######## pipe_ctrl ########
**pipe_ctrl: wiring by layer**

Scale: 4 px per µm.
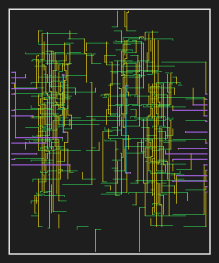

[src/rtl/pipe_ctrl.sv]
// rtl/pipe_ctrl.sv - pipeline stall/flush control with trap sequencer and stall watchdog
//
// Purpose: drives per-register hold (stall_o) and bubble-load (flush_o) for an
// NUM_STAGES-deep pipeline from per-stage stall/flush requests, runs the
// drain -> flush -> redirect sequence on trap entry, and counts consecutive
// fetch stalls.
//
// Ports:
//   clk          in   core clock, rising edge
//   rst_n        in   asynchronous active-low reset
//   stallreq_i   in   [NUM_STAGES] stage j cannot advance
//   flushreq_i   in   [NUM_STAGES] stage j requests flush of registers 1..j
//   enter_i      in   trap/interrupt entry request (level, sampled in IDLE)
//   stall_o      out  [NUM_STAGES] hold pipeline register k
//   flush_o      out  [NUM_STAGES] load a bubble into register k (bit 0 always 0)
//   redirect_o   out  pc_reg loads the trap vector (one cycle)
//   busy_o       out  trap sequence in progress
//   stall_cnt_o  out  [WDOG_WIDTH] consecutive cycles with stall_o[0]=1, saturating
//   wdog_o       out  registered: stall_cnt_o is all-ones
module pipe_ctrl #(
    parameter int NUM_STAGES   = 5,
    parameter int DRAIN_CYCLES = 2,
    parameter int WDOG_WIDTH   = 8
) (
    input  logic                  clk,
    input  logic                  rst_n,
    input  logic [NUM_STAGES-1:0] stallreq_i,
    input  logic [NUM_STAGES-1:0] flushreq_i,
    input  logic                  enter_i,
    output logic [NUM_STAGES-1:0] stall_o,
    output logic [NUM_STAGES-1:0] flush_o,
    output logic                  redirect_o,
    output logic                  busy_o,
    output logic [WDOG_WIDTH-1:0] stall_cnt_o,
    output logic                  wdog_o
);

    localparam int DW = (DRAIN_CYCLES < 2) ? 1 : $clog2(DRAIN_CYCLES + 1);

    typedef enum logic [1:0] {
        ST_IDLE  = 2'd0,
        ST_DRAIN = 2'd1,
        ST_FLUSH = 2'd2
    } state_t;

    state_t                state_q, state_d;
    logic [DW-1:0]         drain_cnt_q, drain_cnt_d;
    logic [WDOG_WIDTH-1:0] stall_cnt_q, stall_cnt_d;
    logic                  wdog_q, wdog_d;

    logic [NUM_STAGES-1:0] base_stall;
    logic [NUM_STAGES-1:0] bubble;
    logic [NUM_STAGES-1:0] flush_range;

    // Walk from the last stage towards pc_reg. acc_s holds the OR of the
    // stall requests strictly above the current stage when a flush request
    // is examined, so a request is honoured only if nothing downstream
    // stalls. acc_f is sticky: an honoured request at j flushes every
    // register 1..j, which also gives the union of several requests.
    always_comb begin
        logic acc_s;
        logic acc_f;
        acc_s       = 1'b0;
        acc_f       = 1'b0;
        base_stall  = '0;
        flush_range = '0;
        for (int k = NUM_STAGES - 1; k >= 0; k--) begin
            if (flushreq_i[k] && !acc_s) begin
                acc_f = 1'b1;
            end
            acc_s = acc_s | stallreq_i[k];
            base_stall[k] = acc_s;
            if (k >= 1) begin
                flush_range[k] = acc_f;
            end
        end
    end

    // A bubble goes in where a held register feeds one that keeps moving.
    always_comb begin
        bubble = '0;
        for (int k = 1; k < NUM_STAGES; k++) begin
            bubble[k] = base_stall[k-1] & ~base_stall[k];
        end
    end

    always_comb begin
        state_d     = state_q;
        drain_cnt_d = drain_cnt_q;
        // Flush wins over stall on the same register; bit 0 is never in the
        // flush range so pc_reg keeps its stall while the redirect arrives.
        stall_o     = base_stall & ~flush_range;
        flush_o     = bubble | flush_range;
        redirect_o  = 1'b0;
        case (state_q)
            ST_IDLE: begin
                if (enter_i) begin
                    state_d     = ST_DRAIN;
                    drain_cnt_d = DW'(DRAIN_CYCLES);
                end
            end
            ST_DRAIN: begin
                // Fetch frozen, decode fed bubbles, branch flushes ignored
                // while older instructions retire.
                stall_o    = base_stall;
                flush_o    = bubble;
                stall_o[0] = 1'b1;
                flush_o[1] = 1'b1;
                if (drain_cnt_q == '0) begin
                    state_d = ST_FLUSH;
                end else if (stallreq_i == '0) begin
                    drain_cnt_d = drain_cnt_q - DW'(1);
                    // Leave as soon as the last stall-free drain cycle retires.
                    if (drain_cnt_q == DW'(1)) begin
                        state_d = ST_FLUSH;
                    end
                end
            end
            ST_FLUSH: begin
                stall_o    = '0;
                flush_o    = {{(NUM_STAGES-1){1'b1}}, 1'b0};
                redirect_o = 1'b1;
                state_d    = ST_IDLE;
            end
            default: begin
                state_d = ST_IDLE;
            end
        endcase
    end

    // Watchdog tracks the final fetch hold, including the one forced by DRAIN.
    always_comb begin
        stall_cnt_d = '0;
        if (stall_o[0]) begin
            stall_cnt_d = (stall_cnt_q == '1) ? stall_cnt_q : stall_cnt_q + WDOG_WIDTH'(1);
        end
        wdog_d = (stall_cnt_q == '1);
    end

    always_ff @(posedge clk or negedge rst_n) begin
        if (!rst_n) begin
            state_q     <= ST_IDLE;
            drain_cnt_q <= '0;
            stall_cnt_q <= '0;
            wdog_q      <= 1'b0;
        end else begin
            state_q     <= state_d;
            drain_cnt_q <= drain_cnt_d;
            stall_cnt_q <= stall_cnt_d;
            wdog_q      <= wdog_d;
        end
    end

    assign busy_o      = (state_q != ST_IDLE);
    assign stall_cnt_o = stall_cnt_q;
    assign wdog_o      = wdog_q;

endmodule

[config.mk]
export PLATFORM = sky130hd
export DESIGN_NAME = pipe_ctrl
export DESIGN_NICKNAME = d
export VERILOG_FILES = /design/src/rtl/pipe_ctrl.sv
export SDC_FILE = /design/constraint.sdc
export NUM_CORES = 1
export LEC_CHECK = 0
export CORE_ASPECT_RATIO = 1.25
export CORE_MARGIN = 3
export CORE_UTILIZATION = 40
export DETAILED_ROUTE_END_ITERATION = 8
export PLACE_DENSITY = 0.72
export SKIP_LAST_GASP = 1
export SLEW_MARGIN = 20
export SYNTH_ARGS = -nofsm -noshare
export SYNTH_HDL_FRONTEND = slang
export SYNTH_SLANG_ARGS = --single-unit
export TNS_END_PERCENT = 30
[constraint.sdc]
create_clock -name clk -period 3.4 [get_ports clk]
set_input_delay 1.02 -clock clk [delete_from_list [all_inputs] [get_ports clk]]
set_output_delay 1.02 -clock clk [all_outputs]
set_load 0.02 [all_outputs]
######## svc_soc_io_arbiter_flat ########
===== config.mk =====
export PLATFORM = sky130hd
export DESIGN_NAME = svc_soc_io_arbiter_flat
export DESIGN_NICKNAME = d
export VERILOG_FILES = /design/src/rtl/svc_soc_io_arbiter_if.sv /design/src/rtl/svc_soc_io_arbiter.sv /design/src/flat_wrapper.sv
export SDC_FILE = /design/constraint.sdc
export NUM_CORES = 1
export LEC_CHECK = 0
export CAP_MARGIN = 5
export CORE_MARGIN = 3
export CORE_UTILIZATION = 30
export CTS_CLUSTER_DIAMETER = 60
export DETAILED_ROUTE_END_ITERATION = 12
export GPL_TIMING_DRIVEN = 0
export PLACE_DENSITY = 0.71
export SLEW_MARGIN = 40
export SYNTH_ARGS = -nofsm -noshare
export SYNTH_HDL_FRONTEND = slang
export SYNTH_SLANG_ARGS = --single-unit

===== constraint.sdc =====
create_clock -name clk -period 1.6 [get_ports clk]
set_input_delay 0.48 -clock clk [delete_from_list [all_inputs] [get_ports clk]]
set_output_delay 0.48 -clock clk [all_outputs]
set_load 0.005 [all_outputs]

===== src/rtl/svc_soc_io_arbiter_if.sv =====
// Single-beat request/response channel between one master and the SoC I/O arbiter.
// valid/ready request handshake with posted writes and a one-cycle read-data pulse.
interface svc_soc_io_arbiter_if;
  logic        valid;
  logic        ready;
  logic        we;
  logic [31:0] addr;
  logic [31:0] wdata;
  logic [3:0]  wstrb;
  logic        rvalid;
  logic [31:0] rdata;

  modport master (
    output valid, we, addr, wdata, wstrb,
    input  ready, rvalid, rdata
  );

  modport slave (
    input  valid, we, addr, wdata, wstrb,
    output ready, rvalid, rdata
  );
endinterface


===== src/rtl/svc_soc_io_arbiter.sv =====
// Two-master arbiter (CPU on m0, debug bridge on m1) in front of the SoC I/O register bank.
// One transaction in flight at a time; reads return on the owner's rvalid pulse.
module svc_soc_io_arbiter #(
  parameter int RD_LATENCY = 1,
  parameter bit FIXED_PRIO = 1'b0
) (
  input  logic                       clk,
  input  logic                       rst,
  svc_soc_io_arbiter_if.slave        m0,
  svc_soc_io_arbiter_if.slave        m1,
  output logic                       io_ren,
  output logic [31:0]                io_raddr,
  input  logic [31:0]                io_rdata,
  output logic                       io_wen,
  output logic [31:0]                io_waddr,
  output logic [31:0]                io_wdata,
  output logic [3:0]                 io_wstrb
);

  typedef enum logic [1:0] {
    ST_IDLE  = 2'd0,
    ST_ISSUE = 2'd1,
    ST_WAIT  = 2'd2
  } state_t;

  localparam logic [2:0] LAT      = 3'(RD_LATENCY);
  localparam bit         LAT_ZERO = (RD_LATENCY == 0);

  state_t      state_r;
  logic        last_grant_r;
  logic        owner_r;
  logic        we_r;
  logic [2:0]  cnt_r;
  logic        m0_rvalid_r;
  logic        m1_rvalid_r;
  logic [31:0] m0_rdata_r;
  logic [31:0] m1_rdata_r;
  logic        io_ren_r;
  logic        io_wen_r;
  logic [31:0] io_raddr_r;
  logic [31:0] io_waddr_r;
  logic [31:0] io_wdata_r;
  logic [3:0]  io_wstrb_r;

  logic        grant0_s;
  logic        grant1_s;
  logic        capture_s;
  logic        sel_we_s;
  logic [31:0] sel_addr_s;
  logic [31:0] sel_wdata_s;
  logic [3:0]  sel_wstrb_s;

  // Grant decision: only in IDLE, ties resolved by fixed priority or by last_grant.
  always_comb begin
    grant0_s = 1'b0;
    grant1_s = 1'b0;
    if (!rst && (state_r == ST_IDLE)) begin
      if (m0.valid && m1.valid) begin
        if (FIXED_PRIO || last_grant_r) begin
          grant0_s = 1'b1;
        end else begin
          grant1_s = 1'b1;
        end
      end else if (m0.valid) begin
        grant0_s = 1'b1;
      end else if (m1.valid) begin
        grant1_s = 1'b1;
      end else begin
        grant0_s = 1'b0;
        grant1_s = 1'b0;
      end
    end else begin
      grant0_s = 1'b0;
      grant1_s = 1'b0;
    end
  end

  // Request field mux and read-data capture strobe.
  always_comb begin
    if (grant1_s) begin
      sel_we_s    = m1.we;
      sel_addr_s  = m1.addr;
      sel_wdata_s = m1.wdata;
      sel_wstrb_s = m1.wstrb;
    end else begin
      sel_we_s    = m0.we;
      sel_addr_s  = m0.addr;
      sel_wdata_s = m0.wdata;
      sel_wstrb_s = m0.wstrb;
    end
    // A zero-latency bank answers in the strobe cycle itself.
    capture_s = !we_r && (((state_r == ST_ISSUE) && LAT_ZERO) ||
                          ((state_r == ST_WAIT) && (cnt_r <= 3'd1)));
  end

  // Transaction FSM with registered bank strobes and read responses.
  always_ff @(posedge clk) begin
    if (rst) begin
      state_r      <= ST_IDLE;
      last_grant_r <= 1'b1;
      owner_r      <= 1'b0;
      we_r         <= 1'b0;
      cnt_r        <= 3'd0;
      m0_rvalid_r  <= 1'b0;
      m1_rvalid_r  <= 1'b0;
      m0_rdata_r   <= 32'd0;
      m1_rdata_r   <= 32'd0;
      io_ren_r     <= 1'b0;
      io_wen_r     <= 1'b0;
      io_raddr_r   <= 32'd0;
      io_waddr_r   <= 32'd0;
      io_wdata_r   <= 32'd0;
      io_wstrb_r   <= 4'd0;
    end else begin
      io_ren_r    <= 1'b0;
      io_wen_r    <= 1'b0;
      m0_rvalid_r <= 1'b0;
      m1_rvalid_r <= 1'b0;
      case (state_r)
        ST_IDLE: begin
          if (grant0_s || grant1_s) begin
            owner_r      <= grant1_s;
            last_grant_r <= grant1_s;
            we_r         <= sel_we_s;
            if (sel_we_s) begin
              io_wen_r   <= 1'b1;
              io_waddr_r <= sel_addr_s;
              io_wdata_r <= sel_wdata_s;
              io_wstrb_r <= sel_wstrb_s;
            end else begin
              io_ren_r   <= 1'b1;
              io_raddr_r <= sel_addr_s;
            end
            state_r <= ST_ISSUE;
          end
        end
        ST_ISSUE: begin
          if (we_r || LAT_ZERO) begin
            state_r <= ST_IDLE;
          end else begin
            cnt_r   <= LAT;
            state_r <= ST_WAIT;
          end
        end
        ST_WAIT: begin
          if (cnt_r <= 3'd1) begin
            state_r <= ST_IDLE;
          end else begin
            cnt_r <= cnt_r - 3'd1;
          end
        end
        default: begin
          state_r <= ST_IDLE;
        end
      endcase
      if (capture_s) begin
        if (owner_r) begin
          m1_rvalid_r <= 1'b1;
          m1_rdata_r  <= io_rdata;
        end else begin
          m0_rvalid_r <= 1'b1;
          m0_rdata_r  <= io_rdata;
        end
      end
    end
  end

  assign m0.ready  = grant0_s;
  assign m1.ready  = grant1_s;
  assign m0.rvalid = m0_rvalid_r;
  assign m1.rvalid = m1_rvalid_r;
  assign m0.rdata  = m0_rdata_r;
  assign m1.rdata  = m1_rdata_r;
  assign io_ren    = io_ren_r;
  assign io_wen    = io_wen_r;
  assign io_raddr  = io_raddr_r;
  assign io_waddr  = io_waddr_r;
  assign io_wdata  = io_wdata_r;
  assign io_wstrb  = io_wstrb_r;

endmodule

===== src/flat_wrapper.sv =====
// flat-port wrapper written by rule: the top's interface ports become plain ports
module svc_soc_io_arbiter_flat 
#(
  parameter int RD_LATENCY = 1,
  parameter bit FIXED_PRIO = 1'b0
)
  (clk, rst, io_ren, io_raddr, io_rdata, io_wen, io_waddr, io_wdata, io_wstrb, m0_valid, m0_we, m0_addr, m0_wdata, m0_wstrb, m0_ready, m0_rvalid, m0_rdata, m1_valid, m1_we, m1_addr, m1_wdata, m1_wstrb, m1_ready, m1_rvalid, m1_rdata);
  svc_soc_io_arbiter_if m0_i ();
  svc_soc_io_arbiter_if m1_i ();
  input  logic clk;
  input  logic rst;
  output logic io_ren;
  output logic [31:0] io_raddr;
  input  logic [31:0] io_rdata;
  output logic io_wen;
  output logic [31:0] io_waddr;
  output logic [31:0] io_wdata;
  output logic [3:0] io_wstrb;
  input wire logic [$bits(m0_i.valid)-1:0] m0_valid;
  input wire logic [$bits(m0_i.we)-1:0] m0_we;
  input wire logic [$bits(m0_i.addr)-1:0] m0_addr;
  input wire logic [$bits(m0_i.wdata)-1:0] m0_wdata;
  input wire logic [$bits(m0_i.wstrb)-1:0] m0_wstrb;
  output wire logic [$bits(m0_i.ready)-1:0] m0_ready;
  output wire logic [$bits(m0_i.rvalid)-1:0] m0_rvalid;
  output wire logic [$bits(m0_i.rdata)-1:0] m0_rdata;
  input wire logic [$bits(m1_i.valid)-1:0] m1_valid;
  input wire logic [$bits(m1_i.we)-1:0] m1_we;
  input wire logic [$bits(m1_i.addr)-1:0] m1_addr;
  input wire logic [$bits(m1_i.wdata)-1:0] m1_wdata;
  input wire logic [$bits(m1_i.wstrb)-1:0] m1_wstrb;
  output wire logic [$bits(m1_i.ready)-1:0] m1_ready;
  output wire logic [$bits(m1_i.rvalid)-1:0] m1_rvalid;
  output wire logic [$bits(m1_i.rdata)-1:0] m1_rdata;
  assign m0_i.valid = m0_valid;
  assign m0_i.we = m0_we;
  assign m0_i.addr = m0_addr;
  assign m0_i.wdata = m0_wdata;
  assign m0_i.wstrb = m0_wstrb;
  assign m0_ready = m0_i.ready;
  assign m0_rvalid = m0_i.rvalid;
  assign m0_rdata = m0_i.rdata;
  assign m1_i.valid = m1_valid;
  assign m1_i.we = m1_we;
  assign m1_i.addr = m1_addr;
  assign m1_i.wdata = m1_wdata;
  assign m1_i.wstrb = m1_wstrb;
  assign m1_ready = m1_i.ready;
  assign m1_rvalid = m1_i.rvalid;
  assign m1_rdata = m1_i.rdata;
  svc_soc_io_arbiter #(.RD_LATENCY(RD_LATENCY), .FIXED_PRIO(FIXED_PRIO)) u_core (.clk(clk), .rst(rst), .m0(m0_i), .m1(m1_i), .io_ren(io_ren), .io_raddr(io_raddr), .io_rdata(io_rdata), .io_wen(io_wen), .io_waddr(io_waddr), .io_wdata(io_wdata), .io_wstrb(io_wstrb));
endmodule

######## immediate_generator_pipe_flat ########
### src/rtl/immediate_generator_pipe_pkg.sv
// Shared types and encodings for the pipelined immediate generator.
// This package defines the format tags, the opcode and funct3 constants, and the buffer entry layout.
package imm_pkg;

  typedef enum logic [2:0] {
    FMT_NONE = 3'd0,
    FMT_I    = 3'd1,
    FMT_S    = 3'd2,
    FMT_B    = 3'd3,
    FMT_U    = 3'd4,
    FMT_J    = 3'd5,
    FMT_R    = 3'd6,
    FMT_SH   = 3'd7
  } imm_fmt_t;

  localparam logic [6:0] OP_LOAD   = 7'b0000011;
  localparam logic [6:0] OP_JALR   = 7'b1100111;
  localparam logic [6:0] OP_SYSTEM = 7'b1110011;
  localparam logic [6:0] OP_IMM    = 7'b0010011;
  localparam logic [6:0] OP_STORE  = 7'b0100011;
  localparam logic [6:0] OP_BRANCH = 7'b1100011;
  localparam logic [6:0] OP_LUI    = 7'b0110111;
  localparam logic [6:0] OP_AUIPC  = 7'b0010111;
  localparam logic [6:0] OP_JAL    = 7'b1101111;
  localparam logic [6:0] OP_REG    = 7'b0110011;

  localparam logic [2:0] F3_SLL     = 3'b001;
  localparam logic [2:0] F3_SRL_SRA = 3'b101;
  localparam logic [2:0] F3_XOR     = 3'b100;
  localparam logic [2:0] F3_OR      = 3'b110;
  localparam logic [2:0] F3_AND     = 3'b111;

  typedef enum logic [1:0] {
    OCC_EMPTY = 2'd0,
    OCC_ONE   = 2'd1,
    OCC_FULL  = 2'd2
  } occ_state_t;

  // The immediate is stored separately because its width depends on XLEN.
  typedef struct packed {
    imm_fmt_t    fmt;
    logic        illegal;
    logic [31:0] instr;
  } entry_meta_t;

endpackage

### src/rtl/immediate_generator_pipe_if.sv
// Handshake bundle for the immediate generator.
// It carries the upstream instruction stream and the downstream decoded result.
interface immediate_generator_pipe_if #(parameter int XLEN = 32);
  import imm_pkg::*;

  logic            in_valid;
  logic            in_ready;
  logic [31:0]     instruction;
  logic            out_valid;
  logic            out_ready;
  logic [XLEN-1:0] imm_out;
  imm_fmt_t        fmt_out;
  logic            illegal;
  logic [31:0]     instr_out;

  modport slave (
    input  in_valid, instruction, out_ready,
    output in_ready, out_valid, imm_out, fmt_out, illegal, instr_out
  );

  modport master (
    output in_valid, instruction, out_ready,
    input  in_ready, out_valid, imm_out, fmt_out, illegal, instr_out
  );
endinterface

### src/rtl/immediate_generator_pipe_decode.sv
// Combinational RV32I/RV64I immediate decoder.
// It produces the extended immediate, the format tag and an illegal-opcode flag.
module imm_decode_comb
  import imm_pkg::*;
#(
  parameter int XLEN       = 32,
  parameter int ZEXT_LOGIC = 0
) (
  input  logic [31:0]     i_instr,
  output logic [XLEN-1:0] o_imm,
  output imm_fmt_t        o_fmt,
  output logic            o_illegal
);

  logic [6:0]  w_op;
  logic [2:0]  w_f3;
  logic [31:0] w_val;
  logic        w_sext;

  assign w_op = i_instr[6:0];
  assign w_f3 = i_instr[14:12];

  // Every format is first assembled as a 32-bit value. It is then widened to XLEN either signed or unsigned.
  always_comb begin
    w_val     = '0;
    w_sext    = 1'b1;
    o_fmt     = FMT_NONE;
    o_illegal = 1'b0;
    case (w_op)
      OP_LOAD, OP_JALR, OP_SYSTEM: begin
        w_val = {{20{i_instr[31]}}, i_instr[31:20]};
        o_fmt = FMT_I;
      end
      OP_IMM: begin
        if (w_f3 == F3_SLL || w_f3 == F3_SRL_SRA) begin
          w_val  = (XLEN == 64) ? {26'b0, i_instr[25:20]} : {27'b0, i_instr[24:20]};
          w_sext = 1'b0;
          o_fmt  = FMT_SH;
        end else if (ZEXT_LOGIC != 0 && (w_f3 == F3_XOR || w_f3 == F3_OR || w_f3 == F3_AND)) begin
          w_val  = {20'b0, i_instr[31:20]};
          w_sext = 1'b0;
          o_fmt  = FMT_I;
        end else begin
          w_val = {{20{i_instr[31]}}, i_instr[31:20]};
          o_fmt = FMT_I;
        end
      end
      OP_STORE: begin
        w_val = {{20{i_instr[31]}}, i_instr[31:25], i_instr[11:7]};
        o_fmt = FMT_S;
      end
      OP_BRANCH: begin
        w_val = {{19{i_instr[31]}}, i_instr[31], i_instr[7], i_instr[30:25], i_instr[11:8], 1'b0};
        o_fmt = FMT_B;
      end
      OP_LUI, OP_AUIPC: begin
        w_val = {i_instr[31:12], 12'b0};
        o_fmt = FMT_U;
      end
      OP_JAL: begin
        w_val = {{11{i_instr[31]}}, i_instr[31], i_instr[19:12], i_instr[20], i_instr[30:21], 1'b0};
        o_fmt = FMT_J;
      end
      OP_REG: o_fmt = FMT_R;
      default: o_illegal = 1'b1;
    endcase
  end

  assign o_imm = w_sext ? XLEN'($signed(w_val)) : XLEN'(w_val);

endmodule

### src/rtl/immediate_generator_pipe.sv
// Registered immediate generator behind a 2-entry skid buffer.
// Decode is combinational on the input side; this module holds only the buffer and the handshake.
module immediate_generator_pipe
  import imm_pkg::*;
#(
  parameter int XLEN       = 32,
  parameter int ZEXT_LOGIC = 0
) (
  input logic                        clk,
  input logic                        rst_n,
  input logic                        flush,
  immediate_generator_pipe_if.slave  bus
);

  logic [XLEN-1:0] w_dec_imm;
  imm_fmt_t        w_dec_fmt;
  logic            w_dec_illegal;
  logic            w_in_fire;
  logic            w_out_fire;

  occ_state_t      r_state;
  logic            r_out_valid;
  logic            r_in_ready;
  logic [XLEN-1:0] r_main_imm;
  entry_meta_t     r_main;
  logic [XLEN-1:0] r_skid_imm;
  entry_meta_t     r_skid;

  imm_decode_comb #(
    .XLEN       (XLEN),
    .ZEXT_LOGIC (ZEXT_LOGIC)
  ) u_decode (
    .i_instr   (bus.instruction),
    .o_imm     (w_dec_imm),
    .o_fmt     (w_dec_fmt),
    .o_illegal (w_dec_illegal)
  );

  // Flush blocks acceptance, so an instruction presented with it is dropped.
  assign w_in_fire  = bus.in_valid & r_in_ready & ~flush;
  assign w_out_fire = r_out_valid & bus.out_ready;

  always_ff @(posedge clk or negedge rst_n) begin
    if (!rst_n) begin
      r_state     <= OCC_EMPTY;
      r_out_valid <= 1'b0;
      r_in_ready  <= 1'b1;
      r_main_imm  <= '0;
      r_main      <= '0;
      r_skid_imm  <= '0;
      r_skid      <= '0;
    end else if (flush) begin
      r_state     <= OCC_EMPTY;
      r_out_valid <= 1'b0;
      r_in_ready  <= 1'b1;
    end else begin
      case (r_state)
        OCC_EMPTY: begin
          if (w_in_fire) begin
            r_main_imm  <= w_dec_imm;
            r_main      <= '{fmt: w_dec_fmt, illegal: w_dec_illegal, instr: bus.instruction};
            r_out_valid <= 1'b1;
            r_state     <= OCC_ONE;
          end
        end
        OCC_ONE: begin
          if (w_in_fire && w_out_fire) begin
            r_main_imm <= w_dec_imm;
            r_main     <= '{fmt: w_dec_fmt, illegal: w_dec_illegal, instr: bus.instruction};
          end else if (w_in_fire) begin
            r_skid_imm <= w_dec_imm;
            r_skid     <= '{fmt: w_dec_fmt, illegal: w_dec_illegal, instr: bus.instruction};
            r_in_ready <= 1'b0;
            r_state    <= OCC_FULL;
          end else if (w_out_fire) begin
            r_out_valid <= 1'b0;
            r_state     <= OCC_EMPTY;
          end
        end
        OCC_FULL: begin
          if (w_out_fire) begin
            r_main_imm <= r_skid_imm;
            r_main     <= r_skid;
            r_in_ready <= 1'b1;
            r_state    <= OCC_ONE;
          end
        end
        default: begin
          r_state     <= OCC_EMPTY;
          r_out_valid <= 1'b0;
          r_in_ready  <= 1'b1;
        end
      endcase
    end
  end

  assign bus.in_ready  = r_in_ready;
  assign bus.out_valid = r_out_valid;
  assign bus.imm_out   = r_main_imm;
  assign bus.fmt_out   = r_main.fmt;
  assign bus.illegal   = r_main.illegal;
  assign bus.instr_out = r_main.instr;

endmodule

### src/flat_wrapper.sv
// flat-port wrapper written by rule: the top's interface ports become plain ports
module immediate_generator_pipe_flat import imm_pkg::*;
#(
  parameter int XLEN       = 32,
  parameter int ZEXT_LOGIC = 0
)
  (clk, rst_n, flush, bus_in_valid, bus_instruction, bus_out_ready, bus_in_ready, bus_out_valid, bus_imm_out, bus_fmt_out, bus_illegal, bus_instr_out);
  immediate_generator_pipe_if #(.XLEN(XLEN)) bus_i ();
  input logic clk;
  input logic rst_n;
  input logic flush;
  input wire logic [$bits(bus_i.in_valid)-1:0] bus_in_valid;
  input wire logic [$bits(bus_i.instruction)-1:0] bus_instruction;
  input wire logic [$bits(bus_i.out_ready)-1:0] bus_out_ready;
  output wire logic [$bits(bus_i.in_ready)-1:0] bus_in_ready;
  output wire logic [$bits(bus_i.out_valid)-1:0] bus_out_valid;
  output wire logic [$bits(bus_i.imm_out)-1:0] bus_imm_out;
  output wire logic [$bits(bus_i.fmt_out)-1:0] bus_fmt_out;
  output wire logic [$bits(bus_i.illegal)-1:0] bus_illegal;
  output wire logic [$bits(bus_i.instr_out)-1:0] bus_instr_out;
  assign bus_i.in_valid = bus_in_valid;
  assign bus_i.instruction = bus_instruction;
  assign bus_i.out_ready = bus_out_ready;
  assign bus_in_ready = bus_i.in_ready;
  assign bus_out_valid = bus_i.out_valid;
  assign bus_imm_out = bus_i.imm_out;
  assign bus_fmt_out = bus_i.fmt_out;
  assign bus_illegal = bus_i.illegal;
  assign bus_instr_out = bus_i.instr_out;
  immediate_generator_pipe #(.XLEN(XLEN), .ZEXT_LOGIC(ZEXT_LOGIC)) u_core (.clk(clk), .rst_n(rst_n), .flush(flush), .bus(bus_i));
endmodule
### config.mk
export PLATFORM = sky130hd
export DESIGN_NAME = immediate_generator_pipe_flat
export DESIGN_NICKNAME = d
export VERILOG_FILES = /design/src/rtl/immediate_generator_pipe_pkg.sv /design/src/rtl/immediate_generator_pipe_if.sv /design/src/rtl/immediate_generator_pipe_decode.sv /design/src/rtl/immediate_generator_pipe.sv /design/src/flat_wrapper.sv
export SDC_FILE = /design/constraint.sdc
export NUM_CORES = 1
export LEC_CHECK = 0
export ABC_AREA = 1
export CORE_MARGIN = 8
export CORE_UTILIZATION = 45
export DETAILED_ROUTE_END_ITERATION = 8
export GPL_TIMING_DRIVEN = 1
export MAX_ROUTING_LAYER = met4
export PLACE_DENSITY_LB_ADDON = 0.2
export SYNTH_ARGS = -nofsm -noshare
export SYNTH_HDL_FRONTEND = slang
export SYNTH_SLANG_ARGS = --single-unit
### constraint.sdc
create_clock -name clk -period 3.8 [get_ports clk]
set_input_delay 0.57 -clock clk [delete_from_list [all_inputs] [get_ports clk]]
set_output_delay 0.57 -clock clk [all_outputs]
set_load 0.005 [all_outputs]
**pipe_ctrl: gate families picked out**

Scale: 4 px per µm.
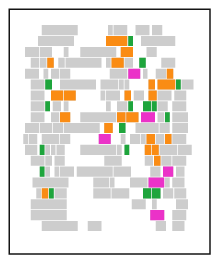
legend:
  non-inverting ao/oa cells:
    color: magenta
    cells: 6
  aoi and oai cells:
    color: orange
    cells: 21
    most_used: a21oi_1
  nand cells:
    color: green
    cells: 16
    most_used: nand2_1
fraction of area in multi-input gates: 0.413
most numerous logic cell after layout: clkdlybuf4s50_1
final cell count without fillers: 184

**pipe_ctrl: clock routing**

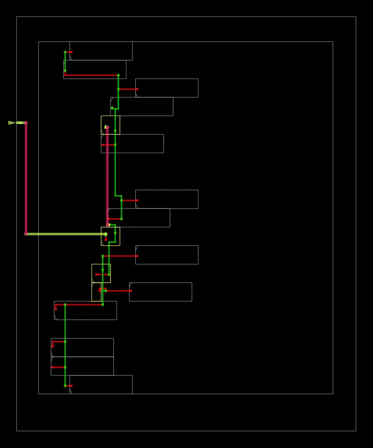
Flops: 13
Late-Pin Clk Latency: 270 ps
Num CTS Buffers: 3
clock sinks: 13

Notes on 'wiring by layer' of pipe_ctrl above:
legend:
  metal 1:
    color: green
    wire_length: 960 µm
  metal 3:
    color: purple
    wire_length: 124 µm
  metal 2:
    color: yellow
    wire_length: 1220 µm
  metal 4:
    color: cyan
    wire_length: 52.4 µm
WL final: 2350 µm
Routed wire per std cell: 12.8 µm
All-Layer GR Usage: 0.174
vias: 955

==> metrics.cfg, pipe_ctrl <==
[run_status]
outcome = finished, violations left
failed_checks = negative setup slack

[floorplan]
io_pins = 34
dieHeight_um = 60.8

[pwr]
p_sw_frac = 0.469

[clock_network]
clk_pin_slew_ps = 70
post_cts_buffers = 0

[synthesis]
ys_chip_area_um2 = 961
yosysMostFrequentCell = dfrtp_1
async_reset_ff_frac = 1.00
flop_cell = dfrtp_1
synthesis.nets = 130

[final_timing]
finalWorstSetupSlack_ps = -72.6
setup_viol = 3

[placement]
placed_area_um2 = 1370

-- pipe_ctrl: how the worst max path moves through the flow --
stage,startpoint,end,slack (ps),depth (start not counted)
floorplan,flushreq_i[2],stall_o[2],420,4
global placement,stallreq_i[3],stall_o[2],-480,6
detailed placement,stallreq_i[3],stall_o[2],-500,6
CTS,flushreq_i[4],stall_o[4],-150,4
global route,flushreq_i[2],flush_o[2],-140,6
finish,flushreq_i[2],stall_o[2],-70,6
-- pipe_ctrl: cells by family (layout without fill, tap and decap cells) --
family	count (synthesis)	count (layout)	synth area share
compound gates	27	27	0.208
xor+xnor	2	2	0.0182
fa+ha+maj	7	7	0.0911
buf+inv	14	57	0.0664
flops	13	13	0.339
mux	2	2	0.0221
other cells	1	1	0.00390
simple gates	44	44	0.251
-- pipe_ctrl: layout make-up --
cell class	instances	area, µm²
clock buffer	4	26.3
timing repair buffer	43	399
tap	31	38.8
sequential	13	325
multi-input combinational	83	583
fill	208	825
inverter	10	37.5
-- pipe_ctrl: registers in the layout, summed over array words and instances, names as in the netlist --
signal / flops
drain_cnt_q: 2
stall_cnt_o: 8
wdog_o: 1
state_q: 2
**immediate_generator_pipe_flat: clock network drawn from the DEF**

Scale: 3 px per µm.
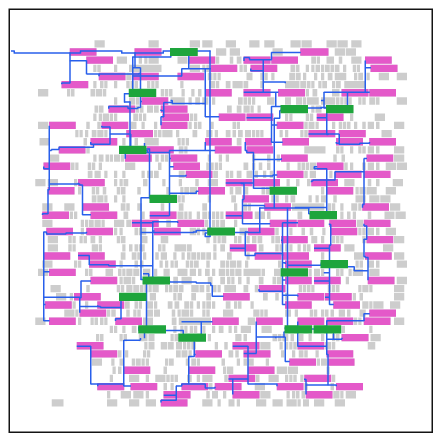
legend:
  flip-flops:
    color: magenta
    count: 140
  clock wires:
    color: blue
    length: 1810 µm
  clock drivers:
    color: green
    count: 17
routed clock nets: 18
flops lie: spread over the die
Clk pwr share: 0.269
Late-Pin Clk Latency: 420 ps
clock distribution power: 1690 µW
worst clock skew: 5.46 ps

**immediate_generator_pipe_flat: gate families picked out**

Scale: 2 px per µm.
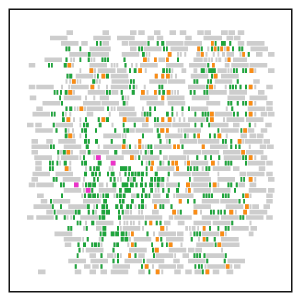
legend:
  nand cells:
    color: green
    cells: 419
    most_used: nand2_1
  aoi and oai cells:
    color: orange
    cells: 95
    most_used: a31oi_1
  non-inverting ao/oa cells:
    color: magenta
    cells: 4
    most_used: o21a_1
fraction of area in multi-input gates: 0.349
final cell count without fillers: 1192
most numerous logic cell after layout: nand2_1

==> metrics.cfg, immediate_generator_pipe_flat <==
[worst_setup_path]
crit_fanout = 15
cp_slowest_cell = nor2_2

[pwr]
worst_ir_drop_vdd_mv = 0.343
p_switching_uw = 1920

[synthesis]
yosys_register_bits = 140
ys_sh_mux = 0
top_cell_area_share = 0.499

[cells_and_area]
fill_cells = 1437
layout.nets = 1031
num_antenna_cells = 0
final_cell_mix = nand2_1, nor2_1, dfrtp_1
syn_to_final_growth_pct = 23.7

[run_status]
outcome = finished clean

[floorplan]
chipArea_um2 = 19700

[clock_network]
cts_resized = 0

[global_routing]
globalRouteTotalUtil = 0.198

-- immediate_generator_pipe_flat: routing by layer --
metal  global-route usage  part of all wire  vias to the layer above
met5                    -                 0                        -
met4               0.0696             0.016                        0
met3               0.0384             0.051                       30
met2                0.285              0.44                      164
met1                0.273              0.49                     2975
li1                     -                 -                     3127
-- immediate_generator_pipe_flat: state kept, by name (all words and copies together) (netlist names) --
| name | cells |
|---|---|
| u_core.r_skid_imm | 32 |
| u_core.bus.illegal | 1 |
| u_core.bus.in_ready | 1 |
| u_core.bus.instr_out | 32 |
| u_core.r_state | 2 |
| u_core.bus.out_valid | 1 |
| u_core.bus.fmt_out | 3 |
| u_core.bus.imm_out | 32 |
| u_core.r_skid | 36 |
-- immediate_generator_pipe_flat: final timing paths --
| check | start | to | slack (ps) |
|---|---|---|---|
| max | bus_instruction[0] | u_core.r_skid_imm[7] | 1340 |
| min | rst_n | u_core.bus.imm_out[8] | 280 |
| max reg2reg | u_core.r_state[0] | u_core.bus.fmt_out[0] | 1810 |
| min reg2reg | u_core.r_skid[21] | u_core.r_skid[21] | 470 |
| max in group asynchronous | rst_n | u_core.bus.in_ready | 2610 |
| min in group clk | u_core.r_skid[21] | u_core.r_skid[21] | 470 |
**svc_soc_io_arbiter_flat: clock network drawn from the DEF**

Scale: 3 px per µm.
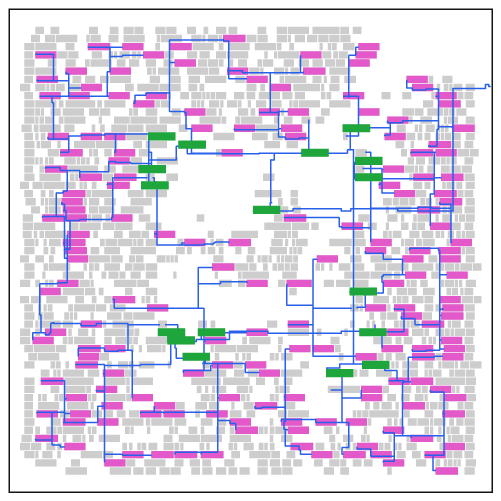
legend:
  clock drivers:
    color: green
    count: 17
  flip-flops:
    color: magenta
    count: 176
  clock wires:
    color: blue
    length: 2390 µm
routed clock nets: 18
flops lie: spread over the die

==> metrics.cfg, svc_soc_io_arbiter_flat <==
[pwr]
power_uw = 11600
pwr-share-seq = 0.420
pg_comb_uw = 2650

[final_timing]
finalWorstSetupSlack_ps = -337
period_needed_ps = 1940
final-max-slew-violation-count = 0
setup_viol = 167

[clock_network]
cts_hold_buf = 0
cts_root_buffer = clkbuf_16
clk_pin_slew_ps = 70
cts_htree_levels = 4

[global_routing]
grt_pass1_wl_um = 45500
grtUsageMet2 = 0.380

[detailed_routing]
routed-wl-met3_um = 2230
drc = 0

[synthesis]
top_area_cell = dfxtp_1
syn_area_um2 = 7160
avgSynthCellArea_um2 = 8.88

[floorplan]
rows = 55
die_w_um = 160
chipArea_um2 = 25800

[min_path]
hold-path-endpoint = u_core.m1.rdata[0]

[run_status]
failed_checks = negative setup slack
outcome = finished, violations left

[worst_setup_path]
r2r-start = u_core.state_r[1]

## svc_soc_io_arbiter_flat: area by class of cell
type / count / area [µm²]
Tap cell: 313 / 392
Sequential cell: 176 / 3590
Timing Repair Buffer: 404 / 4060
Clock buffer: 19 / 433
Inverter: 75 / 284
Fill cell: 2015 / 9480
Buffer: 63 / 576
Multi-Input combinational cell: 485 / 4110
Clock inverter: 12 / 126
## svc_soc_io_arbiter_flat: how the worst max path moves through the flow
stage | start | to | cells past startpoint
after floorplan | rst | u_core.io_wdata[20] | 6
after global placement | m1_valid | u_core.io_raddr[30] | 6
after detailed placement | m1_valid | u_core.io_raddr[27] | 6
after CTS | u_core.state_r[0] | m0_ready | 5
after global routing | u_core.state_r[1] | m0_ready | 5
final | u_core.state_r[1] | m0_ready | 5
## svc_soc_io_arbiter_flat: logic make-up after synthesis
family                   synth area share
flip-flops                          0.492
buffers and inverters              0.0888
adder cells (fa/ha/maj)           0.00874
AND-OR/OR-AND                       0.291
AND/OR/NAND/NOR                     0.119
## svc_soc_io_arbiter_flat: per-stage QoR
stage	util	setup slack, ps
after CTS	0.559	-329
after global routing	0.589	-399
final	0.589	-337
after floorplan	-	-56.3
after detailed placement	0.481	-979
after global placement	0.481	-995

==> layout pictures side by side <==
The metal 3 layer.
Plate I
Scale: 3 px per µm.
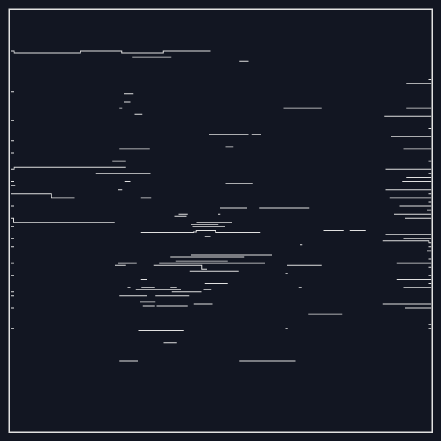
Plate II
Scale: 3 px per µm.
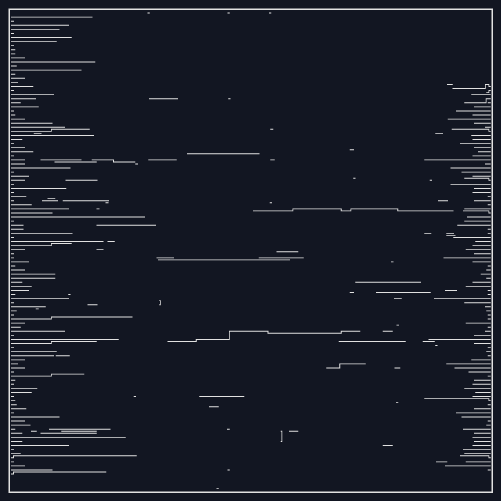
Plate III
Scale: 8 px per µm.
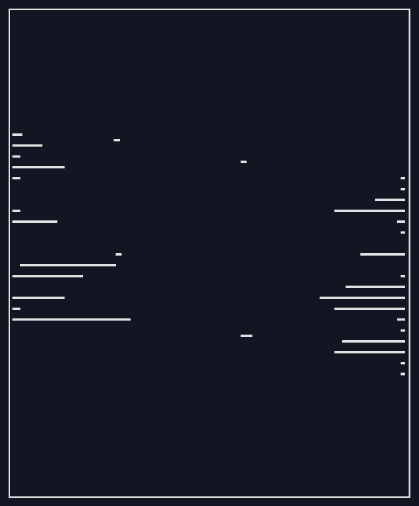
Plate II comes from svc_soc_io_arbiter_flat.
Plate III comes from pipe_ctrl.
Plate I comes from immediate_generator_pipe_flat.

Key to Plate III:
longest straight run: 14.5 µm
wire length on this layer: 124 µm
main direction: horizontal
share of all routed wire: 5.3%
nets with wire on the layer: 30


######## sparc_fetch_unit ########
### config.mk
export PLATFORM = sky130hd
export DESIGN_NAME = sparc_fetch_unit
export DESIGN_NICKNAME = d
export VERILOG_FILES = /design/src/rtl/sparc_fetch_unit.sv
export SDC_FILE = /design/constraint.sdc
export NUM_CORES = 1
export LEC_CHECK = 0
export CAP_MARGIN = 30
export CORE_ASPECT_RATIO = 0.5
export CORE_UTILIZATION = 48
export CTS_CLUSTER_SIZE = 25
export DETAILED_ROUTE_END_ITERATION = 12
export PLACE_DENSITY = 0.88
export SLEW_MARGIN = 5
export SYNTH_ARGS = -nofsm -noshare
export SYNTH_HDL_FRONTEND = slang
export SYNTH_SLANG_ARGS = --single-unit
### constraint.sdc
create_clock -name clk_i -period 2.7 [get_ports clk_i]
set_input_delay 0.81 -clock clk_i [delete_from_list [all_inputs] [get_ports clk_i]]
set_output_delay 0.81 -clock clk_i [all_outputs]
set_load 0.02 [all_outputs]
### src/rtl/sparc_fetch_unit.sv
// rtl/sparc_fetch_unit.sv - SPARC instruction-fetch front end with PC/nPC pair and IF/ID register
//
// Purpose:
//   Holds the architectural PC/nPC pair, addresses the combinational
//   instruction ROM from PC, and captures the fetched word into the IF/ID
//   register. A taken branch only redirects nPC, so the word after the
//   branch (the delay slot) is always fetched.
//
// Ports:
//   clk_i            rising-edge clock
//   clr_i            synchronous active-high reset, overrides everything
//   le_pc_i          PC/nPC load enable (0 = stall, branch_taken ignored)
//   le_ifid_i        IF/ID load enable (0 = hold)
//   squash_i         load NOP_WORD bubble into IF/ID at this edge
//   branch_taken_i   resolved taken branch/call/jmpl
//   branch_target_i  branch target; bits [1:0] forced to 00
//   imem_addr_o      PC[ADDR_W-1:0], combinational ROM address
//   imem_data_i      ROM word at imem_addr_o, same cycle
//   instr_o          IF/ID instruction word
//   instr_pc_o       PC of the word in instr_o
//   instr_valid_o    1 = real fetched word, 0 = reset/squash bubble

module sparc_fetch_unit #(
    parameter int          ADDR_W   = 9,
    parameter logic [31:0] RESET_PC = 32'h0000_0000,
    parameter logic [31:0] NOP_WORD = 32'h0000_0000
) (
    input  logic              clk_i,
    input  logic              clr_i,
    input  logic              le_pc_i,
    input  logic              le_ifid_i,
    input  logic              squash_i,
    input  logic              branch_taken_i,
    input  logic [31:0]       branch_target_i,
    output logic [ADDR_W-1:0] imem_addr_o,
    input  logic [31:0]       imem_data_i,
    output logic [31:0]       instr_o,
    output logic [31:0]       instr_pc_o,
    output logic              instr_valid_o
);

    logic [31:0] pc_q, pc_d;
    logic [31:0] npc_q, npc_d;
    logic [31:0] instr_q, instr_d;
    logic [31:0] instr_pc_q, instr_pc_d;
    logic        instr_valid_q, instr_valid_d;

    always_comb begin
        pc_d          = pc_q;
        npc_d         = npc_q;
        instr_d       = instr_q;
        instr_pc_d    = instr_pc_q;
        instr_valid_d = instr_valid_q;

        // PC always advances to nPC; a taken branch only replaces the
        // next nPC, which is what makes the delay slot execute.
        if (le_pc_i) begin
            pc_d = npc_q;
            if (branch_taken_i) begin
                npc_d = {branch_target_i[31:2], 2'b00};
            end else begin
                npc_d = npc_q + 32'd4;
            end
        end

        // Squash wins over le_ifid so an annulled slot always becomes a bubble.
        if (squash_i) begin
            instr_d       = NOP_WORD;
            instr_pc_d    = pc_q;
            instr_valid_d = 1'b0;
        end else if (le_ifid_i) begin
            instr_d       = imem_data_i;
            instr_pc_d    = pc_q;
            instr_valid_d = 1'b1;
        end
    end

    always_ff @(posedge clk_i) begin
        if (clr_i) begin
            pc_q          <= RESET_PC;
            npc_q         <= RESET_PC + 32'd4;
            instr_q       <= NOP_WORD;
            instr_pc_q    <= 32'h0000_0000;
            instr_valid_q <= 1'b0;
        end else begin
            pc_q          <= pc_d;
            npc_q         <= npc_d;
            instr_q       <= instr_d;
            instr_pc_q    <= instr_pc_d;
            instr_valid_q <= instr_valid_d;
        end
    end

    assign imem_addr_o   = pc_q[ADDR_W-1:0];
    assign instr_o       = instr_q;
    assign instr_pc_o    = instr_pc_q;
    assign instr_valid_o = instr_valid_q;

endmodule

######## mips_bus_arbiter ########
==> config.mk <==
export PLATFORM = sky130hd
export DESIGN_NAME = mips_bus_arbiter
export DESIGN_NICKNAME = d
export VERILOG_FILES = /design/src/rtl/mips_pkg.sv /design/src/rtl/mips_bus_wait_timer.sv /design/src/rtl/mips_bus_arbiter.sv
export SDC_FILE = /design/constraint.sdc
export NUM_CORES = 1
export LEC_CHECK = 0
export CORE_ASPECT_RATIO = 1.75
export CORE_MARGIN = 8
export CORE_UTILIZATION = 55
export DETAILED_ROUTE_END_ITERATION = 8
export DONT_BUFFER_PORTS = 1
export PLACE_DENSITY = 0.79
export SETUP_SLACK_MARGIN = 0.4
export SYNTH_ARGS = -nofsm -noshare
export SYNTH_HDL_FRONTEND = slang
export SYNTH_SLANG_ARGS = --single-unit
==> constraint.sdc <==
create_clock -name clk -period 2.2 [get_ports clk]
set_clock_uncertainty 0.15 [all_clocks]
set_input_delay 0.55 -clock clk [delete_from_list [all_inputs] [get_ports clk]]
set_output_delay 0.55 -clock clk [all_outputs]
set_load 0.01 [all_outputs]
==> src/rtl/mips_pkg.sv <==
// Shared types and constants for the mips_cpu_bus memory-side blocks.
// Imported by the bus arbiter and its helpers.
package mips_pkg;

    typedef enum logic [1:0] {
        IDLE,
        BUS,
        RESP,
        ACK
    } arb_state_t;

    typedef enum logic {
        OWN_IF,
        OWN_D
    } owner_t;

    localparam logic [31:0] RESET_VECTOR = 32'hBFC00000;

endpackage

==> src/rtl/mips_bus_wait_timer.sv <==
// Counts consecutive waitrequest cycles of one bus transaction.
// Raises a sticky flag when the limit is reached; a limit of 0 disables it.
module mips_bus_wait_timer #(
    parameter int unsigned TIMEOUT = 0
) (
    input  logic clk,
    input  logic reset,
    input  logic start,
    input  logic waiting,
    output logic timed_out
);

    localparam logic [31:0] LIMIT = 32'(TIMEOUT);

    logic [31:0] cnt;

    always_ff @(posedge clk) begin
        if (reset) begin
            cnt       <= '0;
            timed_out <= 1'b0;
        end else if (start) begin
            cnt <= '0;
        end else if (waiting && (LIMIT != '0)) begin
            if (cnt != LIMIT) begin
                cnt <= cnt + 32'd1;
            end
            if ((cnt + 32'd1) >= LIMIT) begin
                timed_out <= 1'b1;
            end
        end
    end

endmodule

==> src/rtl/mips_bus_arbiter.sv <==
// Shares the single Avalon-MM master between instruction fetch and data
// load/store; one transaction at a time, all outputs registered.
module mips_bus_arbiter #(
    parameter bit          ROUND_ROBIN  = 1'b0,
    parameter int unsigned TIMEOUT      = 0,
    parameter logic [31:0] RESET_VECTOR = mips_pkg::RESET_VECTOR
) (
    input  logic        clk,
    input  logic        reset,
    input  logic        if_req,
    input  logic [31:0] if_addr,
    output logic        if_ack,
    output logic [31:0] if_rdata,
    input  logic        d_req,
    input  logic        d_write,
    input  logic [31:0] d_addr,
    input  logic [31:0] d_wdata,
    input  logic [3:0]  d_byteenable,
    output logic        d_ack,
    output logic [31:0] d_rdata,
    output logic        misaligned,
    output logic        bus_timeout,
    output logic [31:0] address,
    output logic        read,
    output logic        write,
    input  logic        waitrequest,
    output logic [31:0] writedata,
    output logic [3:0]  byteenable,
    input  logic [31:0] readdata
);

    import mips_pkg::*;

    arb_state_t  state, state_nxt;
    owner_t      owner, owner_nxt;
    logic        rr_d_next, rr_nxt;
    logic [31:0] addr_nxt, wdata_nxt, if_rdata_nxt, d_rdata_nxt;
    logic [3:0]  be_nxt;
    logic        read_nxt, write_nxt;
    logic        if_ack_nxt, d_ack_nxt, mis_nxt;
    logic        grant_d, start_bus;

    always_ff @(posedge clk) begin
        if (reset) begin
            state      <= IDLE;
            owner      <= OWN_IF;
            rr_d_next  <= 1'b1;
            address    <= RESET_VECTOR;
            read       <= 1'b0;
            write      <= 1'b0;
            writedata  <= '0;
            byteenable <= '0;
            if_ack     <= 1'b0;
            d_ack      <= 1'b0;
            misaligned <= 1'b0;
            if_rdata   <= '0;
            d_rdata    <= '0;
        end else begin
            state      <= state_nxt;
            owner      <= owner_nxt;
            rr_d_next  <= rr_nxt;
            address    <= addr_nxt;
            read       <= read_nxt;
            write      <= write_nxt;
            writedata  <= wdata_nxt;
            byteenable <= be_nxt;
            if_ack     <= if_ack_nxt;
            d_ack      <= d_ack_nxt;
            misaligned <= mis_nxt;
            if_rdata   <= if_rdata_nxt;
            d_rdata    <= d_rdata_nxt;
        end
    end

    always_comb begin
        state_nxt    = state;
        owner_nxt    = owner;
        rr_nxt       = rr_d_next;
        addr_nxt     = address;
        read_nxt     = read;
        write_nxt    = write;
        wdata_nxt    = writedata;
        be_nxt       = byteenable;
        if_ack_nxt   = 1'b0;
        d_ack_nxt    = 1'b0;
        mis_nxt      = 1'b0;
        if_rdata_nxt = if_rdata;
        d_rdata_nxt  = d_rdata;
        grant_d      = 1'b0;
        start_bus    = 1'b0;
        unique case (state)
            IDLE: begin
                if (if_req || d_req) begin
                    // rr_d_next only matters when both ask at once
                    grant_d   = d_req && (!if_req || !ROUND_ROBIN || rr_d_next);
                    owner_nxt = grant_d ? OWN_D : OWN_IF;
                    rr_nxt    = !grant_d;
                    addr_nxt  = grant_d ? d_addr : if_addr;
                    wdata_nxt = grant_d ? d_wdata : '0;
                    be_nxt    = grant_d ? d_byteenable : 4'hF;
                    if (addr_nxt[1:0] != 2'b00) begin
                        state_nxt  = ACK;
                        mis_nxt    = 1'b1;
                        if_ack_nxt = !grant_d;
                        d_ack_nxt  = grant_d;
                    end else begin
                        state_nxt = BUS;
                        start_bus = 1'b1;
                        write_nxt = grant_d && d_write;
                        read_nxt  = !(grant_d && d_write);
                    end
                end
            end
            BUS: begin
                if (!waitrequest) begin
                    read_nxt  = 1'b0;
                    write_nxt = 1'b0;
                    if (read) begin
                        state_nxt = RESP;
                    end else begin
                        state_nxt  = ACK;
                        d_ack_nxt  = (owner == OWN_D);
                        if_ack_nxt = (owner == OWN_IF);
                    end
                end
            end
            RESP: begin
                state_nxt = ACK;
                if (owner == OWN_D) begin
                    d_rdata_nxt = readdata;
                    d_ack_nxt   = 1'b1;
                end else begin
                    if_rdata_nxt = readdata;
                    if_ack_nxt   = 1'b1;
                end
            end
            ACK: begin
                state_nxt = IDLE;
            end
            default: begin
                state_nxt = IDLE;
            end
        endcase
    end

    mips_bus_wait_timer #(
        .TIMEOUT(TIMEOUT)
    ) u_wait_timer (
        .clk      (clk),
        .reset    (reset),
        .start    (start_bus),
        .waiting  ((state == BUS) && waitrequest),
        .timed_out(bus_timeout)
    );

endmodule

######## ifetch_queue ########
**src/rtl/riscv_pkg.sv**
```systemverilog
// Shared definitions for the multicycle RISC-V core and its fetch front end.
//   - base opcode constants
//   - end-of-program marker word
//   - core stage encoding (IF..WB)
//   - prefetch state encoding (RUN/HALT/FAULT)
//   - prefetch queue entry layout {fault, pc, instr}
package riscv_pkg;

  localparam logic [6:0] OP_R     = 7'b0110011;
  localparam logic [6:0] OP_I     = 7'b0000011;  // loads
  localparam logic [6:0] OP_IMM   = 7'b0010011;
  localparam logic [6:0] OP_S     = 7'b0100011;
  localparam logic [6:0] OP_B     = 7'b1100011;
  localparam logic [6:0] OP_U     = 7'b0110111;  // lui
  localparam logic [6:0] OP_J     = 7'b1101111;
  localparam logic [6:0] OP_AUIPC = 7'b0010111;

  localparam logic [31:0] EOF_WORD = 32'hFFFF_FFFF;

  typedef enum logic [2:0] {
    ST_IF, ST_ID, ST_EX, ST_MEM, ST_WB
  } core_stage_e;

  typedef enum logic [1:0] {
    F_RUN, F_HALT, F_FAULT
  } fetch_state_e;

  typedef struct packed {
    logic        fault;
    logic [31:0] pc;
    logic [31:0] instr;
  } fetch_entry_t;

  localparam int ENTRY_W = $bits(fetch_entry_t);

endpackage

```
**src/rtl/ifetch_queue_fifo.sv**
```systemverilog
// fetch_fifo: DEPTH-entry synchronous FIFO of prefetch entries.
//   clk, rst     clock, async active-high reset
//   flush        drop all entries (wins over push)
//   push, wdata  enqueue (ignored when full)
//   pop          dequeue head (ignored when empty)
//   rdata        head entry, straight from storage
//   count        current occupancy, full/empty flags
module fetch_fifo
  import riscv_pkg::*;
#(
  parameter int DEPTH = 4
) (
  input  logic                     clk,
  input  logic                     rst,
  input  logic                     flush,
  input  logic                     push,
  input  logic [ENTRY_W-1:0]       wdata,
  input  logic                     pop,
  output logic [ENTRY_W-1:0]       rdata,
  output logic [$clog2(DEPTH):0]   count,
  output logic                     full,
  output logic                     empty
);

  localparam int AW = $clog2(DEPTH);
  localparam int CW = AW + 1;

  logic [DEPTH-1:0][ENTRY_W-1:0] mem;
  logic [AW-1:0]                 wr_ptr, rd_ptr;
  logic                          do_push, do_pop;

  assign full    = (count == CW'(DEPTH));
  assign empty   = (count == '0);
  assign do_push = push && !full;
  assign do_pop  = pop && !empty;
  assign rdata   = mem[rd_ptr];

  always_ff @(posedge clk or posedge rst) begin
    if (rst) begin
      mem    <= '0;
      wr_ptr <= '0;
      rd_ptr <= '0;
      count  <= '0;
    end else if (flush) begin
      // Collapse onto the current head so the head word is left untouched.
      wr_ptr <= rd_ptr;
      count  <= '0;
    end else begin
      if (do_push) begin
        mem[wr_ptr] <= wdata;
        wr_ptr      <= wr_ptr + AW'(1);
      end
      if (do_pop) rd_ptr <= rd_ptr + AW'(1);
      case ({do_push, do_pop})
        2'b10:   count <= count + CW'(1);
        2'b01:   count <= count - CW'(1);
        default: count <= count;
      endcase
    end
  end

endmodule

```
**src/rtl/ifetch_queue.sv**
```systemverilog
// ifetch_queue: sequential instruction prefetcher in front of the core.
// Walks fetch_pc through a 1-cycle-latency instruction RAM, buffers
// {fault, pc, instr} in a small FIFO and hands entries over valid/ready.
//   CLOCK_50, reset              clock, async active-high reset
//   imem_req/imem_index          RAM read strobe and word index
//   imem_rdata                   RAM data, one cycle after imem_req
//   instr_valid/ready, instr,
//   instr_pc, instr_fault        head-of-queue handshake to the core
//   redirect_valid/redirect_pc   fetch restart from branch resolution
//   halted                       fetch stopped on EOF or fault
//   fetch_count                  entries accepted by the core (saturating)
module ifetch_queue
  import riscv_pkg::fetch_state_e, riscv_pkg::F_RUN, riscv_pkg::F_HALT,
         riscv_pkg::F_FAULT, riscv_pkg::ENTRY_W;
#(
  parameter int          DEPTH      = 4,
  parameter int          IMEM_WORDS = 35,
  parameter logic [31:0] RESET_PC   = 32'h0000_0000,
  parameter logic [31:0] EOF_WORD   = riscv_pkg::EOF_WORD
) (
  input  logic        CLOCK_50,
  input  logic        reset,
  output logic        imem_req,
  output logic [31:0] imem_index,
  input  logic [31:0] imem_rdata,
  output logic        instr_valid,
  input  logic        instr_ready,
  output logic [31:0] instr,
  output logic [31:0] instr_pc,
  output logic        instr_fault,
  input  logic        redirect_valid,
  input  logic [31:0] redirect_pc,
  output logic        halted,
  output logic [31:0] fetch_count
);

  localparam logic [31:0] PC_LIMIT = 32'(IMEM_WORDS * 4);

  fetch_state_e        state;
  logic [31:0]         fetch_pc, req_pc;
  logic                inflight, req_live, req_epoch, epoch;
  logic [$clog2(DEPTH):0] fifo_count;
  logic                fifo_full, fifo_empty;
  logic [ENTRY_W-1:0]  head, wentry;
  logic                slot_free, pc_bad, can_go, issue, fault_enq;
  logic                resp_live, resp_eof, push, pop;

  // Occupancy counts the outstanding RAM read so a response always has room.
  assign slot_free = !fifo_full && ((32'(fifo_count) + 32'(inflight)) < 32'(DEPTH));
  assign pc_bad    = (fetch_pc >= PC_LIMIT) || (fetch_pc[1:0] != 2'b00);
  assign can_go    = !reset && (state == F_RUN) && !redirect_valid && slot_free;
  assign issue     = can_go && !pc_bad;
  // A bad PC never touches RAM; it becomes a synthetic EOF once no response
  // is pending, so it never competes with a RAM response for the write port.
  assign fault_enq = can_go && pc_bad && !inflight;

  assign resp_live = inflight && req_live && (req_epoch == epoch) && !redirect_valid;
  assign resp_eof  = resp_live && (imem_rdata == EOF_WORD);
  assign push      = resp_live || fault_enq;
  assign wentry    = fault_enq ? {1'b1, fetch_pc, EOF_WORD} : {1'b0, req_pc, imem_rdata};
  assign pop       = !fifo_empty && instr_ready;

  assign imem_req    = issue;
  assign imem_index  = {2'b00, fetch_pc[31:2]};
  assign instr_valid = !fifo_empty;
  assign {instr_fault, instr_pc, instr} = head;
  assign halted      = (state != F_RUN);

  fetch_fifo #(.DEPTH(DEPTH)) u_fifo (
    .clk   (CLOCK_50),
    .rst   (reset),
    .flush (redirect_valid),
    .push  (push),
    .wdata (wentry),
    .pop   (pop),
    .rdata (head),
    .count (fifo_count),
    .full  (fifo_full),
    .empty (fifo_empty)
  );

  always_ff @(posedge CLOCK_50 or posedge reset) begin
    if (reset) begin
      state       <= F_RUN;
      fetch_pc    <= RESET_PC;
      req_pc      <= '0;
      inflight    <= 1'b0;
      req_live    <= 1'b0;
      req_epoch   <= 1'b0;
      epoch       <= 1'b0;
      fetch_count <= '0;
    end else begin
      inflight <= issue;
      if (issue) begin
        req_pc    <= fetch_pc;
        req_epoch <= epoch;
        // Issued alongside an EOF response: already past end of program.
        req_live  <= !resp_eof;
      end

      if (redirect_valid) begin
        epoch    <= ~epoch;
        fetch_pc <= redirect_pc;
        state    <= F_RUN;
      end else begin
        if (issue)          fetch_pc <= fetch_pc + 32'd4;
        if (resp_eof)       state    <= F_HALT;
        else if (fault_enq) state    <= F_FAULT;
      end

      if (pop && (fetch_count != 32'hFFFF_FFFF))
        fetch_count <= fetch_count + 32'd1;
    end
  end

endmodule

```
**config.mk**
```make
export PLATFORM = sky130hd
export DESIGN_NAME = ifetch_queue
export DESIGN_NICKNAME = d
export VERILOG_FILES = /design/src/rtl/riscv_pkg.sv /design/src/rtl/ifetch_queue_fifo.sv /design/src/rtl/ifetch_queue.sv
export SDC_FILE = /design/constraint.sdc
export NUM_CORES = 1
export LEC_CHECK = 0
export CORE_MARGIN = 2
export CORE_UTILIZATION = 25
export CTS_CLUSTER_DIAMETER = 100
export DETAILED_ROUTE_END_ITERATION = 12
export PLACE_DENSITY_LB_ADDON = 0.15
export SYNTH_ARGS = -nofsm -noshare
export SYNTH_HDL_FRONTEND = slang
export SYNTH_HIERARCHICAL = 1
export SYNTH_SLANG_ARGS = --single-unit
```
**constraint.sdc**
```tcl
create_clock -name CLOCK_50 -period 12.9 [get_ports CLOCK_50]
set_input_delay 3.225 -clock CLOCK_50 [delete_from_list [all_inputs] [get_ports CLOCK_50]]
set_output_delay 3.225 -clock CLOCK_50 [all_outputs]
set_load 0.05 [all_outputs]
```
**sparc_fetch_unit: the metal 3 layer**

Scale: 4 px per µm.
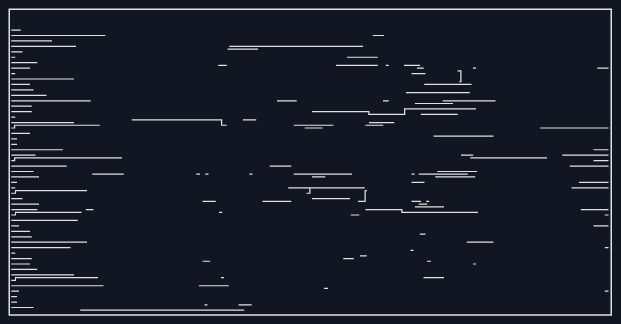
longest straight run: 40.7 µm
main direction: horizontal
nets with wire on the layer: 107
WL final: 14100 µm
GRT met3 Usage: 0.0778
vias: 4863

==> metrics.cfg, sparc_fetch_unit <==
[detailed_routing]
drt_iter0_drc = 324
routedWlPerCell_um = 15.9

[cells_and_area]
clkbuf_count = 21
non_clock_buffer_count = 152
layout.nets = 805
seqCellArea_um2 = 2460
final_util = 0.701

[final_timing]
setup_viol = 0
fmax_mhz = 440
grt_setup_unrepaired = no
period_needed_ps = 2270
hold-worst-slack_ps = 448
worstMarginPinSlew_ps = 690

[synthesis]
syn_area_um2 = 5270
topCellsByArea = dfxtp_1, mux2i_1, nor2_1, nand2_1, a21oi_1
yosysMostFrequentCell = dfxtp_1
synth_cell_type_count = 47
synthCells = 616

[global_routing]
antenna_found_initial = 0

[placement]
port_buffers = 137
hpwl_um = 9360

[worst_setup_path]
path_class = reg -> out
critPathLaunch = pc_q[3]

[floorplan]
core-area_um2 = 10400

[clock_network]
post_cts_buffers = 0
clk_pin_slew_ps = 50
cts_resized = 0

[pwr]
power_uw = 4930

[run_status]
outcome = finished clean

[flow_run]
warning_count = 28

## sparc_fetch_unit: power breakdown
group | total (µW) | switching (µW) | internal [µW]
Combinational | 478 | 239 | 239
Clock | 2510 | 790 | 1720
Sequential | 1940 | 62.3 | 1880
Total | 4930 | 1090 | 3830
## sparc_fetch_unit: sequential cells by signal, summed over array words and instances, names as in the netlist
register	count
instr_o	32
instr_pc_o	30
pc_q	30
instr_valid_o	1
npc_q	30
## sparc_fetch_unit: kinds of logic after synthesis
kind of cell / share of synthesized area
AND-OR/OR-AND: 0.139
adder cells (fa/ha/maj): 0.00237
buffers and inverters: 0.0542
flip-flops: 0.467
multiplexers: 0.137
other: 0.000712
AND/OR/NAND/NOR: 0.199
## sparc_fetch_unit: worst max path at each step
stage	endpoint	slack, ps
global placement	npc_q[7]	380
CTS	imem_addr_o[5]	420
global route	npc_q[30]	340
finish	imem_addr_o[3]	430
floorplan	npc_q[31]	600
detailed placement	npc_q[29]	360
## sparc_fetch_unit: layer usage
layer  vias to the layer above  GRT usage  share of wire
met1                      2295      0.292           0.41
met5                         -          0              0
met4                         0      0.122          0.028
met3                        35     0.0778          0.072
met2                       178      0.427           0.49
li1                       2355          -              -
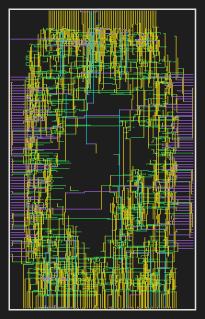
**Above:** mips_bus_arbiter (wiring by layer).
Scale: 2 px per µm.
legend:
  metal 4:
    color: cyan
    wire_length: 686 µm
  metal 2:
    color: yellow
    wire_length: 7790 µm
  metal 3:
    color: purple
    wire_length: 1880 µm
  metal 1:
    color: green
    wire_length: 5090 µm

==> metrics.cfg, mips_bus_arbiter <==
[run_status]
outcome = finished clean

[floorplan]
dieHeight_um = 150
chipArea_um2 = 13800
rows = 49
fp_util = 0.554
tap_cells = 127

[cells_and_area]
final-nonclk-buf-share = 0.0245
non_clock_buffer_count = 11
comb_cells = 442
syn_to_final_growth_pct = 10.1
final_cells = 752

[detailed_routing]
drt_iter0_drc = 193
dr.pass1.iters = 5

[worst_setup_path]
critPathLaunch = state[0]
crit_fanout = 13

[global_routing]
globalRouteTotalUtil = 0.213

[clock_network]
cts_htree_levels = 4

mips_bus_arbiter: power breakdown:
part | total (µW) | leakage, µW | switching [µW] | internal (µW)
Sequential | 3820 | 0.00115 | 708 | 3110
Clock | 2730 | 0.000275 | 1050 | 1680
Combinational | 2230 | 0.000846 | 1310 | 921
mips_bus_arbiter: cells by family after synthesis:
logic type,after synthesis,synth area share
adder cells (fa/ha/maj),5,0.0112
AND-OR/OR-AND,144,0.174
AND/OR/NAND/NOR,257,0.190
buffers and inverters,58,0.0614
other,1,0.000669
flip-flops,140,0.500
multiplexers,35,0.0625
mips_bus_arbiter: synthesized netlist by cell type (3+ instances only):
master	instances	share of area
buf_6	5	0.010
buf_4	11	0.015
a21oi_1	97	0.087
dfxtp_1	140	0.50
buf_1	7	0.0047
clkbuf_1	11	0.0074
nand3b_1	4	0.0054
buf_2	20	0.018
ha_1	5	0.011
a211oi_2	23	0.051
nand2b_1	3	0.0033
a211o_1	9	0.014
nand2_1	164	0.11
mux2i_1	35	0.063
nor2_1	42	0.028
nand3_1	33	0.029
o21ai_0	6	0.0054
nor3_1	3	0.0027
**ifetch_queue: wiring by layer**

Scale: 1 px per µm.
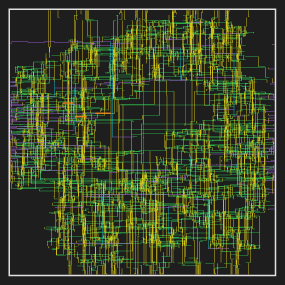
legend:
  metal 4:
    color: cyan
    wire_length: 773 µm
  metal 2:
    color: yellow
    wire_length: 22.0 mm
  metal 1:
    color: green
    wire_length: 21.4 mm
  metal 5:
    color: orange
    wire_length: 32.2 µm
  metal 3:
    color: purple
    wire_length: 2330 µm

==> metrics.cfg, ifetch_queue <==
[run_status]
outcome = finished clean

[global_routing]
grt_pass1_wl_um = 71700

[floorplan]
fp_util = 0.253

[detailed_routing]
via_per_inst = 4.51
dr.pass1.iters = 4

[worst_setup_path]
r2r-start = u_fifo/count[2]
crit_path_start_kind = input pin
cp_data_arrival_time_ps = 7290
r2r-end = u_fifo/mem[222]

[min_path]
hold-path-endpoint = req_pc[19]

[final_timing]
setup_tns_ps = 0
hold-worst-slack_ps = 478

[synthesis]
synth.logic.top_family = multiplexers
synth-edff-count = 0
syn_area_um2 = 17000
yosys-top-cells-count = dfrtp_1, mux2_1, mux2_2
top_area_cell = dfrtp_1

[clock_network]
clock-sinks = 369
clk_latency_ps = 580

[cells_and_area]
layout.nets = 1389
final-clk-cell-share = 0.0740
final-comb-area_um2 = 7030
final-nonclk-buf-share = 0.0979

[pwr]
pg_comb_uw = 911

[flow_run]
warning_count = 33

-- ifetch_queue: sequential cells by signal, indices dropped and copies added (netlist names), 2 cells and up --
| register | cells |
|---|---|
| fetch_count | 32 |
| state | 2 |
| u_fifo/mem | 260 |
| fetch_pc | 32 |
| u_fifo/count | 3 |
| req_pc | 32 |
| u_fifo/wr_ptr | 2 |
| u_fifo/rd_ptr | 2 |
-- ifetch_queue: per-stage QoR --
| stage | total power, µW | setup slack, ps | area [µm²] | cells |
|---|---|---|---|---|
| after global placement | 2390 | 2360 | 19500 | 2138 |
| final | 3670 | 2380 | 21100 | 2222 |
| after global routing | 3870 | 2070 | 21100 | 2222 |
| after CTS | 3760 | 2350 | 21100 | 2222 |
| after floorplan | 2130 | 2320 | 17000 | 1153 |
| after detailed placement | 2400 | 2360 | 19500 | 2138 |
-- ifetch_queue: per-layer routing --
| layer | wire length, µm | share of wire | up-vias |
|---|---|---|---|
| li1 | - | - | 4505 |
| met1 | 21400 | 0.46 | 5251 |
| met2 | 22000 | 0.47 | 194 |
| met3 | 2330 | 0.050 | 58 |
| met4 | 772 | 0.017 | 6 |
| met5 | 32 | 0.00069 | - |

######## rf_burst_gen_flat ########
**rf_burst_gen_flat: wiring by layer**

Scale: 3 px per µm.
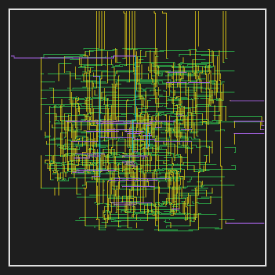

<file path="src/rtl/rf_burst_gen_if.sv">
// Command/status bundle between burst control logic and rf_burst_gen.
// master drives the command side; slave is the generator.
interface rf_burst_gen_if;
    logic       start;
    logic [7:0] burst_len;
    logic       abort;
    logic       rfout;
    logic       busy;
    logic       done;
    logic [7:0] pulse_cnt;

    modport master (
        output start, burst_len, abort,
        input  rfout, busy, done, pulse_cnt
    );

    modport slave (
        input  start, burst_len, abort,
        output rfout, busy, done, pulse_cnt
    );
endinterface

</file>
<file path="src/rtl/rf_burst_gen.sv">
// Burst generator of fixed-width, fixed-gap pulses on rfout for the RF-input detector.
// Define RF_BURST_GEN_ABORT_EN to let abort end a running burst early.
module rf_burst_gen #(
    parameter int unsigned CNT_W   = 21,
    parameter int unsigned PULSE_W = 100,
    parameter int unsigned GAP_W   = 10000
) (
    input logic           clk,
    input logic           rst,
    rf_burst_gen_if.slave bus
);

    typedef enum logic [1:0] {StIdle, StPulse, StGap} state_e;

    localparam logic [CNT_W-1:0] PulseLast = CNT_W'(PULSE_W - 1);
    localparam logic [CNT_W-1:0] GapLast   = CNT_W'(GAP_W - 1);

    state_e           state_q, state_d;
    logic [CNT_W-1:0] timer_q, timer_d;
    logic [7:0]       len_q, len_d;
    logic [7:0]       cnt_q, cnt_d;
    logic             rfout_q, rfout_d;
    logic             busy_q, busy_d;
    logic             done_q, done_d;
    logic             abort_hit;
    logic             pulse_end, gap_end, last_pulse;

`ifdef RF_BURST_GEN_ABORT_EN
    assign abort_hit = bus.abort && busy_q;
`else
    logic unused_abort;
    assign unused_abort = bus.abort;
    assign abort_hit    = 1'b0;
`endif

    assign pulse_end  = (timer_q == PulseLast);
    assign gap_end    = (timer_q == GapLast);
    // cnt_q already includes the pulse just finished when the gap ends
    assign last_pulse = (cnt_q == len_q);

    always_ff @(posedge clk or negedge rst) begin
        if (!rst) begin
            state_q <= StIdle;
            timer_q <= '0;
            len_q   <= '0;
            cnt_q   <= '0;
            rfout_q <= 1'b0;
            busy_q  <= 1'b0;
            done_q  <= 1'b0;
        end else begin
            state_q <= state_d;
            timer_q <= timer_d;
            len_q   <= len_d;
            cnt_q   <= cnt_d;
            rfout_q <= rfout_d;
            busy_q  <= busy_d;
            done_q  <= done_d;
        end
    end

    always_comb begin
        state_d = state_q;
        timer_d = timer_q;
        case (state_q)
            StIdle: begin
                if (bus.start && (bus.burst_len != 8'd0)) begin
                    state_d = StPulse;
                    timer_d = '0;
                end
            end
            StPulse: begin
                if (pulse_end) begin
                    state_d = StGap;
                    timer_d = '0;
                end else begin
                    timer_d = timer_q + 1'b1;
                end
            end
            StGap: begin
                if (gap_end) begin
                    state_d = last_pulse ? StIdle : StPulse;
                    timer_d = '0;
                end else begin
                    timer_d = timer_q + 1'b1;
                end
            end
            default: begin
                state_d = StIdle;
                timer_d = '0;
            end
        endcase
        if (abort_hit) begin
            state_d = StIdle;
            timer_d = '0;
        end
    end

    always_comb begin
        rfout_d = 1'b0;
        busy_d  = busy_q;
        done_d  = 1'b0;
        cnt_d   = cnt_q;
        len_d   = len_q;
        case (state_q)
            StIdle: begin
                busy_d = 1'b0;
                if (bus.start) begin
                    cnt_d = '0;
                    if (bus.burst_len != 8'd0) begin
                        len_d   = bus.burst_len;
                        rfout_d = 1'b1;
                        busy_d  = 1'b1;
                    end else begin
                        done_d = 1'b1;
                    end
                end
            end
            StPulse: begin
                busy_d = 1'b1;
                if (pulse_end) begin
                    cnt_d = cnt_q + 8'd1;
                end else begin
                    rfout_d = 1'b1;
                end
            end
            StGap: begin
                busy_d = 1'b1;
                if (gap_end) begin
                    if (last_pulse) begin
                        busy_d = 1'b0;
                        done_d = 1'b1;
                    end else begin
                        rfout_d = 1'b1;
                    end
                end
            end
            default: busy_d = 1'b0;
        endcase
        if (abort_hit) begin
            rfout_d = 1'b0;
            busy_d  = 1'b0;
            done_d  = 1'b0;
        end
    end

    assign bus.rfout     = rfout_q;
    assign bus.busy      = busy_q;
    assign bus.done      = done_q;
    assign bus.pulse_cnt = cnt_q;

endmodule

</file>
<file path="src/flat_wrapper.sv">
// flat-port wrapper written by rule: the top's interface ports become plain ports
module rf_burst_gen_flat 
#(
    parameter int unsigned CNT_W   = 21,
    parameter int unsigned PULSE_W = 100,
    parameter int unsigned GAP_W   = 10000
)
  (clk, rst, bus_start, bus_burst_len, bus_abort, bus_rfout, bus_busy, bus_done, bus_pulse_cnt);
  rf_burst_gen_if bus_i ();
  input logic clk;
  input logic rst;
  input wire logic [$bits(bus_i.start)-1:0] bus_start;
  input wire logic [$bits(bus_i.burst_len)-1:0] bus_burst_len;
  input wire logic [$bits(bus_i.abort)-1:0] bus_abort;
  output wire logic [$bits(bus_i.rfout)-1:0] bus_rfout;
  output wire logic [$bits(bus_i.busy)-1:0] bus_busy;
  output wire logic [$bits(bus_i.done)-1:0] bus_done;
  output wire logic [$bits(bus_i.pulse_cnt)-1:0] bus_pulse_cnt;
  assign bus_i.start = bus_start;
  assign bus_i.burst_len = bus_burst_len;
  assign bus_i.abort = bus_abort;
  assign bus_rfout = bus_i.rfout;
  assign bus_busy = bus_i.busy;
  assign bus_done = bus_i.done;
  assign bus_pulse_cnt = bus_i.pulse_cnt;
  rf_burst_gen #(.CNT_W(CNT_W), .PULSE_W(PULSE_W), .GAP_W(GAP_W)) u_core (.clk(clk), .rst(rst), .bus(bus_i));
endmodule
</file>
<file path="config.mk">
export PLATFORM = sky130hd
export DESIGN_NAME = rf_burst_gen_flat
export DESIGN_NICKNAME = d
export VERILOG_FILES = /design/src/rtl/rf_burst_gen_if.sv /design/src/rtl/rf_burst_gen.sv /design/src/flat_wrapper.sv
export SDC_FILE = /design/constraint.sdc
export NUM_CORES = 1
export LEC_CHECK = 0
export CAP_MARGIN = 5
export CORE_MARGIN = 10
export CORE_UTILIZATION = 59
export CTS_CLUSTER_DIAMETER = 200
export CTS_CLUSTER_SIZE = 16
export DETAILED_ROUTE_END_ITERATION = 10
export GPL_TIMING_DRIVEN = 0
export PLACE_DENSITY = 0.83
export SLEW_MARGIN = 20
export SYNTH_ARGS = -nofsm -noshare
export SYNTH_HDL_FRONTEND = slang
export SYNTH_SLANG_ARGS = --single-unit
export TNS_END_PERCENT = 1
</file>
<file path="constraint.sdc">
create_clock -name clk -period 3.8 [get_ports clk]
set_clock_uncertainty 0.1 [all_clocks]
set_input_delay 0.38 -clock clk [delete_from_list [all_inputs] [get_ports clk]]
set_output_delay 0.38 -clock clk [all_outputs]
set_load 0.005 [all_outputs]
</file>
######## otopilot_komut_sirali ########
==> config.mk <==
export PLATFORM = sky130hd
export DESIGN_NAME = otopilot_komut_sirali
export DESIGN_NICKNAME = d
export VERILOG_FILES = /design/src/rtl/otopilot_pkg.sv /design/src/rtl/otopilot_komut_sirali_wp_tablo.sv /design/src/rtl/otopilot_komut_sirali.sv
export SDC_FILE = /design/constraint.sdc
export NUM_CORES = 1
export LEC_CHECK = 0
export CAP_MARGIN = 20
export CORE_MARGIN = 2
export CORE_UTILIZATION = 30
export CTS_CLUSTER_DIAMETER = 40
export DETAILED_ROUTE_END_ITERATION = 10
export SYNTH_ARGS = -nofsm -noshare
export SYNTH_HDL_FRONTEND = slang
export SYNTH_SLANG_ARGS = --single-unit
export TNS_END_PERCENT = 100
==> constraint.sdc <==
create_clock -name clk -period 2.5 [get_ports clk]
set_clock_uncertainty 0.1 [all_clocks]
set_input_delay 0.25 -clock clk [delete_from_list [all_inputs] [get_ports clk]]
set_output_delay 0.25 -clock clk [all_outputs]
set_load 0.005 [all_outputs]
==> src/rtl/otopilot_pkg.sv <==
// Shared types and constants for the autopilot mission sequencer.
package otopilot_pkg;

  localparam int unsigned HEDEF_W       = 8;
  localparam int unsigned MAX_HEDEF_DEF = 100;
  localparam int unsigned MAX_TEKRAR    = 2;

  typedef enum logic [2:0] {
    BOSTA,
    YUKLE,
    GONDER,
    BEKLE,
    SONRAKI,
    BITTI,
    HATA
  } state_e;

endpackage

==> src/rtl/otopilot_komut_sirali_wp_tablo.sv <==
// Waypoint altitude table: synchronous write, combinational read, cleared by reset.
module otopilot_komut_sirali_wp_tablo
  import otopilot_pkg::*;
#(
  parameter int unsigned N_WP = 4
) (
  input  logic                    clk,
  input  logic                    rst_n,
  input  logic                    i_wr_en,
  input  logic [$clog2(N_WP)-1:0] i_wr_addr,
  input  logic [HEDEF_W-1:0]      i_wr_data,
  input  logic [$clog2(N_WP)-1:0] i_rd_addr,
  output logic [HEDEF_W-1:0]      o_rd_data_c
);

  logic [HEDEF_W-1:0] r_mem [N_WP];

  always_ff @(posedge clk) begin
    if (!rst_n) begin
      for (int i = 0; i < int'(N_WP); i++) begin
        r_mem[i] <= '0;
      end
    end else if (i_wr_en) begin
      r_mem[i_wr_addr] <= i_wr_data;
    end
  end

  assign o_rd_data_c = r_mem[i_rd_addr];

endmodule

==> src/rtl/otopilot_komut_sirali.sv <==
// Mission sequencer: issues waypoint altitudes to the autopilot and tracks arrival/error/timeout.
// Optional OTOPILOT_TEKRAR_EN: a timeout resends the same waypoint up to MAX_TEKRAR times.
module otopilot_komut_sirali
  import otopilot_pkg::*;
#(
  parameter int unsigned N_WP        = 4,
  parameter int unsigned MAX_HEDEF   = MAX_HEDEF_DEF,
  parameter int unsigned HOLD_CYC    = 8,
  parameter int unsigned TIMEOUT_CYC = 64
) (
  input  logic                    clk,
  input  logic                    rst_n,
  input  logic                    wp_wr_en_i,
  input  logic [$clog2(N_WP)-1:0] wp_addr_i,
  input  logic [HEDEF_W-1:0]      wp_data_i,
  input  logic [$clog2(N_WP):0]   wp_sayi_i,
  input  logic                    start_i,
  input  logic                    yesil_led_i,
  input  logic                    kirmizi_led_i,
  output logic [HEDEF_W-1:0]      hedef_yukseklik_o,
  output logic                    yukseklik_bilgisi_o,
  output logic [$clog2(N_WP)-1:0] wp_idx_o,
  output logic                    busy_o,
  output logic                    done_o,
  output logic                    hata_o
);

  localparam int unsigned AW = $clog2(N_WP);
  localparam int unsigned SW = AW + 1;
  localparam int unsigned HW = $clog2(HOLD_CYC + 1);
  localparam int unsigned TW = $clog2(TIMEOUT_CYC + 1);

  state_e             r_state, w_state_nxt;
  logic [AW-1:0]      r_wp_idx;
  logic [SW-1:0]      r_sayi;
  logic [HEDEF_W-1:0] r_hedef, w_rd_data;
  logic               r_strobe, r_busy, r_done, r_hata;
  logic [HW-1:0]      r_hold, w_hold_nxt;
  logic [TW-1:0]      r_to, w_to_nxt;
  logic               w_start, w_sayi_bad, w_last, w_tbl_we;

`ifdef OTOPILOT_TEKRAR_EN
  localparam int unsigned KW = $clog2(MAX_TEKRAR + 1);
  logic [KW-1:0] r_tekrar;
  logic          w_retry;
`endif

  assign w_start    = (r_state == BOSTA) && start_i;
  assign w_sayi_bad = (wp_sayi_i == '0) || (wp_sayi_i > SW'(N_WP));
  assign w_last     = ({1'b0, r_wp_idx} == (r_sayi - SW'(1)));
  assign w_tbl_we   = (r_state == BOSTA) && wp_wr_en_i;

  otopilot_komut_sirali_wp_tablo #(
    .N_WP(N_WP)
  ) u_wp_tablo (
    .clk        (clk),
    .rst_n      (rst_n),
    .i_wr_en    (w_tbl_we),
    .i_wr_addr  (wp_addr_i),
    .i_wr_data  (wp_data_i),
    .i_rd_addr  (r_wp_idx),
    .o_rd_data_c(w_rd_data)
  );

  always_ff @(posedge clk) begin
    if (!rst_n) begin
      r_state <= BOSTA;
    end else begin
      r_state <= w_state_nxt;
    end
  end

  // Next state plus hold/timeout counter updates; red beats green beats timeout.
  always_comb begin
    w_state_nxt = r_state;
    w_hold_nxt  = r_hold;
    w_to_nxt    = r_to;
`ifdef OTOPILOT_TEKRAR_EN
    w_retry     = 1'b0;
`endif
    case (r_state)
      BOSTA: begin
        if (w_start) begin
          w_state_nxt = w_sayi_bad ? HATA : YUKLE;
        end
      end
      YUKLE: begin
        w_state_nxt = (w_rd_data > HEDEF_W'(MAX_HEDEF)) ? HATA : GONDER;
      end
      GONDER: begin
        w_hold_nxt  = '0;
        w_to_nxt    = '0;
        w_state_nxt = BEKLE;
      end
      BEKLE: begin
        if (r_to != TW'(TIMEOUT_CYC)) begin
          w_to_nxt = r_to + TW'(1);
        end
        if (!yesil_led_i) begin
          w_hold_nxt = '0;
        end else if (r_hold != HW'(HOLD_CYC)) begin
          w_hold_nxt = r_hold + HW'(1);
        end
        if (kirmizi_led_i) begin
          w_state_nxt = HATA;
        end else if (w_hold_nxt == HW'(HOLD_CYC)) begin
          w_state_nxt = SONRAKI;
        end else if (w_to_nxt == TW'(TIMEOUT_CYC)) begin
`ifdef OTOPILOT_TEKRAR_EN
          if (r_tekrar != KW'(MAX_TEKRAR)) begin
            w_retry     = 1'b1;
            w_state_nxt = GONDER;
          end else begin
            w_state_nxt = HATA;
          end
`else
          w_state_nxt = HATA;
`endif
        end
      end
      SONRAKI: begin
        w_state_nxt = w_last ? BITTI : YUKLE;
      end
      BITTI:   w_state_nxt = BOSTA;
      HATA:    w_state_nxt = BOSTA;
      default: w_state_nxt = BOSTA;
    endcase
  end

  // Registered outputs and mission bookkeeping.
  always_ff @(posedge clk) begin
    if (!rst_n) begin
      r_wp_idx <= '0;
      r_sayi   <= '0;
      r_hedef  <= '0;
      r_strobe <= 1'b0;
      r_busy   <= 1'b0;
      r_done   <= 1'b0;
      r_hata   <= 1'b0;
      r_hold   <= '0;
      r_to     <= '0;
    end else begin
      r_strobe <= (r_state == GONDER);
      r_hold   <= w_hold_nxt;
      r_to     <= w_to_nxt;
      case (r_state)
        BOSTA: begin
          if (start_i) begin
            r_done   <= 1'b0;
            r_hata   <= 1'b0;
            r_busy   <= 1'b1;
            r_wp_idx <= '0;
            r_sayi   <= wp_sayi_i;
          end
        end
        YUKLE: r_hedef <= w_rd_data;
        SONRAKI: begin
          if (!w_last) begin
            r_wp_idx <= r_wp_idx + AW'(1);
          end
        end
        BITTI: begin
          r_done <= 1'b1;
          r_busy <= 1'b0;
        end
        HATA: begin
          r_hata <= 1'b1;
          r_busy <= 1'b0;
        end
        default: ;
      endcase
    end
  end

`ifdef OTOPILOT_TEKRAR_EN
  // Retry budget is per waypoint.
  always_ff @(posedge clk) begin
    if (!rst_n) begin
      r_tekrar <= '0;
    end else if (w_start || (r_state == SONRAKI)) begin
      r_tekrar <= '0;
    end else if (w_retry) begin
      r_tekrar <= r_tekrar + KW'(1);
    end
  end
`endif

  assign hedef_yukseklik_o   = r_hedef;
  assign yukseklik_bilgisi_o = r_strobe;
  assign wp_idx_o            = r_wp_idx;
  assign busy_o              = r_busy;
  assign done_o              = r_done;
  assign hata_o              = r_hata;

endmodule

######## led_blink_sched ########
### src/rtl/led_blink_sched.sv
// Shared-timebase LED pattern controller: one prescaler tick drives key debounce,
// blink and water-light timers; a debounced key press steps through four display modes.
module led_blink_sched #(
  parameter int CLK_HZ      = 50_000_000,
  parameter int TICK_HZ     = 1000,
  parameter int DEBOUNCE_T  = 20,
  parameter int HALF_SLOW_T = 500,
  parameter int HALF_FAST_T = 250,
  parameter int STEP_T      = 250
) (
  input  logic       clk_50M,
  input  logic       rst,
  input  logic       key_n,
  output logic [3:0] led_out,
  output logic [1:0] mode_out,
  output logic       tick_out
);

  localparam int DIV    = CLK_HZ / TICK_HZ;
  localparam int DIV_W  = (DIV > 1)         ? $clog2(DIV)         : 1;
  localparam int DEB_W  = (DEBOUNCE_T > 1)  ? $clog2(DEBOUNCE_T)  : 1;
  localparam int SLOW_W = (HALF_SLOW_T > 1) ? $clog2(HALF_SLOW_T) : 1;
  localparam int FAST_W = (HALF_FAST_T > 1) ? $clog2(HALF_FAST_T) : 1;
  localparam int STEP_W = (STEP_T > 1)      ? $clog2(STEP_T)      : 1;

  localparam logic [DIV_W-1:0]  DIV_MAX  = DIV_W'(DIV - 1);
  localparam logic [DEB_W-1:0]  DEB_MAX  = DEB_W'(DEBOUNCE_T - 1);
  localparam logic [SLOW_W-1:0] SLOW_MAX = SLOW_W'(HALF_SLOW_T - 1);
  localparam logic [FAST_W-1:0] FAST_MAX = FAST_W'(HALF_FAST_T - 1);
  localparam logic [STEP_W-1:0] STEP_MAX = STEP_W'(STEP_T - 1);

  typedef enum logic [1:0] {
    OFF    = 2'd0,
    BLINK  = 2'd1,
    WATER  = 2'd2,
    ALL_ON = 2'd3
  } mode_t;

  logic [DIV_W-1:0]  pre_cnt;
  logic              tick;
  logic              sync1, sync2;
  logic [DEB_W-1:0]  deb_cnt;
  logic              stable, stable_d;
  logic              press;
  mode_t             mode, mode_nxt;
  logic [SLOW_W-1:0] slow_cnt;
  logic [FAST_W-1:0] fast_cnt;
  logic [STEP_W-1:0] step_cnt;
  logic              slow_tgl, fast_tgl;
  logic [1:0]        ptr;

  function automatic logic [3:0] led_pattern(input mode_t m, input logic s_tgl,
                                             input logic f_tgl, input logic [1:0] p);
    case (m)
      BLINK:   led_pattern = {~f_tgl, f_tgl, ~s_tgl, s_tgl};
      WATER:   led_pattern = ~(4'b0001 << p);
      ALL_ON:  led_pattern = 4'h0;
      default: led_pattern = 4'hF;
    endcase
  endfunction

  // Prescaler: period of exactly DIV cycles, tick on the terminal count
  always_ff @(posedge clk_50M or posedge rst) begin
    if (rst) begin
      pre_cnt <= '0;
    end else if (pre_cnt == DIV_MAX) begin
      pre_cnt <= '0;
    end else begin
      pre_cnt <= pre_cnt + DIV_W'(1);
    end
  end

  assign tick = (pre_cnt == DIV_MAX);

  // Key path: synchronizer idles high so reset never looks like a press
  always_ff @(posedge clk_50M or posedge rst) begin
    if (rst) begin
      sync1    <= 1'b1;
      sync2    <= 1'b1;
      deb_cnt  <= '0;
      stable   <= 1'b1;
      stable_d <= 1'b1;
    end else begin
      sync1    <= key_n;
      sync2    <= sync1;
      stable_d <= stable;
      if (tick) begin
        if (sync2 != stable) begin
          if (deb_cnt == DEB_MAX) begin
            stable  <= sync2;
            deb_cnt <= '0;
          end else begin
            deb_cnt <= deb_cnt + DEB_W'(1);
          end
        end else begin
          deb_cnt <= '0;
        end
      end
    end
  end

  assign press = stable_d & ~stable;

  // Mode FSM
  always_ff @(posedge clk_50M or posedge rst) begin
    if (rst) mode <= OFF;
    else     mode <= mode_nxt;
  end

  always_comb begin
    mode_nxt = mode;
    if (press) begin
      case (mode)
        OFF:     mode_nxt = BLINK;
        BLINK:   mode_nxt = WATER;
        WATER:   mode_nxt = ALL_ON;
        default: mode_nxt = OFF;
      endcase
    end
  end

  // Pattern timers: a press restarts every pattern at phase 0 and swallows a coincident tick
  always_ff @(posedge clk_50M or posedge rst) begin
    if (rst) begin
      slow_cnt <= '0;
      fast_cnt <= '0;
      step_cnt <= '0;
      slow_tgl <= 1'b0;
      fast_tgl <= 1'b0;
      ptr      <= 2'd0;
    end else if (press) begin
      slow_cnt <= '0;
      fast_cnt <= '0;
      step_cnt <= '0;
      slow_tgl <= 1'b0;
      fast_tgl <= 1'b0;
      ptr      <= 2'd0;
    end else if (tick) begin
      if (slow_cnt == SLOW_MAX) begin
        slow_cnt <= '0;
        slow_tgl <= ~slow_tgl;
      end else begin
        slow_cnt <= slow_cnt + SLOW_W'(1);
      end
      if (fast_cnt == FAST_MAX) begin
        fast_cnt <= '0;
        fast_tgl <= ~fast_tgl;
      end else begin
        fast_cnt <= fast_cnt + FAST_W'(1);
      end
      if (step_cnt == STEP_MAX) begin
        step_cnt <= '0;
        ptr      <= ptr + 2'd1;
      end else begin
        step_cnt <= step_cnt + STEP_W'(1);
      end
    end
  end

  // Output register stage
  always_ff @(posedge clk_50M or posedge rst) begin
    if (rst) begin
      led_out  <= 4'hF;
      tick_out <= 1'b0;
    end else begin
      led_out  <= led_pattern(mode, slow_tgl, fast_tgl, ptr);
      tick_out <= tick;
    end
  end

  assign mode_out = mode;

endmodule

### config.mk
export PLATFORM = sky130hd
export DESIGN_NAME = led_blink_sched
export DESIGN_NICKNAME = d
export VERILOG_FILES = /design/src/rtl/led_blink_sched.sv
export SDC_FILE = /design/constraint.sdc
export NUM_CORES = 1
export LEC_CHECK = 0
export CAP_MARGIN = 10
export CORE_MARGIN = 2
export CORE_UTILIZATION = 41
export CTS_CLUSTER_DIAMETER = 40
export DETAILED_ROUTE_END_ITERATION = 10
export PLACE_DENSITY = 0.53
export SLEW_MARGIN = 0
export SYNTH_ARGS = -nofsm -noshare
export SYNTH_HDL_FRONTEND = slang
export SYNTH_SLANG_ARGS = --single-unit
### constraint.sdc
create_clock -name clk_50M -period 1.9 [get_ports clk_50M]
set_input_delay 0.19 -clock clk_50M [delete_from_list [all_inputs] [get_ports clk_50M]]
set_output_delay 0.19 -clock clk_50M [all_outputs]
set_load 0.05 [all_outputs]
######## nor_share_arb ########
--- src/rtl/nor_share_pkg.sv ---
// Shared types and helpers for the time-shared NOR evaluation arbiter.
package nor_share_pkg;

  typedef enum logic [1:0] {
    IDLE = 2'd0,
    EVAL = 2'd1,
    DONE = 2'd2
  } state_t;

  // Requester index width; never narrower than one bit.
  function automatic int unsigned idx_width(input int unsigned n);
    return (n < 2) ? 1 : $clog2(n);
  endfunction

endpackage

--- src/rtl/nor_unit.sv ---
// Combinational W-bit bitwise NOR; the only piece mapped onto the gate library.
module nor_unit #(
  parameter int unsigned W = 4
) (
  input  logic [W-1:0] a,
  input  logic [W-1:0] b,
  output logic [W-1:0] y_c
);

  assign y_c = ~(a | b);

endmodule

--- src/rtl/nor_share_arb.sv ---
// Round-robin scheduler sharing one NOR unit among NREQ requesters:
// grant, latch operands, evaluate, then pulse done for one cycle.
module nor_share_arb
  import nor_share_pkg::*;
#(
  parameter int unsigned NREQ = 4,
  parameter int unsigned W    = 4,
  parameter int unsigned IDXW = idx_width(NREQ)
) (
  input  logic              clk,
  input  logic              rst,
  input  logic [NREQ-1:0]   req,
  input  logic [NREQ*W-1:0] a_bus,
  input  logic [NREQ*W-1:0] b_bus,
  output logic [NREQ-1:0]   done,
  output logic [W-1:0]      y,
  output logic [IDXW-1:0]   gnt_idx,
  output logic              busy
);

  localparam logic [NREQ-1:0] ONE_HOT0 = {{(NREQ-1){1'b0}}, 1'b1};
  localparam logic [IDXW-1:0] LAST_IDX = IDXW'(NREQ - 1);

  state_t          state;
  state_t          state_n;
  logic [IDXW-1:0] rr_ptr;
  logic [IDXW-1:0] sel_idx;
  logic [IDXW-1:0] cand;
  logic            sel_vld;
  logic [W-1:0]    sel_a;
  logic [W-1:0]    sel_b;
  logic [W-1:0]    op_a;
  logic [W-1:0]    op_b;
  logic [W-1:0]    nor_y_c;

  // Wrap base+off into 0..NREQ-1 without relying on a power-of-two NREQ.
  function automatic logic [IDXW-1:0] wrap_idx(input logic [IDXW-1:0] base,
                                               input int unsigned     off);
    int unsigned s;
    s = int'(base) + off;
    if (s >= NREQ) s = s - NREQ;
    return IDXW'(s);
  endfunction

  // First requesting index at or above rr_ptr, wrapping around.
  always_comb begin
    sel_vld = 1'b0;
    sel_idx = '0;
    cand    = '0;
    for (int unsigned k = 0; k < NREQ; k++) begin
      cand = wrap_idx(rr_ptr, k);
      if (!sel_vld && req[cand]) begin
        sel_vld = 1'b1;
        sel_idx = cand;
      end
    end
  end

  // Operand mux for the selected requester.
  always_comb begin
    sel_a = '0;
    sel_b = '0;
    for (int unsigned i = 0; i < NREQ; i++) begin
      if (sel_idx == IDXW'(i)) begin
        sel_a = a_bus[i*W +: W];
        sel_b = b_bus[i*W +: W];
      end
    end
  end

  nor_unit #(.W(W)) u_nor (
    .a   (op_a),
    .b   (op_b),
    .y_c (nor_y_c)
  );

  always_ff @(posedge clk) begin
    if (rst) state <= IDLE;
    else     state <= state_n;
  end

  always_comb begin
    state_n = state;
    case (state)
      IDLE:    if (sel_vld) state_n = EVAL;
      EVAL:    state_n = DONE;
      DONE:    state_n = IDLE;
      default: state_n = IDLE;
    endcase
  end

  // Datapath and registered outputs, advanced in step with the FSM.
  always_ff @(posedge clk) begin
    if (rst) begin
      rr_ptr  <= '0;
      gnt_idx <= '0;
      op_a    <= '0;
      op_b    <= '0;
      y       <= '0;
      done    <= '0;
      busy    <= 1'b0;
    end else begin
      done <= '0;
      case (state)
        IDLE: begin
          if (sel_vld) begin
            op_a    <= sel_a;
            op_b    <= sel_b;
            gnt_idx <= sel_idx;
            busy    <= 1'b1;
          end
        end
        EVAL: begin
          y    <= nor_y_c;
          done <= ONE_HOT0 << gnt_idx;
        end
        DONE: begin
          busy   <= 1'b0;
          rr_ptr <= (gnt_idx == LAST_IDX) ? '0 : gnt_idx + IDXW'(1);
        end
        default: ;
      endcase
    end
  end

endmodule

--- config.mk ---
export PLATFORM = sky130hd
export DESIGN_NAME = nor_share_arb
export DESIGN_NICKNAME = d
export VERILOG_FILES = /design/src/rtl/nor_share_pkg.sv /design/src/rtl/nor_unit.sv /design/src/rtl/nor_share_arb.sv
export SDC_FILE = /design/constraint.sdc
export NUM_CORES = 1
export LEC_CHECK = 0
export CORE_UTILIZATION = 42
export DETAILED_ROUTE_END_ITERATION = 12
export PLACE_DENSITY = 0.89
export SLEW_MARGIN = 20
export SYNTH_ARGS = -nofsm -noshare
export SYNTH_HDL_FRONTEND = slang
export SYNTH_SLANG_ARGS = --single-unit
--- constraint.sdc ---
create_clock -name clk -period 2 [get_ports clk]
set_clock_uncertainty 0.2 [all_clocks]
set_input_delay 0.4 -clock clk [delete_from_list [all_inputs] [get_ports clk]]
set_output_delay 0.4 -clock clk [all_outputs]
set_load 0.01 [all_outputs]
**nor_share_arb: clock routing**

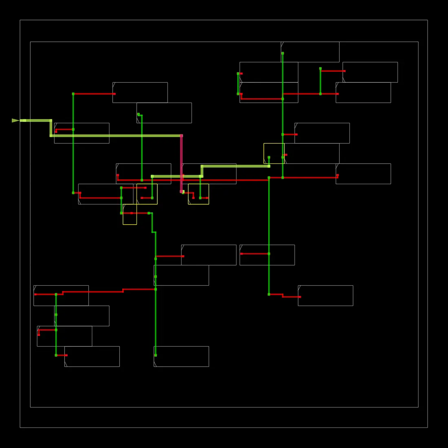
Num CTS Buffers: 3
Late-Pin Clk Latency: 320 ps
clock sinks: 23
# clk buffers: 3
Flops: 23

**nor_share_arb: clock network drawn from the DEF**

Scale: 8 px per µm.
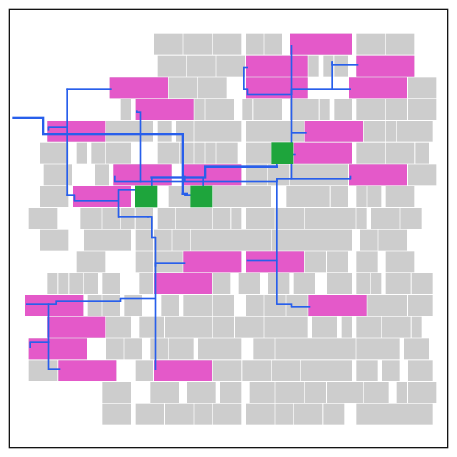
legend:
  clock wires:
    color: blue
    length: 260 µm
  clock drivers:
    color: green
    count: 3
  flip-flops:
    color: magenta
    count: 23
flops lie: spread over the die

==> metrics.cfg, nor_share_arb <==
[final_timing]
period_needed_ps = 1930
setup_viol = 0
finalCritPeriodShare = 0.964
slew-limit-headroom = 0.719
finalWorstSetupSlack_ps = 72.4

[detailed_routing]
dr.pass1.iters = 4

[floorplan]
dieHeight_um = 54.6
rows = 18

[clock_network]
clk_pin_slew_ps = 140

[worst_setup_path]
critPathBufInv = 1
path_class = reg -> out

[global_routing]
antenna_found_initial = 0

[synthesis]
synthesis.nets = 169
syn_area_um2 = 1160

[cells_and_area]
final_util = 0.794

[placement]
place_inst = 213

[run_status]
outcome = finished clean

==> nor_share_arb: area by class of cell <==
class | count | area [µm²] | area share
Timing Repair Buffer | 69 | 668 | 0.331
Multi-Input combinational cell | 96 | 812 | 0.402
Clock buffer | 3 | 22.5 | 0.0111
Tap cell | 30 | 37.5 | 0.0186
Inverter | 3 | 11.3 | 0.00557
Clock inverter | 1 | 5.00 | 0.00248
Sequential cell | 23 | 464 | 0.230
==> nor_share_arb: routing by layer <==
layer	global-route usage	up-vias	wire length, µm
met5	0	-	0
met4	0.103	0	119
met3	0.0556	10	208
met2	0.546	56	2160
met1	0.335	635	1740
li1	-	632	-
==> nor_share_arb: path summary, 6_finish.rpt <==
| path | startpoint | to | depth (start not counted) |
|---|---|---|---|
| setup / recovery | gnt_idx[0] | gnt_idx[0] | 1 |
| hold / removal | busy | busy | 2 |
| setup reg to reg | rr_ptr[0] | op_b[3] | 6 |
| hold reg to reg | busy | busy | 2 |
==> nor_share_arb: report_power, final <==
group / internal, µW / switching [µW] / total (µW)
Combinational: 267 / 228 / 495
Clock: 74.8 / 148 / 222
Sequential: 504 / 32.5 / 537
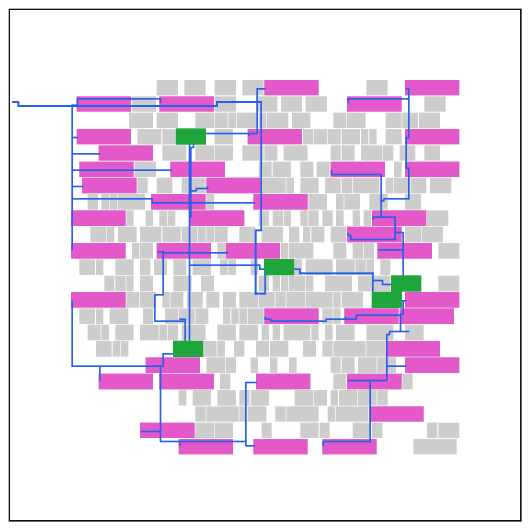
**Above:** rf_burst_gen_flat (clock network drawn from the DEF).
Scale: 6 px per µm.
legend:
  clock drivers:
    color: green
    count: 5
  flip-flops:
    color: magenta
    count: 42
  clock wires:
    color: blue
    length: 569 µm
routed clock nets: 6
Late-Pin Clk Latency: 300 ps
clock distribution power: 306 µW

**rf_burst_gen_flat: gate families picked out**

Scale: 3 px per µm.
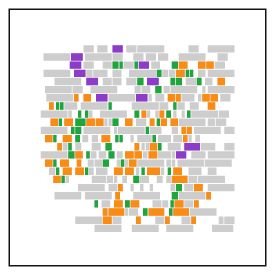
legend:
  mux cells:
    color: purple
    cells: 11
    most_used: mux2_2
  aoi and oai cells:
    color: orange
    cells: 64
    most_used: a21oi_1
  nand cells:
    color: green
    cells: 55
    most_used: nand2_1
final cell count without fillers: 340
most numerous logic cell after layout: dfrtp_1
fraction of area in multi-input gates: 0.468

## Picture notes: 'wiring by layer' of rf_burst_gen_flat
legend:
  metal 4:
    color: cyan
    wire_length: 77.8 µm
  metal 3:
    color: purple
    wire_length: 364 µm
  metal 2:
    color: yellow
    wire_length: 2720 µm
  metal 1:
    color: green
    wire_length: 2740 µm

==> metrics.cfg, rf_burst_gen_flat <==
[detailed_routing]
final_antenna_net_count = 0
dr.pass1.iters = 4
routedWlPerCell_um = 17.4
dr_wl_met2_um = 2720

[placement]
place_congestion = 0.898
port_buffers = 21

[worst_setup_path]
cp_slowest_cell = nor4_1
critical_path_depth = 7

[clock_network]
cts_tree = done
cts_root_buffer = clkbuf_8

[run_status]
outcome = finished clean

[pwr]
powerDensity_nw_per_um2 = 270

[global_routing]
gr-total-overflow = 0

[flow_run]
max_cap_viol_count = 0

[floorplan]
fp_util = 0.615

[final_timing]
hold-worst-slack_ps = 426

[synthesis]
ys.warnings.count = 0
synthCells = 259
yosys_register_bits = 42

[rf_burst_gen_flat: kinds of logic after synthesis]
group                      Yosys count  share of synthesized area
adders and majority gates            6                     0.0301
xor gates and xnor gates            17                     0.0597
and+or+nand+nor                     93                      0.199
AOI/OAI and AO/OA                   66                      0.203
buffers and inverters               24                     0.0376
DFF                                 42                      0.421
muxes                               11                     0.0496
[rf_burst_gen_flat: final timing paths]
kind / slack, ps / endpoint / startpoint
setup / recovery: 1230 / u_core.timer_q[20] / u_core.timer_q[0]
hold / removal: 430 / u_core.bus.pulse_cnt[6] / rst
setup reg to reg: 1230 / u_core.timer_q[20] / u_core.timer_q[0]
hold reg to reg: 440 / u_core.len_q[1] / u_core.len_q[1]
max in group asynchronous: 2700 / u_core.timer_q[10] / rst
min in group clk: 440 / u_core.len_q[1] / u_core.len_q[1]
[rf_burst_gen_flat: timing repair]
action                                  in CTS  in global routing
endpoints found under the setup margin       0                  0
hold buffers                                 1                  0
hold endpoints to repair                    16                  0
[rf_burst_gen_flat: report_power, final]
part | internal, µW | switching (µW)
combinational | 12.4 | 15.1
clock | 133 | 173
sequential | 446 | 0
total | 592 | 188
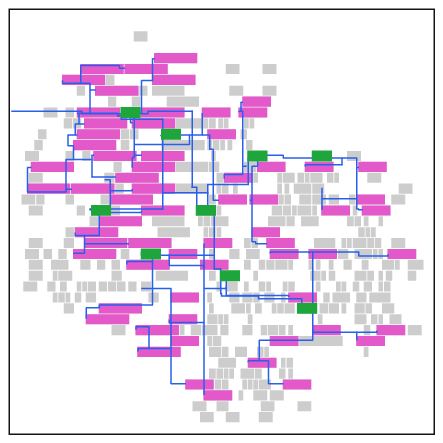
**Above:** otopilot_komut_sirali (clock network drawn from the DEF).
Scale: 4 px per µm.
legend:
  clock wires:
    color: blue
    length: 889 µm
  flip-flops:
    color: magenta
    count: 65
  clock drivers:
    color: green
    count: 9
routed clock nets: 10
Late-Pin Clk Latency: 350 ps
Clk pwr share: 0.378

==> metrics.cfg, otopilot_komut_sirali <==
[global_routing]
grt_util_met3 = 0.0402
grtUsageMet2 = 0.210
gr-total-overflow = 0
grt_pass1_vias = 2257

[final_timing]
setup_viol = 0
setup_tns_ps = 0
worstMarginPinSlew_ps = 493

[clock_network]
post_cts_buffers = 0
cts_root_buffer = clkbuf_8
cts_tree = done
clock-sinks = 65

[detailed_routing]
routedWlPerCell_um = 13.7
met1_length_um = 3100

[pwr]
maxPowerGroup = sequential cells
p_clk_uw = 1020
p_leak_uw = 0.00135

[floorplan]
die_w_um = 106
core-area_um2 = 10200

[synthesis]
synth-edff-count = 32
yosys-top-cells-count = nand2_1, and2_1, dfxtp_1
yosysMostFrequentCell = nand2_1
avgSynthCellArea_um2 = 10.4
ys.warnings.count = 0
top_cell_area_share = 0.309

[worst_setup_path]
required_ps = 2620

[run_status]
outcome = finished clean

[cells_and_area]
finalInstanceArea_um2 = 3830
largest_reg_flops = 32
syn_to_final_growth_pct = 23.2

[placement]
place_congestion = 0.834

[otopilot_komut_sirali: through the flow]
step | setup WS [ps] | total power (µW)
CTS | 352 | 2730
global route | 193 | 2840
detailed placement | 397 | 1710
global placement | 410 | 1700
floorplan | 480 | 1530
finish | 400 | 2700
[otopilot_komut_sirali: final timing paths]
| path | startpoint | to | depth (start not counted) |
|---|---|---|---|
| hold / removal | hedef_yukseklik_o[0] | hedef_yukseklik_o[0] | 2 |
| hold reg to reg | hedef_yukseklik_o[0] | hedef_yukseklik_o[0] | 2 |
| setup / recovery | flip-flop | r_state[2] | 5 |
| setup reg to reg | flip-flop | r_state[2] | 5 |
[otopilot_komut_sirali: final cells by class]
| class | instances | area [µm²] | share of cell area |
|---|---|---|---|
| Clock inverter | 7 | 101 | 0.0264 |
| Sequential cell | 65 | 1620 | 0.423 |
| Timing Repair Buffer | 42 | 395 | 0.103 |
| Multi-Input combinational cell | 214 | 1380 | 0.360 |
| Clock buffer | 9 | 124 | 0.0323 |
| Inverter | 11 | 41.3 | 0.0108 |
| Tap cell | 136 | 170 | 0.0444 |
**led_blink_sched: clock network drawn from the DEF**

Scale: 4 px per µm.
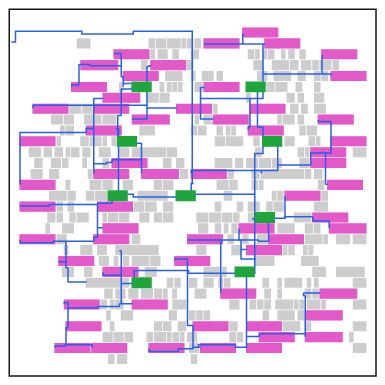
legend:
  clock wires:
    color: blue
    length: 901 µm
  flip-flops:
    color: magenta
    count: 61
  clock drivers:
    color: green
    count: 9
routed clock nets: 10
flops lie: spread over the die
Clk pwr share: 0.515
worst clock skew: 8.86 ps
Late-Pin Clk Latency: 340 ps
clock distribution power: 1420 µW

**led_blink_sched: clock routing**

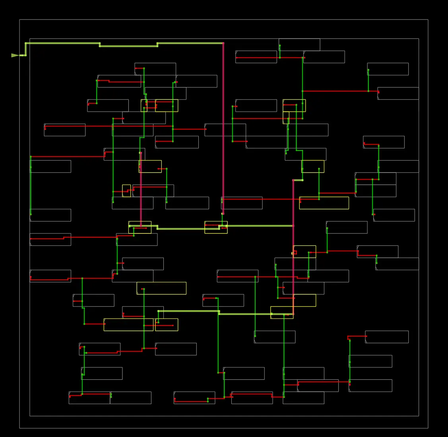
Num CTS Buffers: 9
clock sinks: 61
# clk buffers: 12

==> metrics.cfg, led_blink_sched <==
[global_routing]
gr-total-overflow = 0
antenna_found_initial = 0

[clock_network]
cts_hold_buf = 0
clk_pin_slew_ps = 70

[cells_and_area]
fill_cells = 677
final_common_cell = dfrtp_1

[worst_setup_path]
critPathBufInv = 1
r2r-start = pre_cnt[10]
rrSetupSlack_ps = 50
critical_path_depth = 5
critPathLaunch = pre_cnt[10]

[pwr]
p_sw_frac = 0.197
p_switching_uw = 544
p_int_uw = 2220

[final_timing]
fmax_mhz = 542
finalWorstSetupSlack_ps = 54.1
setup_viol = 0
finalCritPeriodShare = 0.972

[floorplan]
fp_util = 0.426

[synthesis]
yosys-top-cells-count = dfrtp_1, nand2_1, a21oi_1, o21ai_0, nand3_1
synth.logic.top_family = simple AND/OR/NAND/NOR gates
xor_share = 0.0364

[detailed_routing]
routedWlPerCell_um = 14.6
vias = 2476

[run_status]
outcome = finished clean

[placement]
placed_area_um2 = 3500

==> led_blink_sched: routing by layer <==
layer | up-vias | part of all wire | GRT usage | routed length, µm
met5 | - | 0 | 0 | 0
met4 | 0 | 0.013 | 0.0644 | 84
met3 | 8 | 0.034 | 0.0432 | 226
met2 | 39 | 0.47 | 0.272 | 3140
met1 | 1208 | 0.48 | 0.244 | 3190
li1 | 1221 | - | - | -
==> led_blink_sched: final cells by class <==
| type | instances | area [µm²] | share of cell area |
|---|---|---|---|
| flip-flops and latches | 61 | 1540 | 0.408 |
| multi-input cells | 228 | 1500 | 0.397 |
| repair buffers | 37 | 313 | 0.0831 |
| clock buffers | 12 | 145 | 0.0386 |
| well taps | 99 | 124 | 0.0329 |
| clock inverters | 4 | 95.1 | 0.0253 |
| inverters | 14 | 55.1 | 0.0146 |
==> led_blink_sched: per-stage QoR <==
| stage | util | total power, µW | setup TNS (ps) |
|---|---|---|---|
| finish | 0.514 | 2760 | 0 |
| global route | 0.514 | 2870 | -238 |
| CTS | 0.511 | 2800 | 0 |
| detailed placement | 0.478 | 1370 | 0 |
| global placement | 0.478 | 1370 | 0 |
| floorplan | - | 1350 | 0 |

==> notes/layouts.md <==
Pictures saved along the way, in no particular order.

The metal 3 layer.
(a)
Scale: 4 px per µm.
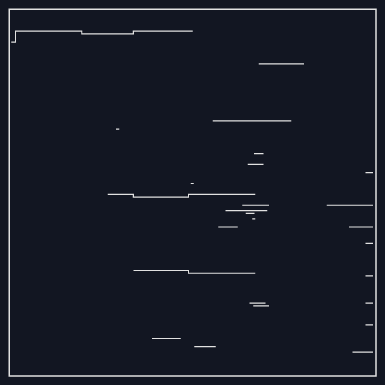
(b)
Scale: 4 px per µm.
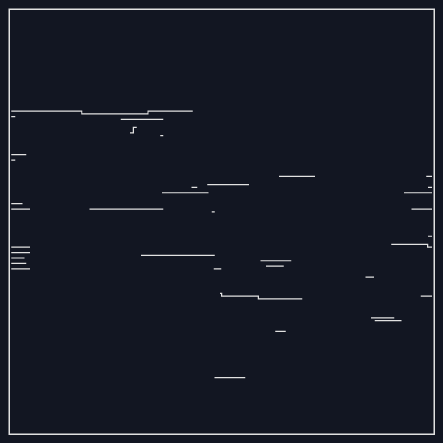
(c)
Scale: 8 px per µm.
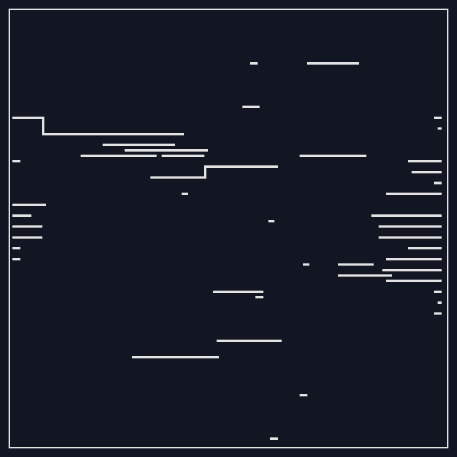
(d)
Scale: 6 px per µm.
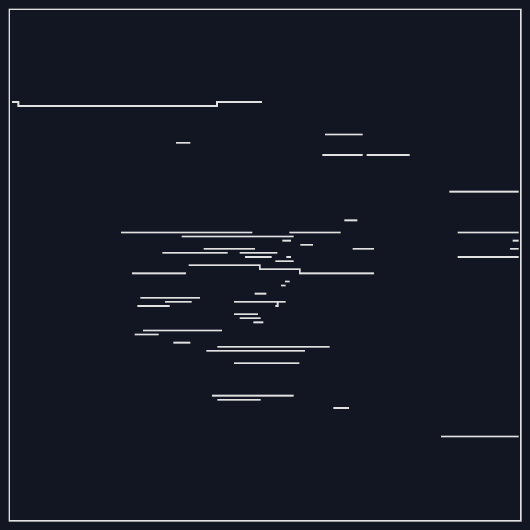
For rf_burst_gen_flat, see (d).
For led_blink_sched, see (a).
For nor_share_arb, see (c).
For otopilot_komut_sirali, see (b).

Key to (b):
nets with wire on the layer: 28
wire length on this layer: 244 µm
share of all routed wire: 3.7%


######## add_sub_result_buffer ########
**add_sub_result_buffer: gate families picked out**

Scale: 2 px per µm.
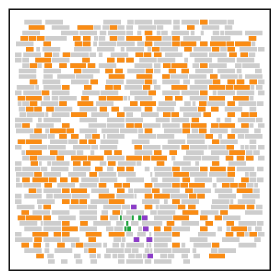
**add_sub_result_buffer: the metal 3 layer**

Scale: 4 px per µm.
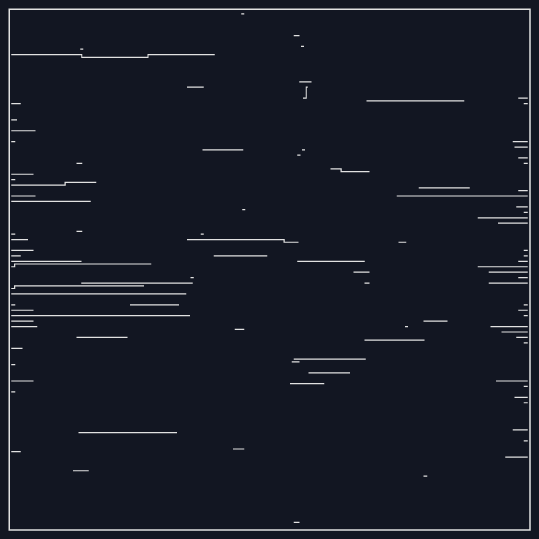
[src/rtl/ppc_types.sv]
// Shared PowerPC execution-side types.
// cond_exception_t carries the CR0/XER side effects produced by an integer op.
package ppc_types;

    typedef struct packed {
        logic       cr0_update;  // CR0 field must be written
        logic [0:3] cr0;         // LT GT EQ SO
        logic       xer_update;  // XER[SO,OV,CA] must be written
        logic       so;
        logic       ov;
        logic       ca;
    } cond_exception_t;

endpackage

[src/rtl/add_sub_result_buffer.sv]
// add_sub_result_buffer: in-order result FIFO between the add_sub_unit and the
// CDB arbiter. The add_sub_unit cannot stall, so issue_stall is raised early
// enough to absorb the results still in flight, and any dropped result sets a
// sticky overflow_err.
//
// Optional feature macro: ADD_SUB_RESULT_BYPASS_EN
//   When defined, an empty buffer forwards the incoming result straight to the
//   cdb_* outputs in the same cycle. If the CDB grants it, the FIFO is skipped;
//   otherwise the result is also pushed and stays at the head.
module add_sub_result_buffer
    import ppc_types::*;
#(
    parameter int unsigned RS_ID_WIDTH = 5,
    parameter int unsigned DEPTH       = 4,
    parameter int unsigned SLACK       = 2
) (
    input  logic                     clk,
    input  logic                     rst,

    // add_sub_unit result interface
    input  logic                     output_valid,
    input  logic [RS_ID_WIDTH-1:0]   rs_id_out,
    input  logic [0:4]               result_reg_addr_out,
    input  logic [0:31]              result,
    input  cond_exception_t          cr0_xer,

    // CDB arbiter interface
    output logic                     cdb_valid,
    input  logic                     cdb_ready,
    output logic [RS_ID_WIDTH-1:0]   cdb_rs_id,
    output logic [0:4]               cdb_reg_addr,
    output logic [0:31]              cdb_result,
    output cond_exception_t          cdb_cr0_xer,

    // Status
    output logic                     issue_stall,
    output logic [$clog2(DEPTH):0]   count,
    output logic                     overflow_err
);

    localparam int unsigned PTR_W = $clog2(DEPTH);
    localparam int unsigned CNT_W = $clog2(DEPTH) + 1;

    localparam logic [CNT_W-1:0] FULL_CNT  = CNT_W'(DEPTH);
    // Stall while the remaining free slots can only just hold the in-flight results.
    localparam logic [CNT_W-1:0] STALL_CNT = CNT_W'(DEPTH - SLACK);

    typedef struct packed {
        logic [RS_ID_WIDTH-1:0] rs_id;
        logic [0:4]             reg_addr;
        logic [0:31]            value;
        cond_exception_t        flags;
    } entry_t;

    entry_t             mem_q [DEPTH];
    logic [PTR_W-1:0]   wr_ptr_q, wr_ptr_d;
    logic [PTR_W-1:0]   rd_ptr_q, rd_ptr_d;
    logic [CNT_W-1:0]   count_q, count_d;
    logic               overflow_q, overflow_d;

    entry_t             in_entry;
    entry_t             head_entry;
    logic               fifo_valid;
    logic               full;
    logic               pop;
    logic               push;
    logic               bypass_take;

    assign in_entry = '{
        rs_id:    rs_id_out,
        reg_addr: result_reg_addr_out,
        value:    result,
        flags:    cr0_xer
    };

    assign fifo_valid = (count_q != '0);
    assign full       = (count_q == FULL_CNT);
    // Only a stored head can be popped; a bypassed result never enters the FIFO.
    assign pop        = fifo_valid && cdb_ready;

`ifdef ADD_SUB_RESULT_BYPASS_EN
    assign bypass_take = !fifo_valid && output_valid && cdb_ready;
`else
    assign bypass_take = 1'b0;
`endif

    // A full FIFO still accepts a result when the head leaves in the same cycle.
    assign push = output_valid && !bypass_take && (!full || pop);

    // Next-state for pointers, occupancy and the sticky overflow flag.
    always_comb begin
        wr_ptr_d   = wr_ptr_q;
        rd_ptr_d   = rd_ptr_q;
        count_d    = count_q;
        overflow_d = overflow_q;

        // Pointer width equals log2(DEPTH), so the increment wraps by itself.
        if (push) begin
            wr_ptr_d = wr_ptr_q + PTR_W'(1);
        end
        if (pop) begin
            rd_ptr_d = rd_ptr_q + PTR_W'(1);
        end

        case ({push, pop})
            2'b10:   count_d = count_q + CNT_W'(1);
            2'b01:   count_d = count_q - CNT_W'(1);
            default: count_d = count_q;
        endcase

        if (output_valid && full && !pop) begin
            overflow_d = 1'b1;
        end
    end

    // Control state register; reset discards every entry at once.
    always_ff @(posedge clk or posedge rst) begin
        if (rst) begin
            wr_ptr_q   <= '0;
            rd_ptr_q   <= '0;
            count_q    <= '0;
            overflow_q <= 1'b0;
        end else begin
            wr_ptr_q   <= wr_ptr_d;
            rd_ptr_q   <= rd_ptr_d;
            count_q    <= count_d;
            overflow_q <= overflow_d;
        end
    end

    // Entry storage, written at the tail on an accepted push.
    always_ff @(posedge clk or posedge rst) begin
        if (rst) begin
            for (int i = 0; i < int'(DEPTH); i++) begin
                mem_q[i] <= '0;
            end
        end else if (push) begin
            mem_q[wr_ptr_q] <= in_entry;
        end
    end

    // Head presentation; data is forced to zero while nothing is valid.
    always_comb begin
        cdb_valid  = fifo_valid;
        head_entry = fifo_valid ? mem_q[rd_ptr_q] : '0;
`ifdef ADD_SUB_RESULT_BYPASS_EN
        if (!fifo_valid && output_valid) begin
            cdb_valid  = 1'b1;
            head_entry = in_entry;
        end
`endif
    end

    assign cdb_rs_id    = head_entry.rs_id;
    assign cdb_reg_addr = head_entry.reg_addr;
    assign cdb_result   = head_entry.value;
    assign cdb_cr0_xer  = head_entry.flags;

    assign issue_stall  = (count_q >= STALL_CNT);
    assign count        = count_q;
    assign overflow_err = overflow_q;

    // Occupancy can never exceed the storage.
    a_count_bound: assert property (@(posedge clk) disable iff (rst) count_q <= FULL_CNT);

    // A held head must not change under backpressure.
    a_head_stable: assert property (@(posedge clk) disable iff (rst)
        (fifo_valid && !cdb_ready) |=> (head_entry == $past(head_entry)));

endmodule

[config.mk]
export PLATFORM = sky130hd
export DESIGN_NAME = add_sub_result_buffer
export DESIGN_NICKNAME = d
export VERILOG_FILES = /design/src/rtl/ppc_types.sv /design/src/rtl/add_sub_result_buffer.sv
export SDC_FILE = /design/constraint.sdc
export NUM_CORES = 1
export LEC_CHECK = 0
export CAP_MARGIN = 20
export CORE_MARGIN = 2
export CORE_UTILIZATION = 61
export DETAILED_ROUTE_END_ITERATION = 16
export GPL_ROUTABILITY_DRIVEN = 0
export GPL_TIMING_DRIVEN = 1
export MAX_ROUTING_LAYER = met4
export PLACE_DENSITY_LB_ADDON = 0.3
export SLEW_MARGIN = 20
export SYNTH_ARGS = -nofsm -noshare
export SYNTH_HDL_FRONTEND = slang
export SYNTH_SLANG_ARGS = --single-unit
export TNS_END_PERCENT = 10
[constraint.sdc]
create_clock -name clk -period 17.57 [get_ports clk]
set_input_delay 4.3925 -clock clk [delete_from_list [all_inputs] [get_ports clk]]
set_output_delay 4.3925 -clock clk [all_outputs]
set_load 0.03 [all_outputs]
==> metrics.cfg <==
[synthesis]
synthesis.nets = 653
ys_sh_mux = 0.359
yosys_register_bits = 212
async_reset_ff_frac = 1.00
synth.logic.top_family = multiplexers
yosys-top-cells-count = dfrtp_1, mux2_2, and2_1
topCellsByArea = dfrtp_1, mux2_2, mux4_2, and2_1, buf_6
ys.warnings.count = 0
synth_cell_type_count = 22
synthAdderAreaFrac = 0.00855
yosysSeqAreaShare = 0.550

[cells_and_area]
layout.nets = 758
syn_to_final_growth_pct = 19.9

[final_timing]
period_needed_ps = 7440
final_hold_viol_count = 0
finalClockSkew_ps = 6.82
final-max-slew-violation-count = 0

[clock_network]
post_cts_buffers = 0
cts_root_buffer = clkbuf_16
clk_latency_ps = 490
cts_tree = done
clk_pin_slew_ps = 60

[worst_setup_path]
crit_path_start_kind = flip-flop
cp_data_arrival_time_ps = 3050
cp-endpoint = cdb_rs_id[4]

[floorplan]
core-area_um2 = 15300
chipArea_um2 = 16800

[global_routing]
gr-total-overflow = 0

[run_status]
outcome = finished clean

## Picture notes: 'gate families picked out' of add_sub_result_buffer
legend:
  mux cells:
    color: orange
    cells: 257
    most_used: mux2_2
    where: spread over the die
  xor and xnor cells:
    color: purple
    cells: 6
    where: bottom center
  nand cells:
    color: green
    cells: 6
    most_used: nand2_1
    where: bottom center
final cell count without fillers: 924
fraction of area in multi-input gates: 0.350
most numerous logic cell after layout: dfrtp_1

## Picture notes: 'the metal 3 layer' of add_sub_result_buffer
nets with wire on the layer: 75
main direction: horizontal
longest straight run: 44.4 µm
wire length on this layer: 759 µm
WL final: 19400 µm
GRT met3 Usage: 0.0394

[report_power, final]
part | internal [µW] | switching (µW) | total (µW)
logic | 732 | 610 | 1340
registers | 742 | 160 | 902
clock network | 271 | 186 | 457
[metal layers]
layer | GRT usage | up-vias | wire (µm)
met5 | - | - | 0
met4 | 0.0677 | 0 | 483
met3 | 0.0394 | 37 | 758
met2 | 0.405 | 114 | 9670
met1 | 0.318 | 2841 | 8440
li1 | - | 2363 | -
[kinds of logic after synthesis]
family / count (synthesis)
muxes: 257
DFF: 212
and+or+nand+nor: 66
buffers and inverters: 44
xor gates and xnor gates: 6
adders and majority gates: 6
AOI/OAI and AO/OA: 1
[layout make-up]
type                            instances  share of cell area
Timing Repair Buffer                  119               0.104
Multi-Input combinational cell        336               0.350
Tap cell                              211              0.0228
Sequential cell                       212               0.459
Clock inverter                          9             0.00649
Inverter                                6             0.00259
Clock buffer                           31              0.0558
[cells in the final DEF (no fill, tap or decap), drive strengths merged, types with 4 or more instances in the layout]
cell           instances
and2                  52
buf                    8
clkbuf                31
clkdlybuf4s50        111
clkinv                 6
dfrtp                212
ha                     5
inv                    6
mux2                 205
mux4                  51
nand2                  4
nor2                   5


==> notes/layouts.md <==
Pictures saved along the way, in no particular order.

Clock routing.
panel A
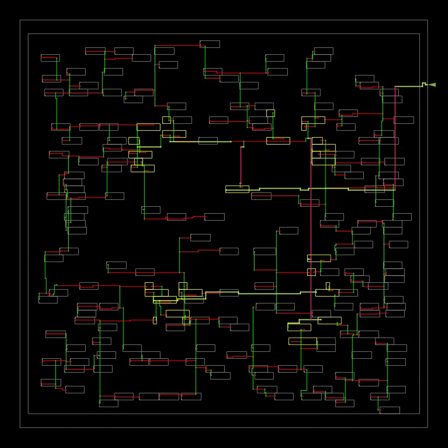
panel B
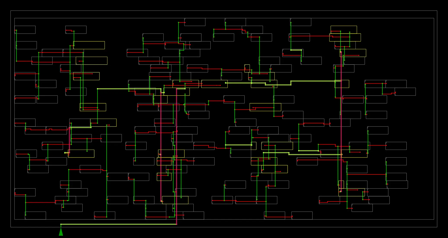
panel C
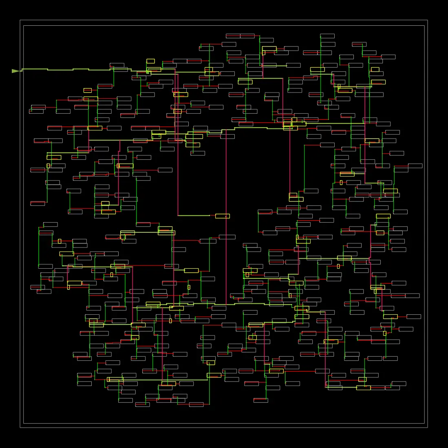
panel D
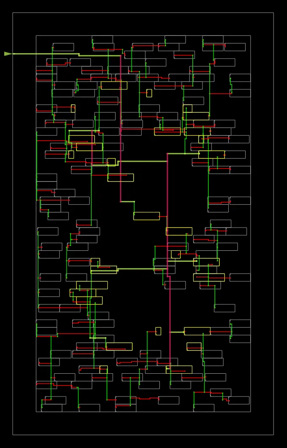
panel E
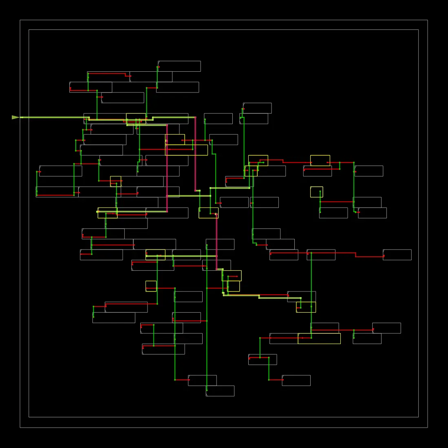
panel F
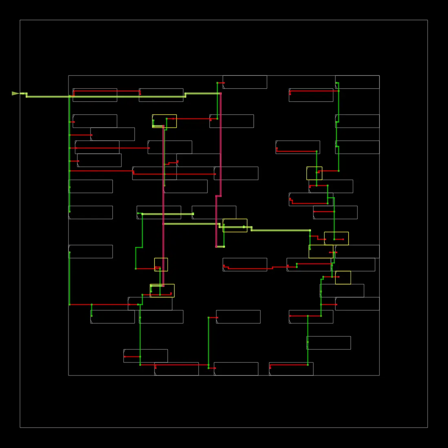
The one with the fewest clock buffers is panel F.
- panel E = otopilot_komut_sirali
- panel F = rf_burst_gen_flat
- panel D = mips_bus_arbiter
- panel B = sparc_fetch_unit
- panel C = ifetch_queue
- panel A = svc_soc_io_arbiter_flat


## Gallery

Gate families picked out.
image #1
Scale: 2 px per µm.
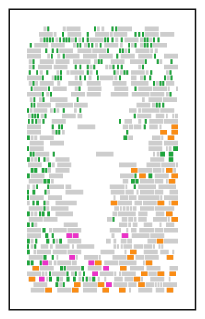
image #2
Scale: 4 px per µm.
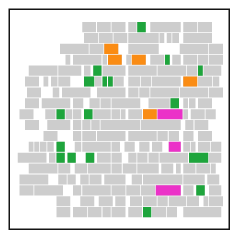
image #3
Scale: 2 px per µm.
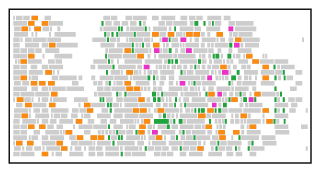
image #4
Scale: 1.5 px per µm.
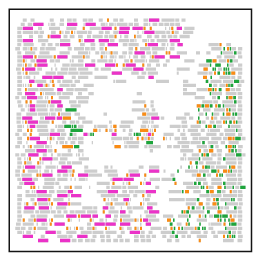
image #5
Scale: 2 px per µm.
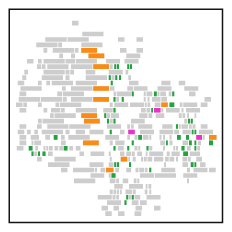
image #6
Scale: 3 px per µm.
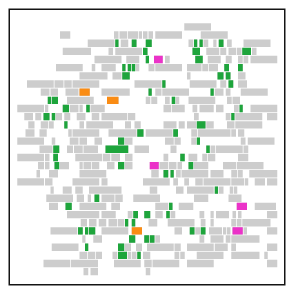
image #2 -> nor_share_arb
image #4 -> svc_soc_io_arbiter_flat
image #3 -> sparc_fetch_unit
image #1 -> mips_bus_arbiter
image #6 -> led_blink_sched
image #5 -> otopilot_komut_sirali
The one with the smallest die is image #2.

Power figures rest on the tool's default switching activity, not on a simulated workload.
